# ---- bram_lane_stream_accessor ----
[src/rtl/bram_acc_pkg.sv]
// Shared types and width helpers for the BRAM lane stream accessor.
// FSM state encoding plus DWIDTH_1/DWIDTH_2 derivation.
package bram_acc_pkg;

   typedef enum logic [1:0] {
      S_IDLE  = 2'd0,
      S_RUN   = 2'd1,
      S_DRAIN = 2'd2,
      S_DONE  = 2'd3
   } state_t;

   function automatic int clog2(input int v);
      int r;
      r = 0;
      while ((1 << r) < v) r++;
      return r;
   endfunction

   function automatic int calc_dwidth_1(input int num_lane, input int in_w);
      return num_lane * in_w;
   endfunction

   function automatic int calc_dwidth_2(input int dwidth_1);
      return 2 * dwidth_1;
   endfunction

endpackage

[src/rtl/bram_acc_lane_mul.sv]
// One registered unsigned IN x IN -> 2*IN lane multiplier.
// The product register only loads on en_i so the output holds between writes.
module bram_acc_lane_mul #(
   parameter int IN_W = 8
) (
   input  logic              clk,
   input  logic              reset,
   input  logic              en_i,
   input  logic [IN_W-1:0]   a_i,
   input  logic [IN_W-1:0]   b_i,
   output logic [2*IN_W-1:0] p_o
);

   logic [2*IN_W-1:0] p_q;

   always_ff @(posedge clk or posedge reset) begin
      if (reset) begin
         p_q <= '0;
      end else if (en_i) begin
         p_q <= {{IN_W{1'b0}}, a_i} * {{IN_W{1'b0}}, b_i};
      end
   end

   assign p_o = p_q;

endmodule

[src/rtl/bram_lane_stream_accessor.sv]
// Streams words from BRAM0, scales each lane by coef, writes widened words to BRAM1.
// Optional BRAM_ACC_PERF_CNT_EN adds perf_cycles_o (cycles spent in RUN+DRAIN).
module bram_lane_stream_accessor
   import bram_acc_pkg::*;
#(
   parameter int NUM_LANE      = 4,
   parameter int IN_DATA_WIDTH = 8,
   parameter int AWIDTH        = 8,
   parameter int CNT_BIT       = AWIDTH + 1,
   parameter int RD_LAT        = 1,
   parameter int DWIDTH_1      = calc_dwidth_1(NUM_LANE, IN_DATA_WIDTH),
   parameter int DWIDTH_2      = calc_dwidth_2(DWIDTH_1)
) (
   input  logic                     clk,
   input  logic                     reset,
   input  logic                     start_run_i,
   input  logic [CNT_BIT-1:0]       run_count_i,
   input  logic [IN_DATA_WIDTH-1:0] coef_i,
   input  logic [AWIDTH-1:0]        src_base_i,
   input  logic [AWIDTH-1:0]        dst_base_i,
   input  logic [DWIDTH_1-1:0]      q_b0_i,
`ifdef BRAM_ACC_PERF_CNT_EN
   output logic [31:0]              perf_cycles_o,
`endif
   output logic                     idle_o,
   output logic                     read_o,
   output logic                     write_o,
   output logic                     done_o,
   output logic [AWIDTH-1:0]        addr_b0_o,
   output logic                     ce_b0_o,
   output logic                     we_b0_o,
   output logic [AWIDTH-1:0]        addr_b1_o,
   output logic                     ce_b1_o,
   output logic                     we_b1_o,
   output logic [DWIDTH_2-1:0]      d_b1_o
);

   state_t state_q, state_d;

   logic [CNT_BIT-1:0]       cnt_q;
   logic [IN_DATA_WIDTH-1:0] coef_q;
   logic [AWIDTH-1:0]        src_q;
   logic [AWIDTH-1:0]        dst_q;
   logic [CNT_BIT-1:0]       iss_cnt_q;
   logic [CNT_BIT-1:0]       wr_cnt_q;

   logic [RD_LAT-1:0]        vld_q;
   logic [AWIDTH-1:0]        dad_q [RD_LAT];
   logic                     wr_vld_q;
   logic [AWIDTH-1:0]        wr_addr_q;

   logic start_acc;
   logic issue;
   logic last_issue;
   logic last_write;
   logic mul_en;

   assign start_acc  = (state_q == S_IDLE) && start_run_i;
   assign issue      = (state_q == S_RUN);
   assign last_issue = issue && (iss_cnt_q == cnt_q - CNT_BIT'(1));
   assign last_write = wr_vld_q && (wr_cnt_q == cnt_q - CNT_BIT'(1));
   assign mul_en     = vld_q[RD_LAT-1];

   always_ff @(posedge clk or posedge reset) begin
      if (reset) state_q <= S_IDLE;
      else       state_q <= state_d;
   end

   always_comb begin
      state_d = state_q;
      case (state_q)
         S_IDLE:  if (start_run_i) state_d = (run_count_i == '0) ? S_DONE : S_RUN;
         S_RUN:   if (last_issue) state_d = S_DRAIN;
         S_DRAIN: if (last_write) state_d = S_DONE;
         S_DONE:  state_d = S_IDLE;
         default: state_d = S_IDLE;
      endcase
   end

   always_comb begin
      idle_o    = (state_q == S_IDLE);
      read_o    = issue;
      done_o    = (state_q == S_DONE);
      ce_b0_o   = issue;
      addr_b0_o = issue ? (src_q + iss_cnt_q[AWIDTH-1:0]) : '0;
   end

   always_ff @(posedge clk or posedge reset) begin
      if (reset) begin
         cnt_q     <= '0;
         coef_q    <= '0;
         src_q     <= '0;
         dst_q     <= '0;
         iss_cnt_q <= '0;
         wr_cnt_q  <= '0;
      end else if (start_acc) begin
         cnt_q     <= run_count_i;
         coef_q    <= coef_i;
         src_q     <= src_base_i;
         dst_q     <= dst_base_i;
         iss_cnt_q <= '0;
         wr_cnt_q  <= '0;
      end else begin
         if (issue)    iss_cnt_q <= iss_cnt_q + CNT_BIT'(1);
         if (wr_vld_q) wr_cnt_q  <= wr_cnt_q + CNT_BIT'(1);
      end
   end

   // Destination address travels with the read so it lines up with q_b0_i.
   always_ff @(posedge clk or posedge reset) begin
      if (reset) begin
         vld_q     <= '0;
         wr_vld_q  <= 1'b0;
         wr_addr_q <= '0;
         for (int i = 0; i < RD_LAT; i++) dad_q[i] <= '0;
      end else begin
         vld_q[0] <= issue;
         dad_q[0] <= dst_q + iss_cnt_q[AWIDTH-1:0];
         for (int i = 1; i < RD_LAT; i++) begin
            vld_q[i] <= vld_q[i-1];
            dad_q[i] <= dad_q[i-1];
         end
         wr_vld_q <= mul_en;
         if (mul_en) wr_addr_q <= dad_q[RD_LAT-1];
      end
   end

   for (genvar gi = 0; gi < NUM_LANE; gi++) begin : g_lane
      bram_acc_lane_mul #(
         .IN_W (IN_DATA_WIDTH)
      ) u_mul (
         .clk   (clk),
         .reset (reset),
         .en_i  (mul_en),
         .a_i   (q_b0_i[gi*IN_DATA_WIDTH +: IN_DATA_WIDTH]),
         .b_i   (coef_q),
         .p_o   (d_b1_o[gi*2*IN_DATA_WIDTH +: 2*IN_DATA_WIDTH])
      );
   end

   assign ce_b1_o   = wr_vld_q;
   assign we_b1_o   = wr_vld_q;
   assign write_o   = wr_vld_q;
   assign addr_b1_o = wr_addr_q;
   assign we_b0_o   = 1'b0;

`ifdef BRAM_ACC_PERF_CNT_EN
   logic [31:0] perf_q;

   always_ff @(posedge clk or posedge reset) begin
      if (reset) begin
         perf_q <= '0;
      end else if (start_acc) begin
         perf_q <= '0;
      end else if ((state_q == S_RUN) || (state_q == S_DRAIN)) begin
         perf_q <= perf_q + 32'd1;
      end
   end

   assign perf_cycles_o = perf_q;
`endif

endmodule

[config.mk]
export PLATFORM = sky130hd
export DESIGN_NAME = bram_lane_stream_accessor
export DESIGN_NICKNAME = d
export VERILOG_FILES = /design/src/rtl/bram_acc_pkg.sv /design/src/rtl/bram_acc_lane_mul.sv /design/src/rtl/bram_lane_stream_accessor.sv
export SDC_FILE = /design/constraint.sdc
export NUM_CORES = 1
export LEC_CHECK = 0
export CORE_ASPECT_RATIO = 0.5
export CORE_UTILIZATION = 35
export CTS_BUF_LIST = sky130_fd_sc_hd__clkbuf_4
export CTS_CLUSTER_SIZE = 28
export DETAILED_ROUTE_END_ITERATION = 16
export GPL_TIMING_DRIVEN = 1
export PLACE_DENSITY_LB_ADDON = 0.2
export SLEW_MARGIN = 0
export SYNTH_ARGS = -nofsm -noshare
export SYNTH_HDL_FRONTEND = slang
export SYNTH_SLANG_ARGS = --single-unit
[constraint.sdc]
create_clock -name clk -period 4.2 [get_ports clk]
set_clock_uncertainty 0.1 [all_clocks]
set_input_delay 0.42 -clock clk [delete_from_list [all_inputs] [get_ports clk]]
set_output_delay 0.42 -clock clk [all_outputs]
set_load 0.05 [all_outputs]
# ---- fifo_burst_arbiter_flat ----
File: src/rtl/fifo_burst_arbiter_if.sv
// Requester and coefficient-FIFO signal bundle for fifo_burst_arbiter.
// The master side is the environment (producers plus FIFO); the slave side is the arbiter.
interface fifo_burst_arbiter_if #(
  parameter int width_p    = 16,
  parameter int burst_n_p  = 4,
  parameter int req_n_p    = 2,
  parameter int id_width_p = $clog2(req_n_p)
);
  logic [req_n_p-1:0][burst_n_p-1:0][width_p-1:0] req_data_i;
  logic [req_n_p-1:0]                              req_valid_i;
  logic [req_n_p-1:0]                              req_ready_o;
  logic [width_p-1:0]                              fifo_data_o;
  logic                                            fifo_valid_o;
  logic                                            fifo_ready_i;
  logic [id_width_p-1:0]                           grant_id_o;
  logic                                            busy_o;
  logic                                            done_o;

  modport master (
    output req_data_i, req_valid_i, fifo_ready_i,
    input  req_ready_o, fifo_data_o, fifo_valid_o, grant_id_o, busy_o, done_o
  );

  modport slave (
    input  req_data_i, req_valid_i, fifo_ready_i,
    output req_ready_o, fifo_data_o, fifo_valid_o, grant_id_o, busy_o, done_o
  );
endinterface

File: src/rtl/fifo_burst_arbiter.sv
// Round-robin arbiter: captures one requester's coefficient bundle in a single
// handshake, then serializes it word by word into a shared valid-ready FIFO.
module fifo_burst_arbiter #(
  parameter int width_p    = 16,
  parameter int burst_n_p  = 4,
  parameter int req_n_p    = 2,
  parameter int id_width_p = $clog2(req_n_p)
) (
  input logic                 clk_i,
  input logic                 reset_n_i,
  fifo_burst_arbiter_if.slave bus
);
  localparam int idx_w_p = $clog2(burst_n_p);

  typedef enum logic {IDLE = 1'b0, XFER = 1'b1} state_t;

  state_t                              state;
  logic [idx_w_p-1:0]                  idx;
  logic [id_width_p-1:0]               last_grant;
  logic [id_width_p-1:0]               grant_id;
  logic [burst_n_p-1:0][width_p-1:0]   buffer;

  logic [id_width_p-1:0]               pick;
  logic                                found;
  logic [req_n_p-1:0]                  req_ready;
  logic                                last_word;
  logic                                accept;

  // Scan from the highest offset down so the nearest requester after last_grant wins.
  always_comb begin
    pick  = '0;
    found = 1'b0;
    for (int k = req_n_p; k >= 1; k--) begin
      if (bus.req_valid_i[(int'(last_grant) + k) % req_n_p]) begin
        pick  = id_width_p'((int'(last_grant) + k) % req_n_p);
        found = 1'b1;
      end
    end
  end

  // Gated by reset so no handshake can complete while the arbiter is held in reset.
  always_comb begin
    req_ready = '0;
    if (state == IDLE && found && reset_n_i) begin
      req_ready[pick] = 1'b1;
    end
  end

  assign last_word = (idx == idx_w_p'(burst_n_p - 1));
  assign accept    = (state == XFER) && bus.fifo_ready_i;

  assign bus.req_ready_o  = req_ready;
  assign bus.fifo_valid_o = (state == XFER);
  assign bus.fifo_data_o  = (state == XFER) ? buffer[idx] : '0;
  assign bus.busy_o       = (state == XFER);
  assign bus.done_o       = accept && last_word;
  assign bus.grant_id_o   = grant_id;

  always_ff @(posedge clk_i or negedge reset_n_i) begin
    if (!reset_n_i) begin
      state      <= IDLE;
      idx        <= '0;
      last_grant <= id_width_p'(req_n_p - 1);
      grant_id   <= '0;
      buffer     <= '0;
    end else if (state == IDLE) begin
      if (found) begin
        buffer     <= bus.req_data_i[pick];
        grant_id   <= pick;
        last_grant <= pick;
        idx        <= '0;
        state      <= XFER;
      end
    end else if (accept) begin
      if (last_word) begin
        idx   <= '0;
        state <= IDLE;
      end else begin
        idx <= idx + idx_w_p'(1);
      end
    end
  end
endmodule

File: src/flat_wrapper.sv
// flat-port wrapper written by rule: the top's interface ports become plain ports
module fifo_burst_arbiter_flat 
#(
  parameter int width_p    = 16,
  parameter int burst_n_p  = 4,
  parameter int req_n_p    = 2,
  parameter int id_width_p = $clog2(req_n_p)
)
  (clk_i, reset_n_i, bus_req_data_i, bus_req_valid_i, bus_fifo_ready_i, bus_req_ready_o, bus_fifo_data_o, bus_fifo_valid_o, bus_grant_id_o, bus_busy_o, bus_done_o);
  fifo_burst_arbiter_if #(.width_p(width_p), .burst_n_p(burst_n_p), .req_n_p(req_n_p), .id_width_p(id_width_p)) bus_i ();
  input logic clk_i;
  input logic reset_n_i;
  input wire logic [$bits(bus_i.req_data_i)-1:0] bus_req_data_i;
  input wire logic [$bits(bus_i.req_valid_i)-1:0] bus_req_valid_i;
  input wire logic [$bits(bus_i.fifo_ready_i)-1:0] bus_fifo_ready_i;
  output wire logic [$bits(bus_i.req_ready_o)-1:0] bus_req_ready_o;
  output wire logic [$bits(bus_i.fifo_data_o)-1:0] bus_fifo_data_o;
  output wire logic [$bits(bus_i.fifo_valid_o)-1:0] bus_fifo_valid_o;
  output wire logic [$bits(bus_i.grant_id_o)-1:0] bus_grant_id_o;
  output wire logic [$bits(bus_i.busy_o)-1:0] bus_busy_o;
  output wire logic [$bits(bus_i.done_o)-1:0] bus_done_o;
  assign bus_i.req_data_i = bus_req_data_i;
  assign bus_i.req_valid_i = bus_req_valid_i;
  assign bus_i.fifo_ready_i = bus_fifo_ready_i;
  assign bus_req_ready_o = bus_i.req_ready_o;
  assign bus_fifo_data_o = bus_i.fifo_data_o;
  assign bus_fifo_valid_o = bus_i.fifo_valid_o;
  assign bus_grant_id_o = bus_i.grant_id_o;
  assign bus_busy_o = bus_i.busy_o;
  assign bus_done_o = bus_i.done_o;
  fifo_burst_arbiter #(.width_p(width_p), .burst_n_p(burst_n_p), .req_n_p(req_n_p), .id_width_p(id_width_p)) u_core (.clk_i(clk_i), .reset_n_i(reset_n_i), .bus(bus_i));
endmodule
File: config.mk
export PLATFORM = sky130hd
export DESIGN_NAME = fifo_burst_arbiter_flat
export DESIGN_NICKNAME = d
export VERILOG_FILES = /design/src/rtl/fifo_burst_arbiter_if.sv /design/src/rtl/fifo_burst_arbiter.sv /design/src/flat_wrapper.sv
export SDC_FILE = /design/constraint.sdc
export NUM_CORES = 1
export LEC_CHECK = 0
export CORE_MARGIN = 3
export CORE_UTILIZATION = 43
export CTS_CLUSTER_DIAMETER = 40
export DETAILED_ROUTE_END_ITERATION = 7
export MAX_ROUTING_LAYER = met4
export PLACE_DENSITY_LB_ADDON = 0.1
export SETUP_SLACK_MARGIN = 0.02
export SLEW_MARGIN = 10
export SYNTH_ARGS = -nofsm -noshare
export SYNTH_HDL_FRONTEND = slang
export SYNTH_SLANG_ARGS = --single-unit
File: constraint.sdc
create_clock -name clk_i -period 2 [get_ports clk_i]
set_input_delay 0.4 -clock clk_i [delete_from_list [all_inputs] [get_ports clk_i]]
set_output_delay 0.4 -clock clk_i [all_outputs]
set_load 0.01 [all_outputs]
Fig. 1: bram_lane_stream_accessor, track usage over the die
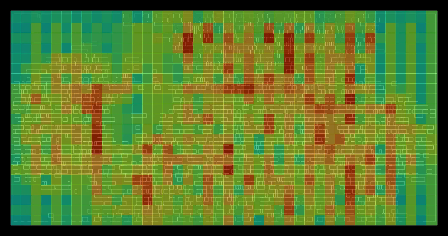
GR peak layer: met2
met1 Use GR: 25.6%

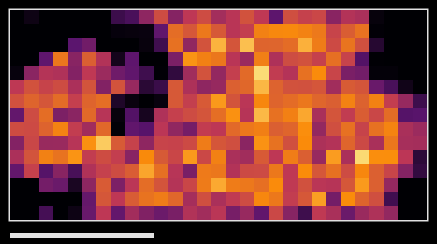
Fig. 2. Cell density map (bram_lane_stream_accessor).
The bar under the picture is 100 um long. 29 x 15 tiles, from black (low) to pale yellow (high), 0 to 100% covered.
nearly empty tiles = 15%
emptiest ninth of the die = north-west
tiles over 75% full = 5.7%
mean over tiles = 44%
fullest tile = 93%
final core occ: 47.1%
Core Footprint: 0.0407 mm^2
floorplan utilization: 35.8%

==> impl_metrics.toml, bram_lane_stream_accessor <==
# yosys + openroad results
[status]
status = "finished, violations left"
violations = "setup timing"

[synth]
edf_count = 0
common_cells = "inv_1 (233), and2_1 (208), nand2_1 (186)"
async_flop_share_pct = 100
syn_avg_cell_area_um2 = 9.29
top_cells_by_area = "dfrtp_1 (23%), fa_1 (20%), ha_1 (14%)"
logic_family = "adder cells"
yosys.area_share.xor_xnor_pct = 4.87
aoi_share_pct = 7.81
synthAdderAreaFrac_pct = 34.2

[layout]
logic_gate_count = 1141
fillers = 3898
final_area_mm2 = 0.0192
drive_above_1_share_pct = 21.8
syn_to_final_growth_pct = 31.7
seq_area_mm2 = 0.00338
buffers_excl_clock = 337
diodes = 3

[route]
vias = 11200
wire_per_inst_um = 14.9
wl_met1_um = 17800
wl_met2_um = 16900

[die]
die.size.y_um = 146

[final_timing]
fin_ws_ps = -110
setup_viol_count_final = 18
rsz0062_at_grt = "true"

[critical_path]
r2r_slack_ps = -110
==> bram_lane_stream_accessor: cells in the final DEF, fill, tap and decap left out, types with 12 or more instances in the layout <==
master and count:
a21o_1 22, xor2_1 27, nand2_1 176, buf_12 12, ha_4 18, inv_1 212
a21oi_1 36, fa_1 132, a21oi_2 19, buf_4 158, nor3_1 12, inv_2 21
and2_1 193, nor2_1 44, dfrtp_1 132, clkdlybuf4s50_1 152, nand3_1 16, mux2_2 45
fa_2 14, o21ai_0 21, xnor2_1 53, clkbuf_4 17, and2_4 15, ha_1 146
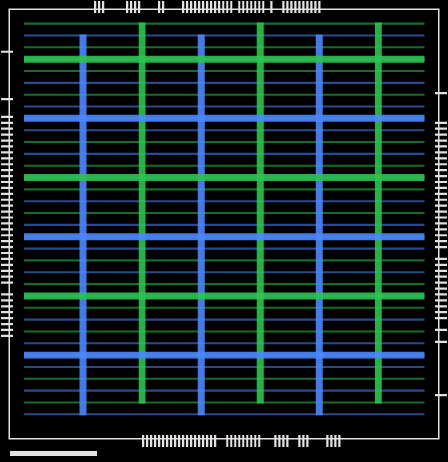
Fig. 3. Supply network (fifo_burst_arbiter_flat).
The bar under the picture is 20 um long. Pins as bars on the die edge.
blue -> VSS
green -> VDD
rows = 33
met1 rails = 34
Core Footprint: 0.00826 mm^2
die width: 98.3 um
DIE HEIGHT: 98.3 um

==> impl_metrics.toml, fifo_burst_arbiter_flat <==
# yosys + openroad results
[status]
violations = "setup timing"
status = "finished, violations left"

[synth]
synth_cell_types = 23
syn_avg_cell_area_um2 = 8.90
ys_ff = 69

[final_timing]
fin_ws_ps = -179
setup_viol_count_final = 16

[clock_tree]
cts_sinks = 69
cts_tree = "yes"
cts_max_path_buffers = 2

[global_routing]
gr-usage-met3_pct = 5.57
grt.overflow.total = 0
grt_pass1_vias = 3648
antenna_found_initial = 0

[critical_path]
path_class = "flip-flop to output port"
slowest_stage = "mux4_2"

[layout]
final_area_mm2 = 0.00559
ff_count = 69

[hold_path]
hold_class = "primary input to async pin"

[route]
vias = 3525
route.detailed.drc = 0
via_per_inst = 5.22

[run]
maxCapViolations = 0
==> fifo_burst_arbiter_flat: flip-flops by register name, indices dropped and copies added, names as in the netlist <==
name and count:
u_core.bus.busy_o 1, u_core.buffer 64, u_core.bus.grant_id_o 1, u_core.last_grant 1, u_core.idx 2
==> fifo_burst_arbiter_flat: cell families after synthesis <==
kind of cell | after synthesis | share of synthesized area [%]
buffers and inverters | 36 | 5.56
AND/OR/NAND/NOR | 153 | 17.1
adder cells (fa/ha/maj) | 1 | 0.341
flip-flops | 69 | 47.1
multiplexers | 16 | 10.6
AND-OR/OR-AND | 137 | 19.2

# ---- writeback_unit_flat ----
===== src/rtl/writeback_unit_pkg.sv =====
// Shared CPU definitions used by the register file, the execute stage and
// the writeback unit.
//   REG_IDX_W / NUM_REGS : register index width and register count
//   DATA_W               : default result / register data width
//   wb_beat_t            : one writeback beat (destination index + data)
package cpu_pkg;

    localparam int REG_IDX_W = 5;
    localparam int NUM_REGS  = 32;
    localparam int DATA_W    = 32;

    typedef struct packed {
        logic [4:0]  rd;
        logic [31:0] data;
    } wb_beat_t;

endpackage : cpu_pkg


===== src/rtl/writeback_unit_if.sv =====
// Bundle of every non-clock signal of the writeback unit.
//   master : producers / decode side (drives valids, indices, data, claims)
//   slave  : the writeback unit (drives readies, register file port,
//            busy mask and the r0 drop pulse)
interface writeback_unit_if #(
    parameter int DATA_W = cpu_pkg::DATA_W
);
    import cpu_pkg::*;

    logic                 alu_valid;
    logic                 alu_ready;
    logic [REG_IDX_W-1:0] alu_rd;
    logic [DATA_W-1:0]    alu_data;

    logic                 mem_valid;
    logic                 mem_ready;
    logic [REG_IDX_W-1:0] mem_rd;
    logic [DATA_W-1:0]    mem_data;

    logic                 claim_valid;
    logic [REG_IDX_W-1:0] claim_rd;

    logic                 rf_write_enable;
    logic [REG_IDX_W-1:0] rf_rd_index;
    logic [DATA_W-1:0]    rf_rd_data;

    logic [NUM_REGS-1:0]  busy_mask;
    logic                 dropped_r0;

    modport master (
        output alu_valid, alu_rd, alu_data,
        output mem_valid, mem_rd, mem_data,
        output claim_valid, claim_rd,
        input  alu_ready, mem_ready,
        input  rf_write_enable, rf_rd_index, rf_rd_data,
        input  busy_mask, dropped_r0
    );

    modport slave (
        input  alu_valid, alu_rd, alu_data,
        input  mem_valid, mem_rd, mem_data,
        input  claim_valid, claim_rd,
        output alu_ready, mem_ready,
        output rf_write_enable, rf_rd_index, rf_rd_data,
        output busy_mask, dropped_r0
    );

endinterface : writeback_unit_if


===== src/rtl/writeback_unit_hold_slot.sv =====
// wb_hold_slot: one-entry holding register for a single result producer.
//   clk, reset     : clock, asynchronous active-low reset
//   in_valid/ready : producer handshake; ready depends on state and take only
//   in_rd, in_data : offered beat
//   take           : this slot wins arbitration this cycle
//   hold_valid/rd/data : buffered beat
//   drop_r0        : an accepted beat targeted r0 and was discarded
module wb_hold_slot
    import cpu_pkg::*;
#(
    parameter int DATA_W = cpu_pkg::DATA_W
) (
    input  logic                 clk,
    input  logic                 reset,
    input  logic                 in_valid,
    output logic                 in_ready,
    input  logic [REG_IDX_W-1:0] in_rd,
    input  logic [DATA_W-1:0]    in_data,
    input  logic                 take,
    output logic                 hold_valid,
    output logic [REG_IDX_W-1:0] hold_rd,
    output logic [DATA_W-1:0]    hold_data,
    output logic                 drop_r0
);

    logic                 valid_q, valid_d;
    logic [REG_IDX_W-1:0] rd_q, rd_d;
    logic [DATA_W-1:0]    data_q, data_d;
    logic                 accept;

    always_comb begin
        in_ready = !valid_q || take;
        accept   = in_valid && in_ready;
        drop_r0  = accept && (in_rd == '0);
        valid_d  = valid_q;
        rd_d     = rd_q;
        data_d   = data_q;
        // An accept only happens when the slot is empty or being drained,
        // so an r0 beat always leaves the slot empty.
        if (accept) begin
            valid_d = (in_rd != '0);
            rd_d    = in_rd;
            data_d  = in_data;
        end else if (take) begin
            valid_d = 1'b0;
        end
    end

    always_ff @(posedge clk or negedge reset) begin
        if (!reset) begin
            valid_q <= 1'b0;
            rd_q    <= '0;
            data_q  <= '0;
        end else begin
            valid_q <= valid_d;
            rd_q    <= rd_d;
            data_q  <= data_d;
        end
    end

    assign hold_valid = valid_q;
    assign hold_rd    = rd_q;
    assign hold_data  = data_q;

endmodule : wb_hold_slot


===== src/rtl/writeback_unit.sv =====
// writeback_unit: register file write-side front end.
// Buffers the ALU and load/mult-div producers in one-entry slots, picks one
// write per cycle, registers the register file write port and tracks the
// pending-destination scoreboard used for decode hazard stalls.
//   clk, reset : clock, asynchronous active-low reset
//   wb         : slave side of writeback_unit_if (producers, claims,
//                register file port, busy_mask, dropped_r0)
module writeback_unit
    import cpu_pkg::*;
#(
    parameter int STARVE_LIMIT = 4,
    parameter int DATA_W       = cpu_pkg::DATA_W
) (
    input  logic           clk,
    input  logic           reset,
    writeback_unit_if.slave wb
);

    localparam int CNT_W = $clog2(STARVE_LIMIT + 1);
    localparam logic [CNT_W-1:0] LIMIT = CNT_W'(STARVE_LIMIT);

    logic                 alu_hv, mem_hv;
    logic [REG_IDX_W-1:0] alu_hrd, mem_hrd;
    logic [DATA_W-1:0]    alu_hdata, mem_hdata;
    logic                 alu_drop, mem_drop;
    logic                 sel_alu, sel_mem;

    logic [CNT_W-1:0]     starve_q, starve_d;
    logic                 we_q, we_d;
    logic [REG_IDX_W-1:0] idx_q, idx_d;
    logic [DATA_W-1:0]    data_q, data_d;
    logic [NUM_REGS-1:0]  busy_q, busy_d;
    logic                 dropped_q, dropped_d;

    wb_hold_slot #(.DATA_W(DATA_W)) u_alu_slot (
        .clk       (clk),
        .reset     (reset),
        .in_valid  (wb.alu_valid),
        .in_ready  (wb.alu_ready),
        .in_rd     (wb.alu_rd),
        .in_data   (wb.alu_data),
        .take      (sel_alu),
        .hold_valid(alu_hv),
        .hold_rd   (alu_hrd),
        .hold_data (alu_hdata),
        .drop_r0   (alu_drop)
    );

    wb_hold_slot #(.DATA_W(DATA_W)) u_mem_slot (
        .clk       (clk),
        .reset     (reset),
        .in_valid  (wb.mem_valid),
        .in_ready  (wb.mem_ready),
        .in_rd     (wb.mem_rd),
        .in_data   (wb.mem_data),
        .take      (sel_mem),
        .hold_valid(mem_hv),
        .hold_rd   (mem_hrd),
        .hold_data (mem_hdata),
        .drop_r0   (mem_drop)
    );

    always_comb begin
        // The multi-cycle path is preferred; the counter guarantees the ALU
        // a slot after STARVE_LIMIT consecutive losses.
        sel_alu = alu_hv && (!mem_hv || (starve_q == LIMIT));
        sel_mem = mem_hv && !sel_alu;

        starve_d = starve_q;
        if (!alu_hv || sel_alu) begin
            starve_d = '0;
        end else if (starve_q != LIMIT) begin
            starve_d = starve_q + 1'b1;
        end

        we_d   = sel_alu || sel_mem;
        idx_d  = idx_q;
        data_d = data_q;
        if (sel_alu) begin
            idx_d  = alu_hrd;
            data_d = alu_hdata;
        end else if (sel_mem) begin
            idx_d  = mem_hrd;
            data_d = mem_hdata;
        end

        // Claim is applied after the clear so a same-index claim wins.
        busy_d = busy_q;
        if (we_d) begin
            busy_d[idx_d] = 1'b0;
        end
        if (wb.claim_valid && (wb.claim_rd != '0)) begin
            busy_d[wb.claim_rd] = 1'b1;
        end
        busy_d[0] = 1'b0;

        dropped_d = alu_drop || mem_drop;
    end

    always_ff @(posedge clk or negedge reset) begin
        if (!reset) begin
            starve_q  <= '0;
            we_q      <= 1'b0;
            idx_q     <= '0;
            data_q    <= '0;
            busy_q    <= '0;
            dropped_q <= 1'b0;
        end else begin
            starve_q  <= starve_d;
            we_q      <= we_d;
            idx_q     <= idx_d;
            data_q    <= data_d;
            busy_q    <= busy_d;
            dropped_q <= dropped_d;
        end
    end

    assign wb.rf_write_enable = we_q;
    assign wb.rf_rd_index     = idx_q;
    assign wb.rf_rd_data      = data_q;
    assign wb.busy_mask       = busy_q;
    assign wb.dropped_r0      = dropped_q;

endmodule : writeback_unit


===== src/flat_wrapper.sv =====
// flat-port wrapper written by rule: the top's interface ports become plain ports
module writeback_unit_flat import cpu_pkg::*;
#(
    parameter int STARVE_LIMIT = 4,
    parameter int DATA_W       = cpu_pkg::DATA_W
)
  (clk, reset, wb_alu_valid, wb_alu_rd, wb_alu_data, wb_mem_valid, wb_mem_rd, wb_mem_data, wb_claim_valid, wb_claim_rd, wb_alu_ready, wb_mem_ready, wb_rf_write_enable, wb_rf_rd_index, wb_rf_rd_data, wb_busy_mask, wb_dropped_r0);
  writeback_unit_if #(.DATA_W(DATA_W)) wb_i ();
  input  logic clk;
  input  logic reset;
  input wire logic [$bits(wb_i.alu_valid)-1:0] wb_alu_valid;
  input wire logic [$bits(wb_i.alu_rd)-1:0] wb_alu_rd;
  input wire logic [$bits(wb_i.alu_data)-1:0] wb_alu_data;
  input wire logic [$bits(wb_i.mem_valid)-1:0] wb_mem_valid;
  input wire logic [$bits(wb_i.mem_rd)-1:0] wb_mem_rd;
  input wire logic [$bits(wb_i.mem_data)-1:0] wb_mem_data;
  input wire logic [$bits(wb_i.claim_valid)-1:0] wb_claim_valid;
  input wire logic [$bits(wb_i.claim_rd)-1:0] wb_claim_rd;
  output wire logic [$bits(wb_i.alu_ready)-1:0] wb_alu_ready;
  output wire logic [$bits(wb_i.mem_ready)-1:0] wb_mem_ready;
  output wire logic [$bits(wb_i.rf_write_enable)-1:0] wb_rf_write_enable;
  output wire logic [$bits(wb_i.rf_rd_index)-1:0] wb_rf_rd_index;
  output wire logic [$bits(wb_i.rf_rd_data)-1:0] wb_rf_rd_data;
  output wire logic [$bits(wb_i.busy_mask)-1:0] wb_busy_mask;
  output wire logic [$bits(wb_i.dropped_r0)-1:0] wb_dropped_r0;
  assign wb_i.alu_valid = wb_alu_valid;
  assign wb_i.alu_rd = wb_alu_rd;
  assign wb_i.alu_data = wb_alu_data;
  assign wb_i.mem_valid = wb_mem_valid;
  assign wb_i.mem_rd = wb_mem_rd;
  assign wb_i.mem_data = wb_mem_data;
  assign wb_i.claim_valid = wb_claim_valid;
  assign wb_i.claim_rd = wb_claim_rd;
  assign wb_alu_ready = wb_i.alu_ready;
  assign wb_mem_ready = wb_i.mem_ready;
  assign wb_rf_write_enable = wb_i.rf_write_enable;
  assign wb_rf_rd_index = wb_i.rf_rd_index;
  assign wb_rf_rd_data = wb_i.rf_rd_data;
  assign wb_busy_mask = wb_i.busy_mask;
  assign wb_dropped_r0 = wb_i.dropped_r0;
  writeback_unit #(.STARVE_LIMIT(STARVE_LIMIT), .DATA_W(DATA_W)) u_core (.clk(clk), .reset(reset), .wb(wb_i));
endmodule

===== config.mk =====
export PLATFORM = sky130hd
export DESIGN_NAME = writeback_unit_flat
export DESIGN_NICKNAME = d
export VERILOG_FILES = /design/src/rtl/writeback_unit_pkg.sv /design/src/rtl/writeback_unit_if.sv /design/src/rtl/writeback_unit_hold_slot.sv /design/src/rtl/writeback_unit.sv /design/src/flat_wrapper.sv
export SDC_FILE = /design/constraint.sdc
export NUM_CORES = 1
export LEC_CHECK = 0
export CORE_MARGIN = 1.5
export CORE_UTILIZATION = 47
export CTS_BUF_LIST = sky130_fd_sc_hd__clkbuf_2 sky130_fd_sc_hd__clkbuf_4 sky130_fd_sc_hd__clkbuf_8
export DETAILED_ROUTE_END_ITERATION = 10
export GPL_TIMING_DRIVEN = 0
export PLACE_DENSITY = 0.85
export RECOVER_POWER = 50
export SYNTH_ARGS = -nofsm -noshare
export SYNTH_HDL_FRONTEND = slang
export SYNTH_HIERARCHICAL = 1
export SYNTH_SLANG_ARGS = --single-unit
export TNS_END_PERCENT = 1

===== constraint.sdc =====
create_clock -name clk -period 2.77 [get_ports clk]
set_clock_uncertainty 0.2 [all_clocks]
set_input_delay 0.277 -clock clk [delete_from_list [all_inputs] [get_ports clk]]
set_output_delay 0.277 -clock clk [all_outputs]
set_load 0.01 [all_outputs]

# ---- load_store_unit ----
## src/rtl/load_store_unit.sv

```systemverilog
// ---------------------------------------------------------------------------
// load_store_unit
// Bridges the execute stage and a word-addressed data memory for RV32I
// loads and stores.
//   - Loads (LB/LH/LW/LBU/LHU): zero latency, lane-selected, sign/zero
//     extended from the combinational memory read path.
//   - SW: single-cycle full-word write.
//   - SB/SH: two-cycle read-modify-write (read + stall, then merged write),
//     because the memory only accepts whole words.
//   - Misaligned accesses and illegal funct3 codes are rejected; the address
//     of the latest rejected access is held in fault_addr.
//
// Ports
//   clk, rst_n                 clock, asynchronous active-low reset
//   req_valid/req_we/req_funct3/req_addr/req_wdata   request from execute
//   load_data                  extended load result (same cycle)
//   stall                      pipeline hold during the RMW read cycle
//   misalign                   current request rejected (combinational)
//   fault_addr                 address of most recent rejected request
//   dm_addr/dm_wdata/dm_we/dm_re/dm_rdata   word-addressed memory port
// ---------------------------------------------------------------------------
module load_store_unit #(
    parameter int ADDR_W = 32,
    parameter int XLEN   = 32
) (
    input  logic              clk,
    input  logic              rst_n,
    input  logic              req_valid,
    input  logic              req_we,
    input  logic [2:0]        req_funct3,
    input  logic [ADDR_W-1:0] req_addr,
    input  logic [XLEN-1:0]   req_wdata,
    output logic [XLEN-1:0]   load_data,
    output logic              stall,
    output logic              misalign,
    output logic [ADDR_W-1:0] fault_addr,
    output logic [ADDR_W-1:0] dm_addr,
    output logic [XLEN-1:0]   dm_wdata,
    output logic              dm_we,
    output logic              dm_re,
    input  logic [XLEN-1:0]   dm_rdata
);

    typedef enum logic [0:0] {
        IDLE  = 1'b0,
        WRITE = 1'b1
    } state_t;

    state_t            state_r;
    state_t            state_next_s;
    logic [XLEN-1:0]   rmw_word_r;
    logic [ADDR_W-1:0] cap_addr_r;
    logic [1:0]        cap_off_r;
    logic              cap_half_r;
    logic [15:0]       cap_data_r;
    logic [ADDR_W-1:0] fault_addr_r;
    logic              capture_s;
    logic              fault_s;
    logic              legal_s;
    logic              aligned_s;

    // Select the addressed byte/half lane of a memory word and extend it.
    function automatic logic [31:0] load_extend(input logic [31:0] word,
                                                input logic [1:0]  off,
                                                input logic [2:0]  f3);
        logic [7:0]  b;
        logic [15:0] h;
        logic [31:0] r;
        case (off)
            2'd0:    b = word[7:0];
            2'd1:    b = word[15:8];
            2'd2:    b = word[23:16];
            2'd3:    b = word[31:24];
            default: b = word[7:0];
        endcase
        h = off[1] ? word[31:16] : word[15:0];
        case (f3)
            3'b000:  r = {{24{b[7]}}, b};
            3'b001:  r = {{16{h[15]}}, h};
            3'b010:  r = word;
            3'b100:  r = {24'd0, b};
            3'b101:  r = {16'd0, h};
            default: r = 32'd0;
        endcase
        return r;
    endfunction

    // Replace one byte or half lane of the captured word with store data.
    function automatic logic [31:0] lane_merge(input logic [31:0] word,
                                               input logic [1:0]  off,
                                               input logic        half,
                                               input logic [15:0] data);
        logic [31:0] r;
        r = word;
        if (half) begin
            if (off[1]) begin
                r[31:16] = data;
            end else begin
                r[15:0] = data;
            end
        end else begin
            case (off)
                2'd0:    r[7:0]   = data[7:0];
                2'd1:    r[15:8]  = data[7:0];
                2'd2:    r[23:16] = data[7:0];
                2'd3:    r[31:24] = data[7:0];
                default: r        = word;
            endcase
        end
        return r;
    endfunction

    // Legality of funct3 for the request direction and its natural alignment.
    always_comb begin
        legal_s   = 1'b0;
        aligned_s = 1'b0;
        case (req_funct3)
            3'b000: begin
                legal_s   = 1'b1;
                aligned_s = 1'b1;
            end
            3'b001: begin
                legal_s   = 1'b1;
                aligned_s = ~req_addr[0];
            end
            3'b010: begin
                legal_s   = 1'b1;
                aligned_s = (req_addr[1:0] == 2'b00);
            end
            3'b100: begin
                legal_s   = ~req_we;
                aligned_s = 1'b1;
            end
            3'b101: begin
                legal_s   = ~req_we;
                aligned_s = ~req_addr[0];
            end
            default: begin
                legal_s   = 1'b0;
                aligned_s = 1'b0;
            end
        endcase
    end

    // Next-state and memory/pipeline strobes; outputs forced quiet while in reset.
    always_comb begin
        state_next_s = state_r;
        load_data    = {XLEN{1'b0}};
        stall        = 1'b0;
        misalign     = 1'b0;
        dm_we        = 1'b0;
        dm_re        = 1'b0;
        dm_addr      = {req_addr[ADDR_W-1:2], 2'b00};
        dm_wdata     = {XLEN{1'b0}};
        capture_s    = 1'b0;
        fault_s      = 1'b0;
        if (rst_n) begin
            case (state_r)
                IDLE: begin
                    if (!req_valid) begin
                        state_next_s = IDLE;
                    end else if (!legal_s || !aligned_s) begin
                        misalign = 1'b1;
                        fault_s  = 1'b1;
                    end else if (!req_we) begin
                        dm_re     = 1'b1;
                        load_data = load_extend(dm_rdata, req_addr[1:0], req_funct3);
                    end else if (req_funct3 == 3'b010) begin
                        dm_we    = 1'b1;
                        dm_wdata = req_wdata;
                    end else begin
                        // Sub-word store: read the old word and hold the pipeline.
                        dm_re        = 1'b1;
                        stall        = 1'b1;
                        capture_s    = 1'b1;
                        state_next_s = WRITE;
                    end
                end
                WRITE: begin
                    // Request inputs are held by the stalled pipeline and ignored here.
                    dm_addr      = cap_addr_r;
                    dm_we        = 1'b1;
                    dm_wdata     = lane_merge(rmw_word_r, cap_off_r, cap_half_r, cap_data_r);
                    state_next_s = IDLE;
                end
                default: begin
                    state_next_s = IDLE;
                end
            endcase
        end else begin
            state_next_s = IDLE;
        end
    end

    // State register, RMW capture registers and fault address.
    always_ff @(posedge clk or negedge rst_n) begin
        if (!rst_n) begin
            state_r      <= IDLE;
            rmw_word_r   <= {XLEN{1'b0}};
            cap_addr_r   <= {ADDR_W{1'b0}};
            cap_off_r    <= 2'd0;
            cap_half_r   <= 1'b0;
            cap_data_r   <= 16'd0;
            fault_addr_r <= {ADDR_W{1'b0}};
        end else begin
            state_r <= state_next_s;
            if (capture_s) begin
                rmw_word_r <= dm_rdata;
                cap_addr_r <= {req_addr[ADDR_W-1:2], 2'b00};
                cap_off_r  <= req_addr[1:0];
                cap_half_r <= req_funct3[0];
                cap_data_r <= req_wdata[15:0];
            end else begin
                rmw_word_r <= rmw_word_r;
            end
            if (fault_s) begin
                fault_addr_r <= req_addr;
            end else begin
                fault_addr_r <= fault_addr_r;
            end
        end
    end

    assign fault_addr = fault_addr_r;

endmodule

```

## config.mk

```make
export PLATFORM = sky130hd
export DESIGN_NAME = load_store_unit
export DESIGN_NICKNAME = d
export VERILOG_FILES = /design/src/rtl/load_store_unit.sv
export SDC_FILE = /design/constraint.sdc
export NUM_CORES = 1
export LEC_CHECK = 0
export CORE_MARGIN = 1
export CORE_UTILIZATION = 40
export CTS_CLUSTER_DIAMETER = 150
export CTS_CLUSTER_SIZE = 16
export DETAILED_ROUTE_END_ITERATION = 16
export PLACE_DENSITY = 0.73
export SYNTH_ARGS = -nofsm -noshare
export SYNTH_HDL_FRONTEND = slang
export SYNTH_SLANG_ARGS = --single-unit
```

## constraint.sdc

```tcl
create_clock -name clk -period 5 [get_ports clk]
set_input_delay 1 -clock clk [delete_from_list [all_inputs] [get_ports clk]]
set_output_delay 1 -clock clk [all_outputs]
set_load 0.005 [all_outputs]
```

# ---- frame_loader ----
<file path="src/rtl/frame_loader.sv">
// Double-buffered pixel-to-frame loader feeding a 5x5 classifier; en rises one cycle after the last pixel.
// pix_ready drops once a full frame is waiting for the classifier and returns when that frame is transferred.
module frame_loader #(
  parameter int WIDTH = 25
) (
  input  logic             clk,
  input  logic             rst_n,
  input  logic             pix_valid,
  input  logic             pix_data,
  input  logic             pix_sof,
  output logic             pix_ready,
  output logic [WIDTH-1:0] frame,
  output logic             en,
  input  logic             cls_ready,
  input  logic [1:0]       cls_out,
  output logic [1:0]       result,
  output logic             result_valid,
  output logic [7:0]       frame_cnt,
  output logic             err
);

  localparam int CW = (WIDTH > 1) ? $clog2(WIDTH) : 1;
  localparam logic [CW-1:0] LAST_IDX = CW'(WIDTH - 1);

  localparam logic [0:0] S_FILL = 1'b0;
  localparam logic [0:0] S_FULL = 1'b1;

  localparam logic [1:0] S_IDLE = 2'd0;
  localparam logic [1:0] S_RUN  = 2'd1;
  localparam logic [1:0] S_GAP  = 2'd2;

  logic [0:0]       r_fill_st;
  logic [1:0]       r_out_st;
  logic [WIDTH-1:0] r_fill;
  logic [CW-1:0]    r_fill_cnt;
  logic [WIDTH-1:0] r_frame;
  logic             r_cls_ready_d;
  logic [1:0]       r_result;
  logic             r_result_valid;
  logic [7:0]       r_frame_cnt;
  logic             r_err;

  logic w_fill_full;
  logic w_accept;
  logic w_restart;
  logic w_xfer;
  logic w_cls_rise;

  assign w_fill_full = (r_fill_st == S_FULL);
  assign w_accept    = pix_valid && pix_ready;
  assign w_restart   = pix_sof && (r_fill_cnt != '0);
  // GAP is the mandatory en-low cycle, so a waiting frame launches as GAP ends.
  assign w_xfer      = w_fill_full && ((r_out_st == S_IDLE) || (r_out_st == S_GAP));
  assign w_cls_rise  = (r_out_st == S_RUN) && cls_ready && !r_cls_ready_d;

  always_ff @(posedge clk) begin
    if (!rst_n) begin
      r_fill_st  <= S_FILL;
      r_fill     <= '0;
      r_fill_cnt <= '0;
      r_err      <= 1'b0;
    end else if (w_xfer) begin
      r_fill_st  <= S_FILL;
      r_fill_cnt <= '0;
    end else if (w_accept) begin
      if (w_restart) begin
        r_fill     <= WIDTH'(pix_data);
        r_fill_cnt <= CW'(1);
        r_err      <= 1'b1;
      end else begin
        r_fill[r_fill_cnt] <= pix_data;
        if (r_fill_cnt == LAST_IDX) begin
          r_fill_st  <= S_FULL;
          r_fill_cnt <= '0;
        end else begin
          r_fill_cnt <= r_fill_cnt + CW'(1);
        end
      end
    end
  end

  always_ff @(posedge clk) begin
    if (!rst_n) begin
      r_out_st       <= S_IDLE;
      r_frame        <= '0;
      r_cls_ready_d  <= 1'b0;
      r_result       <= 2'b00;
      r_result_valid <= 1'b0;
      r_frame_cnt    <= 8'd0;
    end else begin
      r_cls_ready_d  <= cls_ready;
      r_result_valid <= 1'b0;
      case (r_out_st)
        S_IDLE: begin
          if (w_xfer) begin
            r_frame  <= r_fill;
            r_out_st <= S_RUN;
          end
        end
        S_RUN: begin
          if (w_cls_rise) begin
            r_result       <= cls_out;
            r_result_valid <= 1'b1;
            r_frame_cnt    <= r_frame_cnt + 8'd1;
            r_out_st       <= S_GAP;
          end
        end
        S_GAP: begin
          if (w_xfer) begin
            r_frame  <= r_fill;
            r_out_st <= S_RUN;
          end else begin
            r_out_st <= S_IDLE;
          end
        end
        default: r_out_st <= S_IDLE;
      endcase
    end
  end

  assign pix_ready    = rst_n && !w_fill_full;
  assign frame        = r_frame;
  assign en           = (r_out_st == S_RUN);
  assign result       = r_result;
  assign result_valid = r_result_valid;
  assign frame_cnt    = r_frame_cnt;
  assign err          = r_err;

endmodule

</file>
<file path="config.mk">
export PLATFORM = sky130hd
export DESIGN_NAME = frame_loader
export DESIGN_NICKNAME = d
export VERILOG_FILES = /design/src/rtl/frame_loader.sv
export SDC_FILE = /design/constraint.sdc
export NUM_CORES = 1
export LEC_CHECK = 0
export ABC_AREA = 0
export CORE_AREA = 2 2 79 81
export CTS_CLUSTER_DIAMETER = 80
export DETAILED_ROUTE_END_ITERATION = 6
export DIE_AREA = 0 0 81 83
export HOLD_SLACK_MARGIN = 0.05
export PLACE_DENSITY = 0.73
export RECOVER_POWER = 25
export SETUP_SLACK_MARGIN = 0.05
export SKIP_LAST_GASP = 1
export SLEW_MARGIN = 20
export SYNTH_ARGS = -nofsm -noshare
export SYNTH_HDL_FRONTEND = slang
export SYNTH_SLANG_ARGS = --single-unit
</file>
<file path="constraint.sdc">
create_clock -name clk -period 2.45 [get_ports clk]
set_input_delay 0.735 -clock clk [delete_from_list [all_inputs] [get_ports clk]]
set_output_delay 0.735 -clock clk [all_outputs]
set_load 0.02 [all_outputs]
</file>
# ---- bcd_serial_calc_ctrl ----
`src/rtl/bcd_pkg.sv`:
```
// ----------------------------------------------------------------------------
// bcd_pkg
// Shared definitions for the serial BCD calculator datapath.
//   - FSM state encoding for the sequencer (IDLE, LOAD, ADD, COMP, FIN)
//   - BCD_MAX: the largest legal BCD digit value
//   - nines_comp(digit): 9 - digit, used for subtraction and ten's complement
//   - digit_valid(digit): true when the nibble is a legal BCD digit (0..9)
// ----------------------------------------------------------------------------
package bcd_pkg;

    localparam logic [2:0] ST_IDLE = 3'd0;
    localparam logic [2:0] ST_LOAD = 3'd1;
    localparam logic [2:0] ST_ADD  = 3'd2;
    localparam logic [2:0] ST_COMP = 3'd3;
    localparam logic [2:0] ST_FIN  = 3'd4;

    localparam logic [3:0] BCD_MAX = 4'd9;

    // Only meaningful for legal digits; callers check digit_valid first.
    function automatic logic [3:0] nines_comp(input logic [3:0] digit);
        return BCD_MAX - digit;
    endfunction

    function automatic logic digit_valid(input logic [3:0] digit);
        return (digit <= BCD_MAX);
    endfunction

endpackage

```
`src/rtl/bcd_digit_add.sv`:
```
// ----------------------------------------------------------------------------
// bcd_digit_add
// Combinational single-digit BCD adder with +6 decimal correction.
// Ports:
//   a, b  in  [3:0]  BCD digits (0..9)
//   cin   in  1      carry in from the previous digit
//   sum   out [3:0]  BCD sum digit
//   cout  out 1      decimal carry out
// ----------------------------------------------------------------------------
module bcd_digit_add
    import bcd_pkg::*;
(
    input  logic [3:0] a,
    input  logic [3:0] b,
    input  logic       cin,
    output logic [3:0] sum,
    output logic       cout
);

    logic [4:0] raw;
    logic [3:0] corrected;

    // The binary sum of two legal digits plus carry never exceeds 19, so a
    // single +6 correction (mod 16) lands the low nibble on the right digit
    // whenever the binary sum passes 9.
    always_comb begin
        raw       = {1'b0, a} + {1'b0, b} + {4'b0000, cin};
        corrected = raw[3:0] + 4'd6;
        if (raw > {1'b0, BCD_MAX}) begin
            sum  = corrected;
            cout = 1'b1;
        end else begin
            sum  = raw[3:0];
            cout = 1'b0;
        end
    end

endmodule

```
`src/rtl/bcd_serial_calc_ctrl.sv`:
```
// ----------------------------------------------------------------------------
// bcd_serial_calc_ctrl
// Multi-digit BCD add/subtract sequencer. One shared digit adder is stepped
// through the operands least-significant digit first; negative differences
// get a second pass that forms the ten's complement, so the result is always
// a sign-magnitude BCD value for the 7-segment path.
// Ports:
//   clk     in   1       system clock
//   rst     in   1       synchronous active-high reset
//   start   in   1       request, only looked at while idle
//   op      in   1       0 = a+b, 1 = a-b
//   a, b    in   4*NDIG  packed BCD operands, digit 0 in bits [3:0]
//   busy    out  1       operation in progress
//   done    out  1       one-cycle pulse, result and flags valid
//   result  out  4*NDIG  BCD magnitude, held until the next result
//   neg     out  1       subtraction result is negative
//   ovf     out  1       addition carried out of the top digit
//   err     out  1       an operand digit was above 9, result is 0
// ----------------------------------------------------------------------------
module bcd_serial_calc_ctrl
    import bcd_pkg::*;
#(
    parameter int NDIG = 2
) (
    input  logic              clk,
    input  logic              rst,
    input  logic              start,
    input  logic              op,
    input  logic [4*NDIG-1:0] a,
    input  logic [4*NDIG-1:0] b,
    output logic              busy,
    output logic              done,
    output logic [4*NDIG-1:0] result,
    output logic              neg,
    output logic              ovf,
    output logic              err
);

    localparam int W    = 4 * NDIG;
    localparam int IDXW = $clog2(NDIG) + 1;

    logic [2:0]      state;
    logic [W-1:0]    a_q;
    logic [W-1:0]    b_q;
    logic [W-1:0]    work_q;
    logic [W-1:0]    work_next;
    logic [W-1:0]    b_nines;
    logic            op_q;
    logic            carry;
    logic [IDXW-1:0] idx;
    logic            last_digit;
    logic            operands_ok;

    logic [3:0]      a_dig;
    logic [3:0]      b_dig;
    logic [3:0]      w_dig;
    logic [3:0]      add_a;
    logic [3:0]      add_b;
    logic [3:0]      add_sum;
    logic            add_cin;
    logic            add_cout;

    // Operand screening and the nines-complemented addend, both derived
    // from the latched operands so they are stable through LOAD.
    always_comb begin
        operands_ok = 1'b1;
        b_nines     = '0;
        for (int i = 0; i < NDIG; i++) begin
            if (!digit_valid(a_q[4*i +: 4]) || !digit_valid(b_q[4*i +: 4]))
                operands_ok = 1'b0;
            b_nines[4*i +: 4] = nines_comp(b_q[4*i +: 4]);
        end
    end

    // Pick out the current digit of each register and build the working
    // register with the adder's sum dropped into the current slot.
    always_comb begin
        a_dig     = '0;
        b_dig     = '0;
        w_dig     = '0;
        work_next = work_q;
        for (int i = 0; i < NDIG; i++) begin
            if (idx == IDXW'(i)) begin
                a_dig                = a_q[4*i +: 4];
                b_dig                = b_q[4*i +: 4];
                w_dig                = work_q[4*i +: 4];
                work_next[4*i +: 4]  = add_sum;
            end
        end
    end

    // The complement pass feeds 9-w through the adder with a zero addend;
    // the carry register already holds the +1 for digit 0.
    always_comb begin
        if (state == ST_COMP) begin
            add_a = nines_comp(w_dig);
            add_b = 4'd0;
        end else begin
            add_a = a_dig;
            add_b = b_dig;
        end
        add_cin = carry;
    end

    assign last_digit = (idx == IDXW'(NDIG - 1));

    bcd_digit_add u_digit_add (
        .a    (add_a),
        .b    (add_b),
        .cin  (add_cin),
        .sum  (add_sum),
        .cout (add_cout)
    );

    // Sequencer. The result register is written on the edge that enters FIN
    // so that result and flags are already valid while done is high.
    always_ff @(posedge clk) begin
        if (rst) begin
            state  <= ST_IDLE;
            a_q    <= '0;
            b_q    <= '0;
            work_q <= '0;
            op_q   <= 1'b0;
            carry  <= 1'b0;
            idx    <= '0;
            result <= '0;
            neg    <= 1'b0;
            ovf    <= 1'b0;
            err    <= 1'b0;
        end else begin
            case (state)
                ST_IDLE: begin
                    if (start) begin
                        a_q   <= a;
                        b_q   <= b;
                        op_q  <= op;
                        state <= ST_LOAD;
                    end
                end
                ST_LOAD: begin
                    neg    <= 1'b0;
                    ovf    <= 1'b0;
                    err    <= 1'b0;
                    idx    <= '0;
                    work_q <= '0;
                    if (!operands_ok) begin
                        err    <= 1'b1;
                        result <= '0;
                        state  <= ST_FIN;
                    end else begin
                        carry <= op_q;
                        if (op_q)
                            b_q <= b_nines;
                        state <= ST_ADD;
                    end
                end
                ST_ADD: begin
                    work_q <= work_next;
                    carry  <= add_cout;
                    idx    <= idx + IDXW'(1);
                    if (last_digit) begin
                        if (!op_q) begin
                            ovf    <= add_cout;
                            result <= work_next;
                            state  <= ST_FIN;
                        end else if (add_cout) begin
                            result <= work_next;
                            state  <= ST_FIN;
                        end else begin
                            // No end-around carry means b > a: the sum is
                            // the complement of the magnitude.
                            neg   <= 1'b1;
                            idx   <= '0;
                            carry <= 1'b1;
                            state <= ST_COMP;
                        end
                    end
                end
                ST_COMP: begin
                    work_q <= work_next;
                    carry  <= add_cout;
                    idx    <= idx + IDXW'(1);
                    if (last_digit) begin
                        result <= work_next;
                        state  <= ST_FIN;
                    end
                end
                ST_FIN: begin
                    state <= ST_IDLE;
                end
                default: begin
                    state <= ST_IDLE;
                end
            endcase
        end
    end

    assign busy = (state == ST_LOAD) || (state == ST_ADD) || (state == ST_COMP);
    assign done = (state == ST_FIN);

endmodule

```
`config.mk`:
```
export PLATFORM = sky130hd
export DESIGN_NAME = bcd_serial_calc_ctrl
export DESIGN_NICKNAME = d
export VERILOG_FILES = /design/src/rtl/bcd_pkg.sv /design/src/rtl/bcd_digit_add.sv /design/src/rtl/bcd_serial_calc_ctrl.sv
export SDC_FILE = /design/constraint.sdc
export NUM_CORES = 1
export LEC_CHECK = 0
export CORE_MARGIN = 3
export CORE_UTILIZATION = 45
export CTS_BUF_LIST = sky130_fd_sc_hd__clkbuf_16
export CTS_CLUSTER_DIAMETER = 60
export CTS_CLUSTER_SIZE = 24
export DETAILED_ROUTE_END_ITERATION = 6
export PLACE_DENSITY_LB_ADDON = 0.25
export SYNTH_ARGS = -nofsm -noshare
export SYNTH_HDL_FRONTEND = slang
export SYNTH_SLANG_ARGS = --single-unit
```
`constraint.sdc`:
```
create_clock -name clk -period 4.3 [get_ports clk]
set_input_delay 0.43 -clock clk [delete_from_list [all_inputs] [get_ports clk]]
set_output_delay 0.43 -clock clk [all_outputs]
set_load 0.005 [all_outputs]
```

## Gallery

Port wiring.
image #1
The bar under the picture is 50 um long.
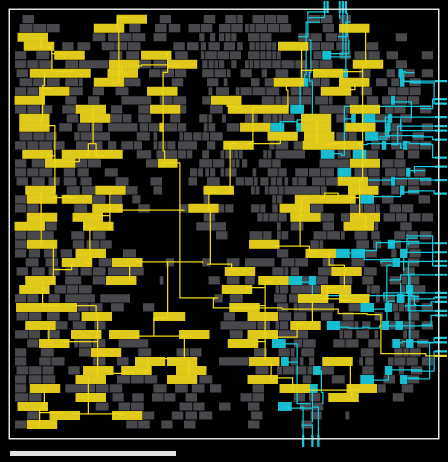
image #2
The bar under the picture is 20 um long.
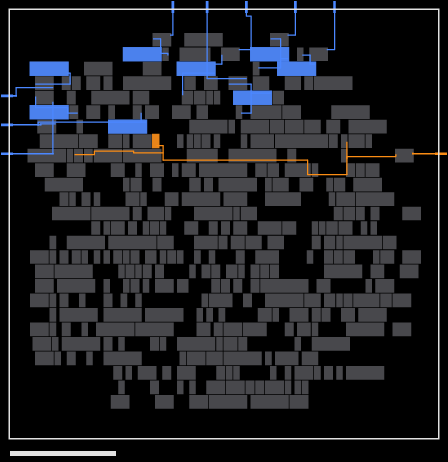
image #3
The bar under the picture is 20 um long.
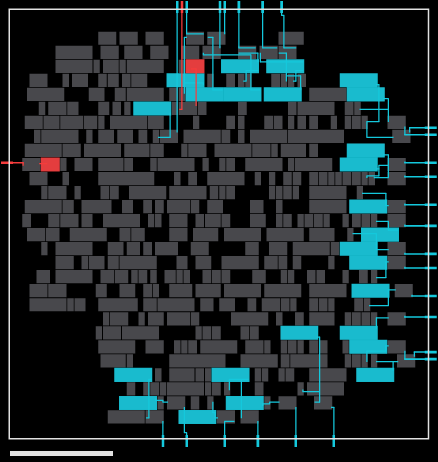
image #4
The bar under the picture is 20 um long.
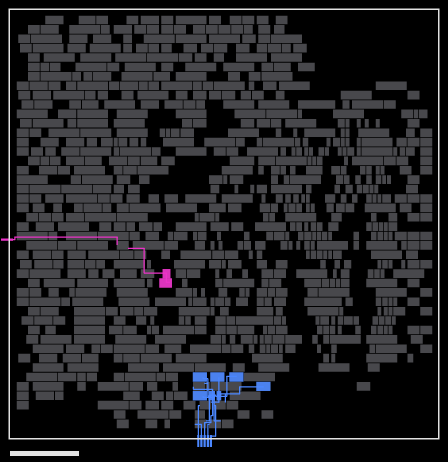
image #3: frame_loader
image #2: bcd_serial_calc_ctrl
image #1: load_store_unit
image #4: writeback_unit_flat

Fig. 4: bcd_serial_calc_ctrl, supply network
The bar under the picture is 20 um long. Pins as bars on the die edge.
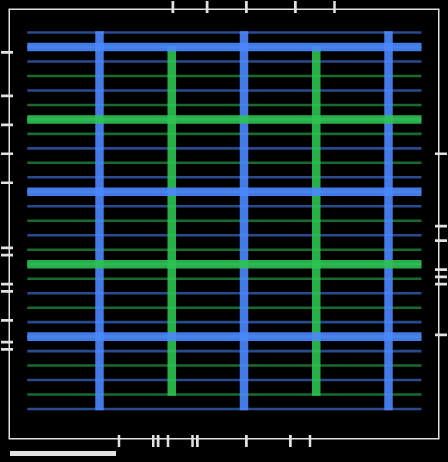
green -> VDD
blue -> VSS
met4 straps = 5
met1 rails = 27
met5 straps = 5
Core Footprint: 0.00524 mm^2
Peak VDD IR: 0.280 mV
DIE HEIGHT: 80.4 um
die width: 80.4 um

==> impl_metrics.toml, bcd_serial_calc_ctrl <==
# yosys + openroad results
[status]
status = "completed"

[synth]
syn_area_mm2 = 0.00249
edf_count = 0
synth_cells = 314
synth_cell_types = 57
synth_top_cell_by_count = "nand2_1"
top_cells_by_area = "dfxtp_1 (34%), nand2_1 (9.5%), a21oi_1 (7.8%)"
async_flop_share_pct = 0

[final_timing]
whs_ps = 457
clock.fmax_mhz = 259

[layout]
diodes = 0
seq_area_um2 = 841
final_area_mm2 = 0.00301
seq_share_pct = 27.9
nonClockInverterCount = 15

[die]
ios = 33

[route]
dr.max_layer_used = "met4"
wl_met2_um = 2940
wl_met1_um = 3030

[hold_path]
hold_end = "result[7]"

[pwr]
powerComb_mw = 0.663
seq-power_mw = 0.472
p_total_mw = 1.50

[global_routing]
gr-usage-met3_pct = 4.37
globalRouteMet2Util_pct = 34.5

[clock_tree]
cts_resized = 0

[critical_path]
worstPathRequired_ps = 4500
==> bcd_serial_calc_ctrl: per-stage QoR <==
| stage | worst slack (ps) | cells |
|---|---|---|
| 2_1_floorplan | 542 | 314 |
| 3_3_place_gp | 426 | 404 |
| 3_5_place_dp | 325 | 404 |
| 4_1_cts | 290 | 412 |
| 5_1_grt | 114 | 412 |
| 6_report | 441 | 412 |
==> bcd_serial_calc_ctrl: registers in the layout, indices dropped and copies added (netlist names) <==
name,flops
idx,2
ovf,1
b_q,8
work_q,8
op_q,1
a_q,8
neg,1
state,3
add_cin,1
result,8
err,1
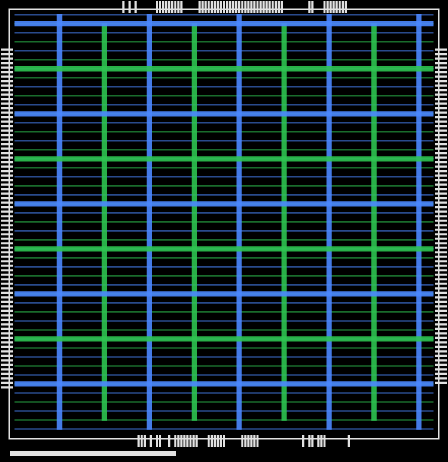
Fig. 5. Supply network (load_store_unit).
The bar under the picture is 50 um long. Pins as bars on the die edge.
green -> VDD
blue -> VSS
met1 rails = 47
met4 straps = 9
rows = 46
met5 straps = 9
signal pins = 235
Peak VDD IR: 0.237 mV
DIE HEIGHT: 129 um

==> impl_metrics.toml, load_store_unit <==
# yosys + openroad results
[clock_tree]
clk_pin_slew_ps = 50
cts_resized = 0
hold_buffers = 0

[synth]
synth_cell_types = 36
syn_avg_cell_area_um2 = 11.4
edf_count = 0
yosys.area_share.xor_xnor_pct = 0
ys.flop_type = "dfrtp_1"

[global_routing]
grt.total_usage_pct = 25.3

[die]
initCoreUtil_pct = 40.9
die_area_mm2 = 0.0167

[status]
status = "completed"

[pwr]
powerComb_mw = 0.876
p_sw_share_pct = 27.1
power_frac_comb_pct = 25.0
powerClk_mw = 1.28

[final_timing]
fin_worst_skew_ps = 10.2
fin_ws_ps = 282
hold_viol = 0

[route]
route.detailed.drc = 0
vias = 5511

[critical_path]
path_buffers = 3
startpoint = "req_funct3[2]"
r2r-start = "state_r"
worstPathRequired_ps = 4000
crit_chain = "clkdlybuf4s50_1 -> or4_4 -> a21oi_2 -> or2b_1 -> buf_4 -> a21oi_1 -> clkdlybuf4s50_1"

[layout]
final_cells = 1023
## load_store_unit: per-layer routing
metal,wire [um],vias to the layer above,global-route usage [%]
met5,0,-,0
met4,365,0,9.00
met3,1830,22,8.96
met2,10100,243,41.8
met1,8380,2732,30.6
li1,-,2514,-
## load_store_unit: final cells by class
cell class,instances,area [um^2]
multi-input combinational,407,3390
tap,216,270
clock buffer,22,464
inverter,5,18.8
fill,1295,6230
timing repair buffer,249,2450
sequential,114,2850
clock inverter,10,156
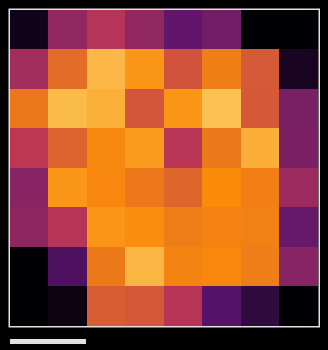
Fig. 6. Cell density map (frame_loader).
The bar under the picture is 20 um long. 8 x 8 tiles, from black (low) to pale yellow (high), 0 to 100% covered.
emptiest ninth of the die = south-west
fullest tile = 87%
tiles over 75% full = 19%
mean over tiles = 52%
nearly empty tiles = 7.8%
final core occ: 61.8%
Core Footprint: 0.00582 mm^2
floorplan utilization: 48.5%

==> impl_metrics.toml, frame_loader <==
# yosys + openroad results
[status]
status = "completed"

[layout]
final_area_mm2 = 0.00359
fin_nets = 389
buffers_excl_clock = 57
ff_count = 71
final_cells = 456
seq_area_mm2 = 0.00142
lay_top_count = "nand2_1"
logic_gate_count = 231

[global_routing]
antenna_found_initial = 0
grt_use_met1_pct = 24.1
grt_max_degree = 41

[clock_tree]
clk_pin_slew_ps = 70
cts_resized = 3

[pwr]
p_per_area_mw_per_mm2 = 657
p_total_mw = 2.36

[critical_path]
endpoint = "pix_ready"
crit_family = "buffers and inverters"
r2r_end = "r_fill[1]"
startpoint = "rst_n"
path_depth = 4
worstPathRequired_ps = 1710

[die]
ios = 47

[final_timing]
setup_viol_count_final = 0
whs_ps = 454
drv_slew = 0
period_needed_ps = 2330
fin_worst_skew_ps = 6.15
slew_headroom_pct = 69.1

[synth]
yosys_area_mm2 = 0.00282
synth_cells = 331

[route]
route.detailed.drc = 0
wire_per_inst_um = 12.6

[run]
warning_count = 29

[hold_path]
hold_class = "flip-flop to flip-flop"
hold_end = "frame[10]"

[place]
dpl.hpwl_um = 3800
frame_loader: cell families after synthesis:
| kind of cell | after synthesis | synth area share, % |
|---|---|---|
| AND-OR/OR-AND | 53 | 10.4 |
| XOR/XNOR | 10 | 3.11 |
| adder cells (fa/ha/maj) | 5 | 2.22 |
| buffers and inverters | 29 | 4.75 |
| flip-flops | 71 | 50.4 |
| multiplexers | 10 | 3.55 |
| AND/OR/NAND/NOR | 153 | 25.5 |
frame_loader: report_power, final:
group          switching (mW)  internal, mW  total (mW)
combinational          0.0585        0.0360      0.0944
sequential            0.00384          1.16        1.16
clock                   0.430         0.675        1.11
total                   0.493          1.87        2.36
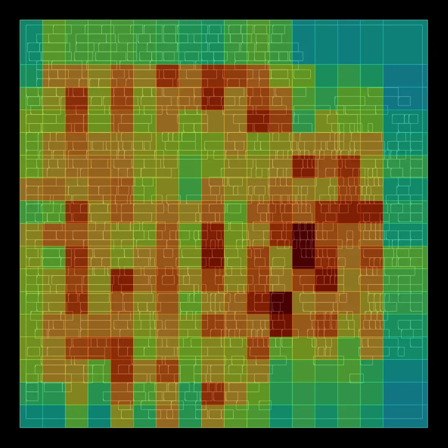
Fig. 7. Track usage over the die (writeback_unit_flat).
met2 Track Usage GR: 42.9%
all-layer global routing usage: 26.0%

==> impl_metrics.toml, writeback_unit_flat <==
# yosys + openroad results
[status]
status = "completed"

[critical_path]
slowest_delay_ps = 360
r2r_slack_ps = 230
r2r_end = "u_core/wb.dropped_r0"
path_buffers = 4

[route]
wl_met1_um = 7430
routed_wl_um = 19100

[final_timing]
worstMarginPinSlew_ps = 1180

[layout]
buffers_excl_clock = 192

[synth]
syn_avg_cell_area_um2 = 11.8
fp_nets = 668
yosysTopAreaCell = "dfrtp_1"

[die]
tap_cells = 184

[pwr]
p_sw_share_pct = 34.6

[place]
dpl.hpwl_um = 13600
-- writeback_unit_flat: sequential cells by signal, indices dropped and copies added, names as in the netlist --
signal                        count
u_core/u_alu_slot/hold_valid      1
u_core/u_alu_slot/hold_data      32
u_core/u_alu_slot/hold_rd         5
u_core/wb.rf_write_enable         1
u_core/starve_q                   3
u_core/u_mem_slot/hold_valid      1
u_core/wb.rf_rd_data             32
u_core/u_mem_slot/hold_data      32
u_core/u_mem_slot/hold_rd         5
u_core/wb.busy_mask              31
u_core/wb.dropped_r0              1
u_core/wb.rf_rd_index             5


==> screenshots <==
Supply network.
picture 1
The bar under the picture is 100 um long. Pins as bars on the die edge.
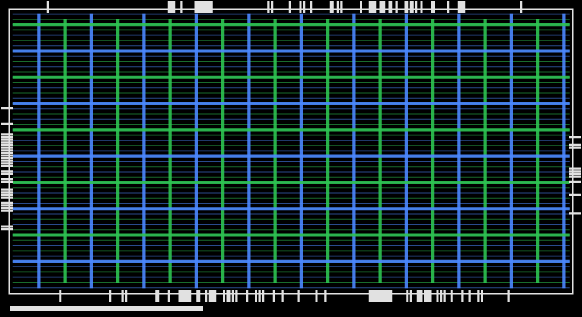
picture 2
The bar under the picture is 20 um long. Pins as bars on the die edge.
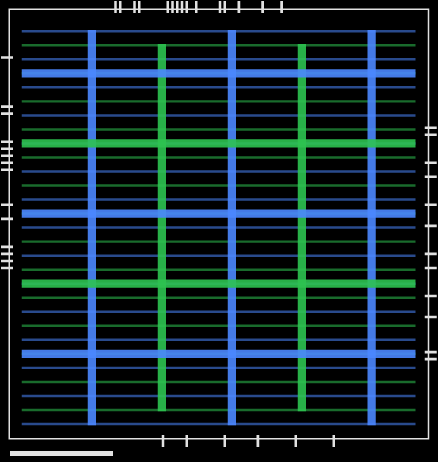
picture 3
The bar under the picture is 20 um long. Pins as bars on the die edge.
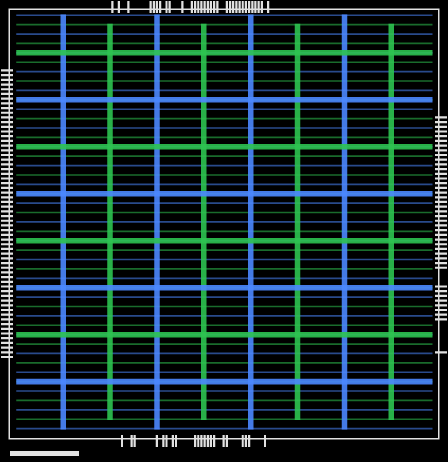
bram_lane_stream_accessor is picture 1.
frame_loader is picture 2.
writeback_unit_flat is picture 3.
- fewest pins: picture 2

Key to picture 1:
blue -> VSS
green -> VDD
met5 straps = 10
met4 straps = 21
met1 rails = 53
signal pins = 156
rows = 52


==> gallery <==
Placement by cell class.
Plate I
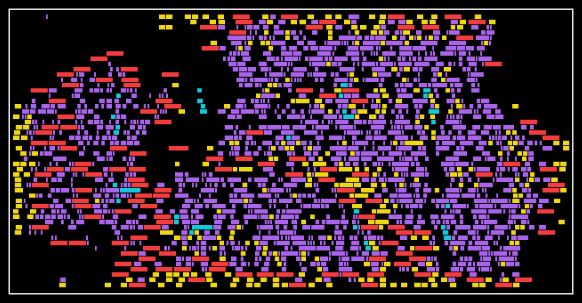
Plate II
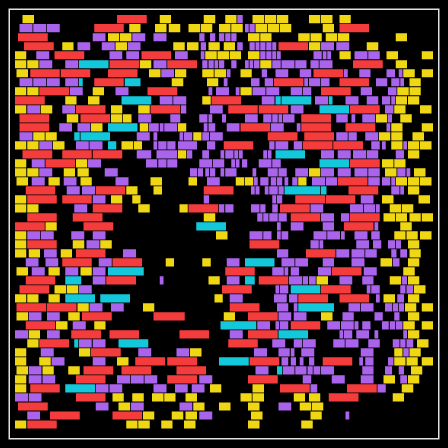
Plate III
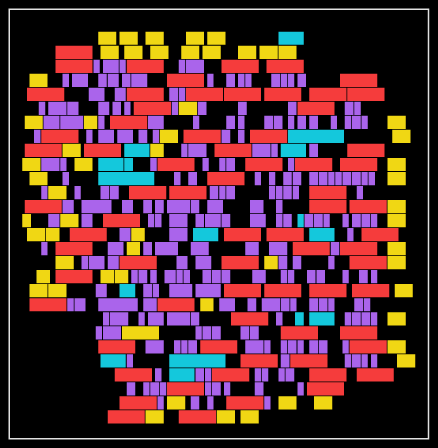
Plate IV
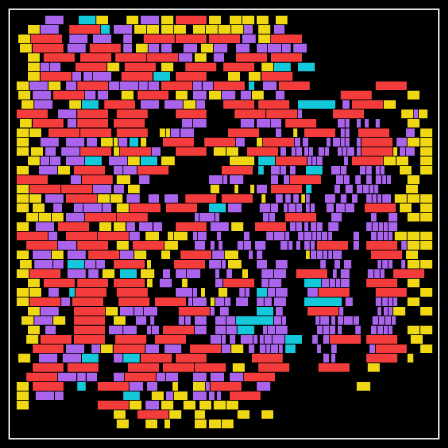
Plate V
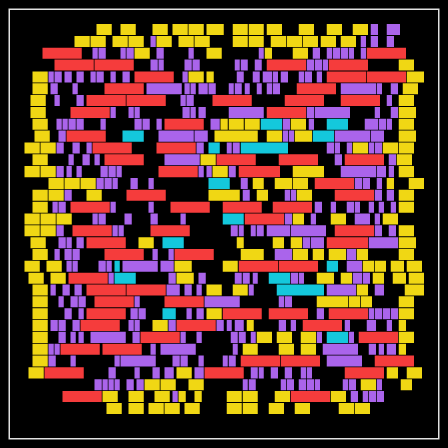
Plate VI
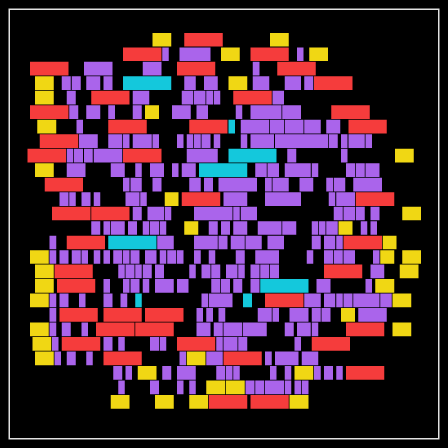
| from | picture |
|---|---|
| writeback_unit_flat | Plate IV |
| frame_loader | Plate III |
| bcd_serial_calc_ctrl | Plate VI |
| load_store_unit | Plate II |
| bram_lane_stream_accessor | Plate I |
| fifo_burst_arbiter_flat | Plate V |

Key to Plate IV:
yellow -> other buffers and delay cells  # cells 192, share of their area 20%
purple -> all other logic  # cells 399, share of their area 33%
cyan -> clock drivers and dummy loads  # cells 31, share of their area 4.6%
red -> flip-flops  # cells 149, share of their area 42%

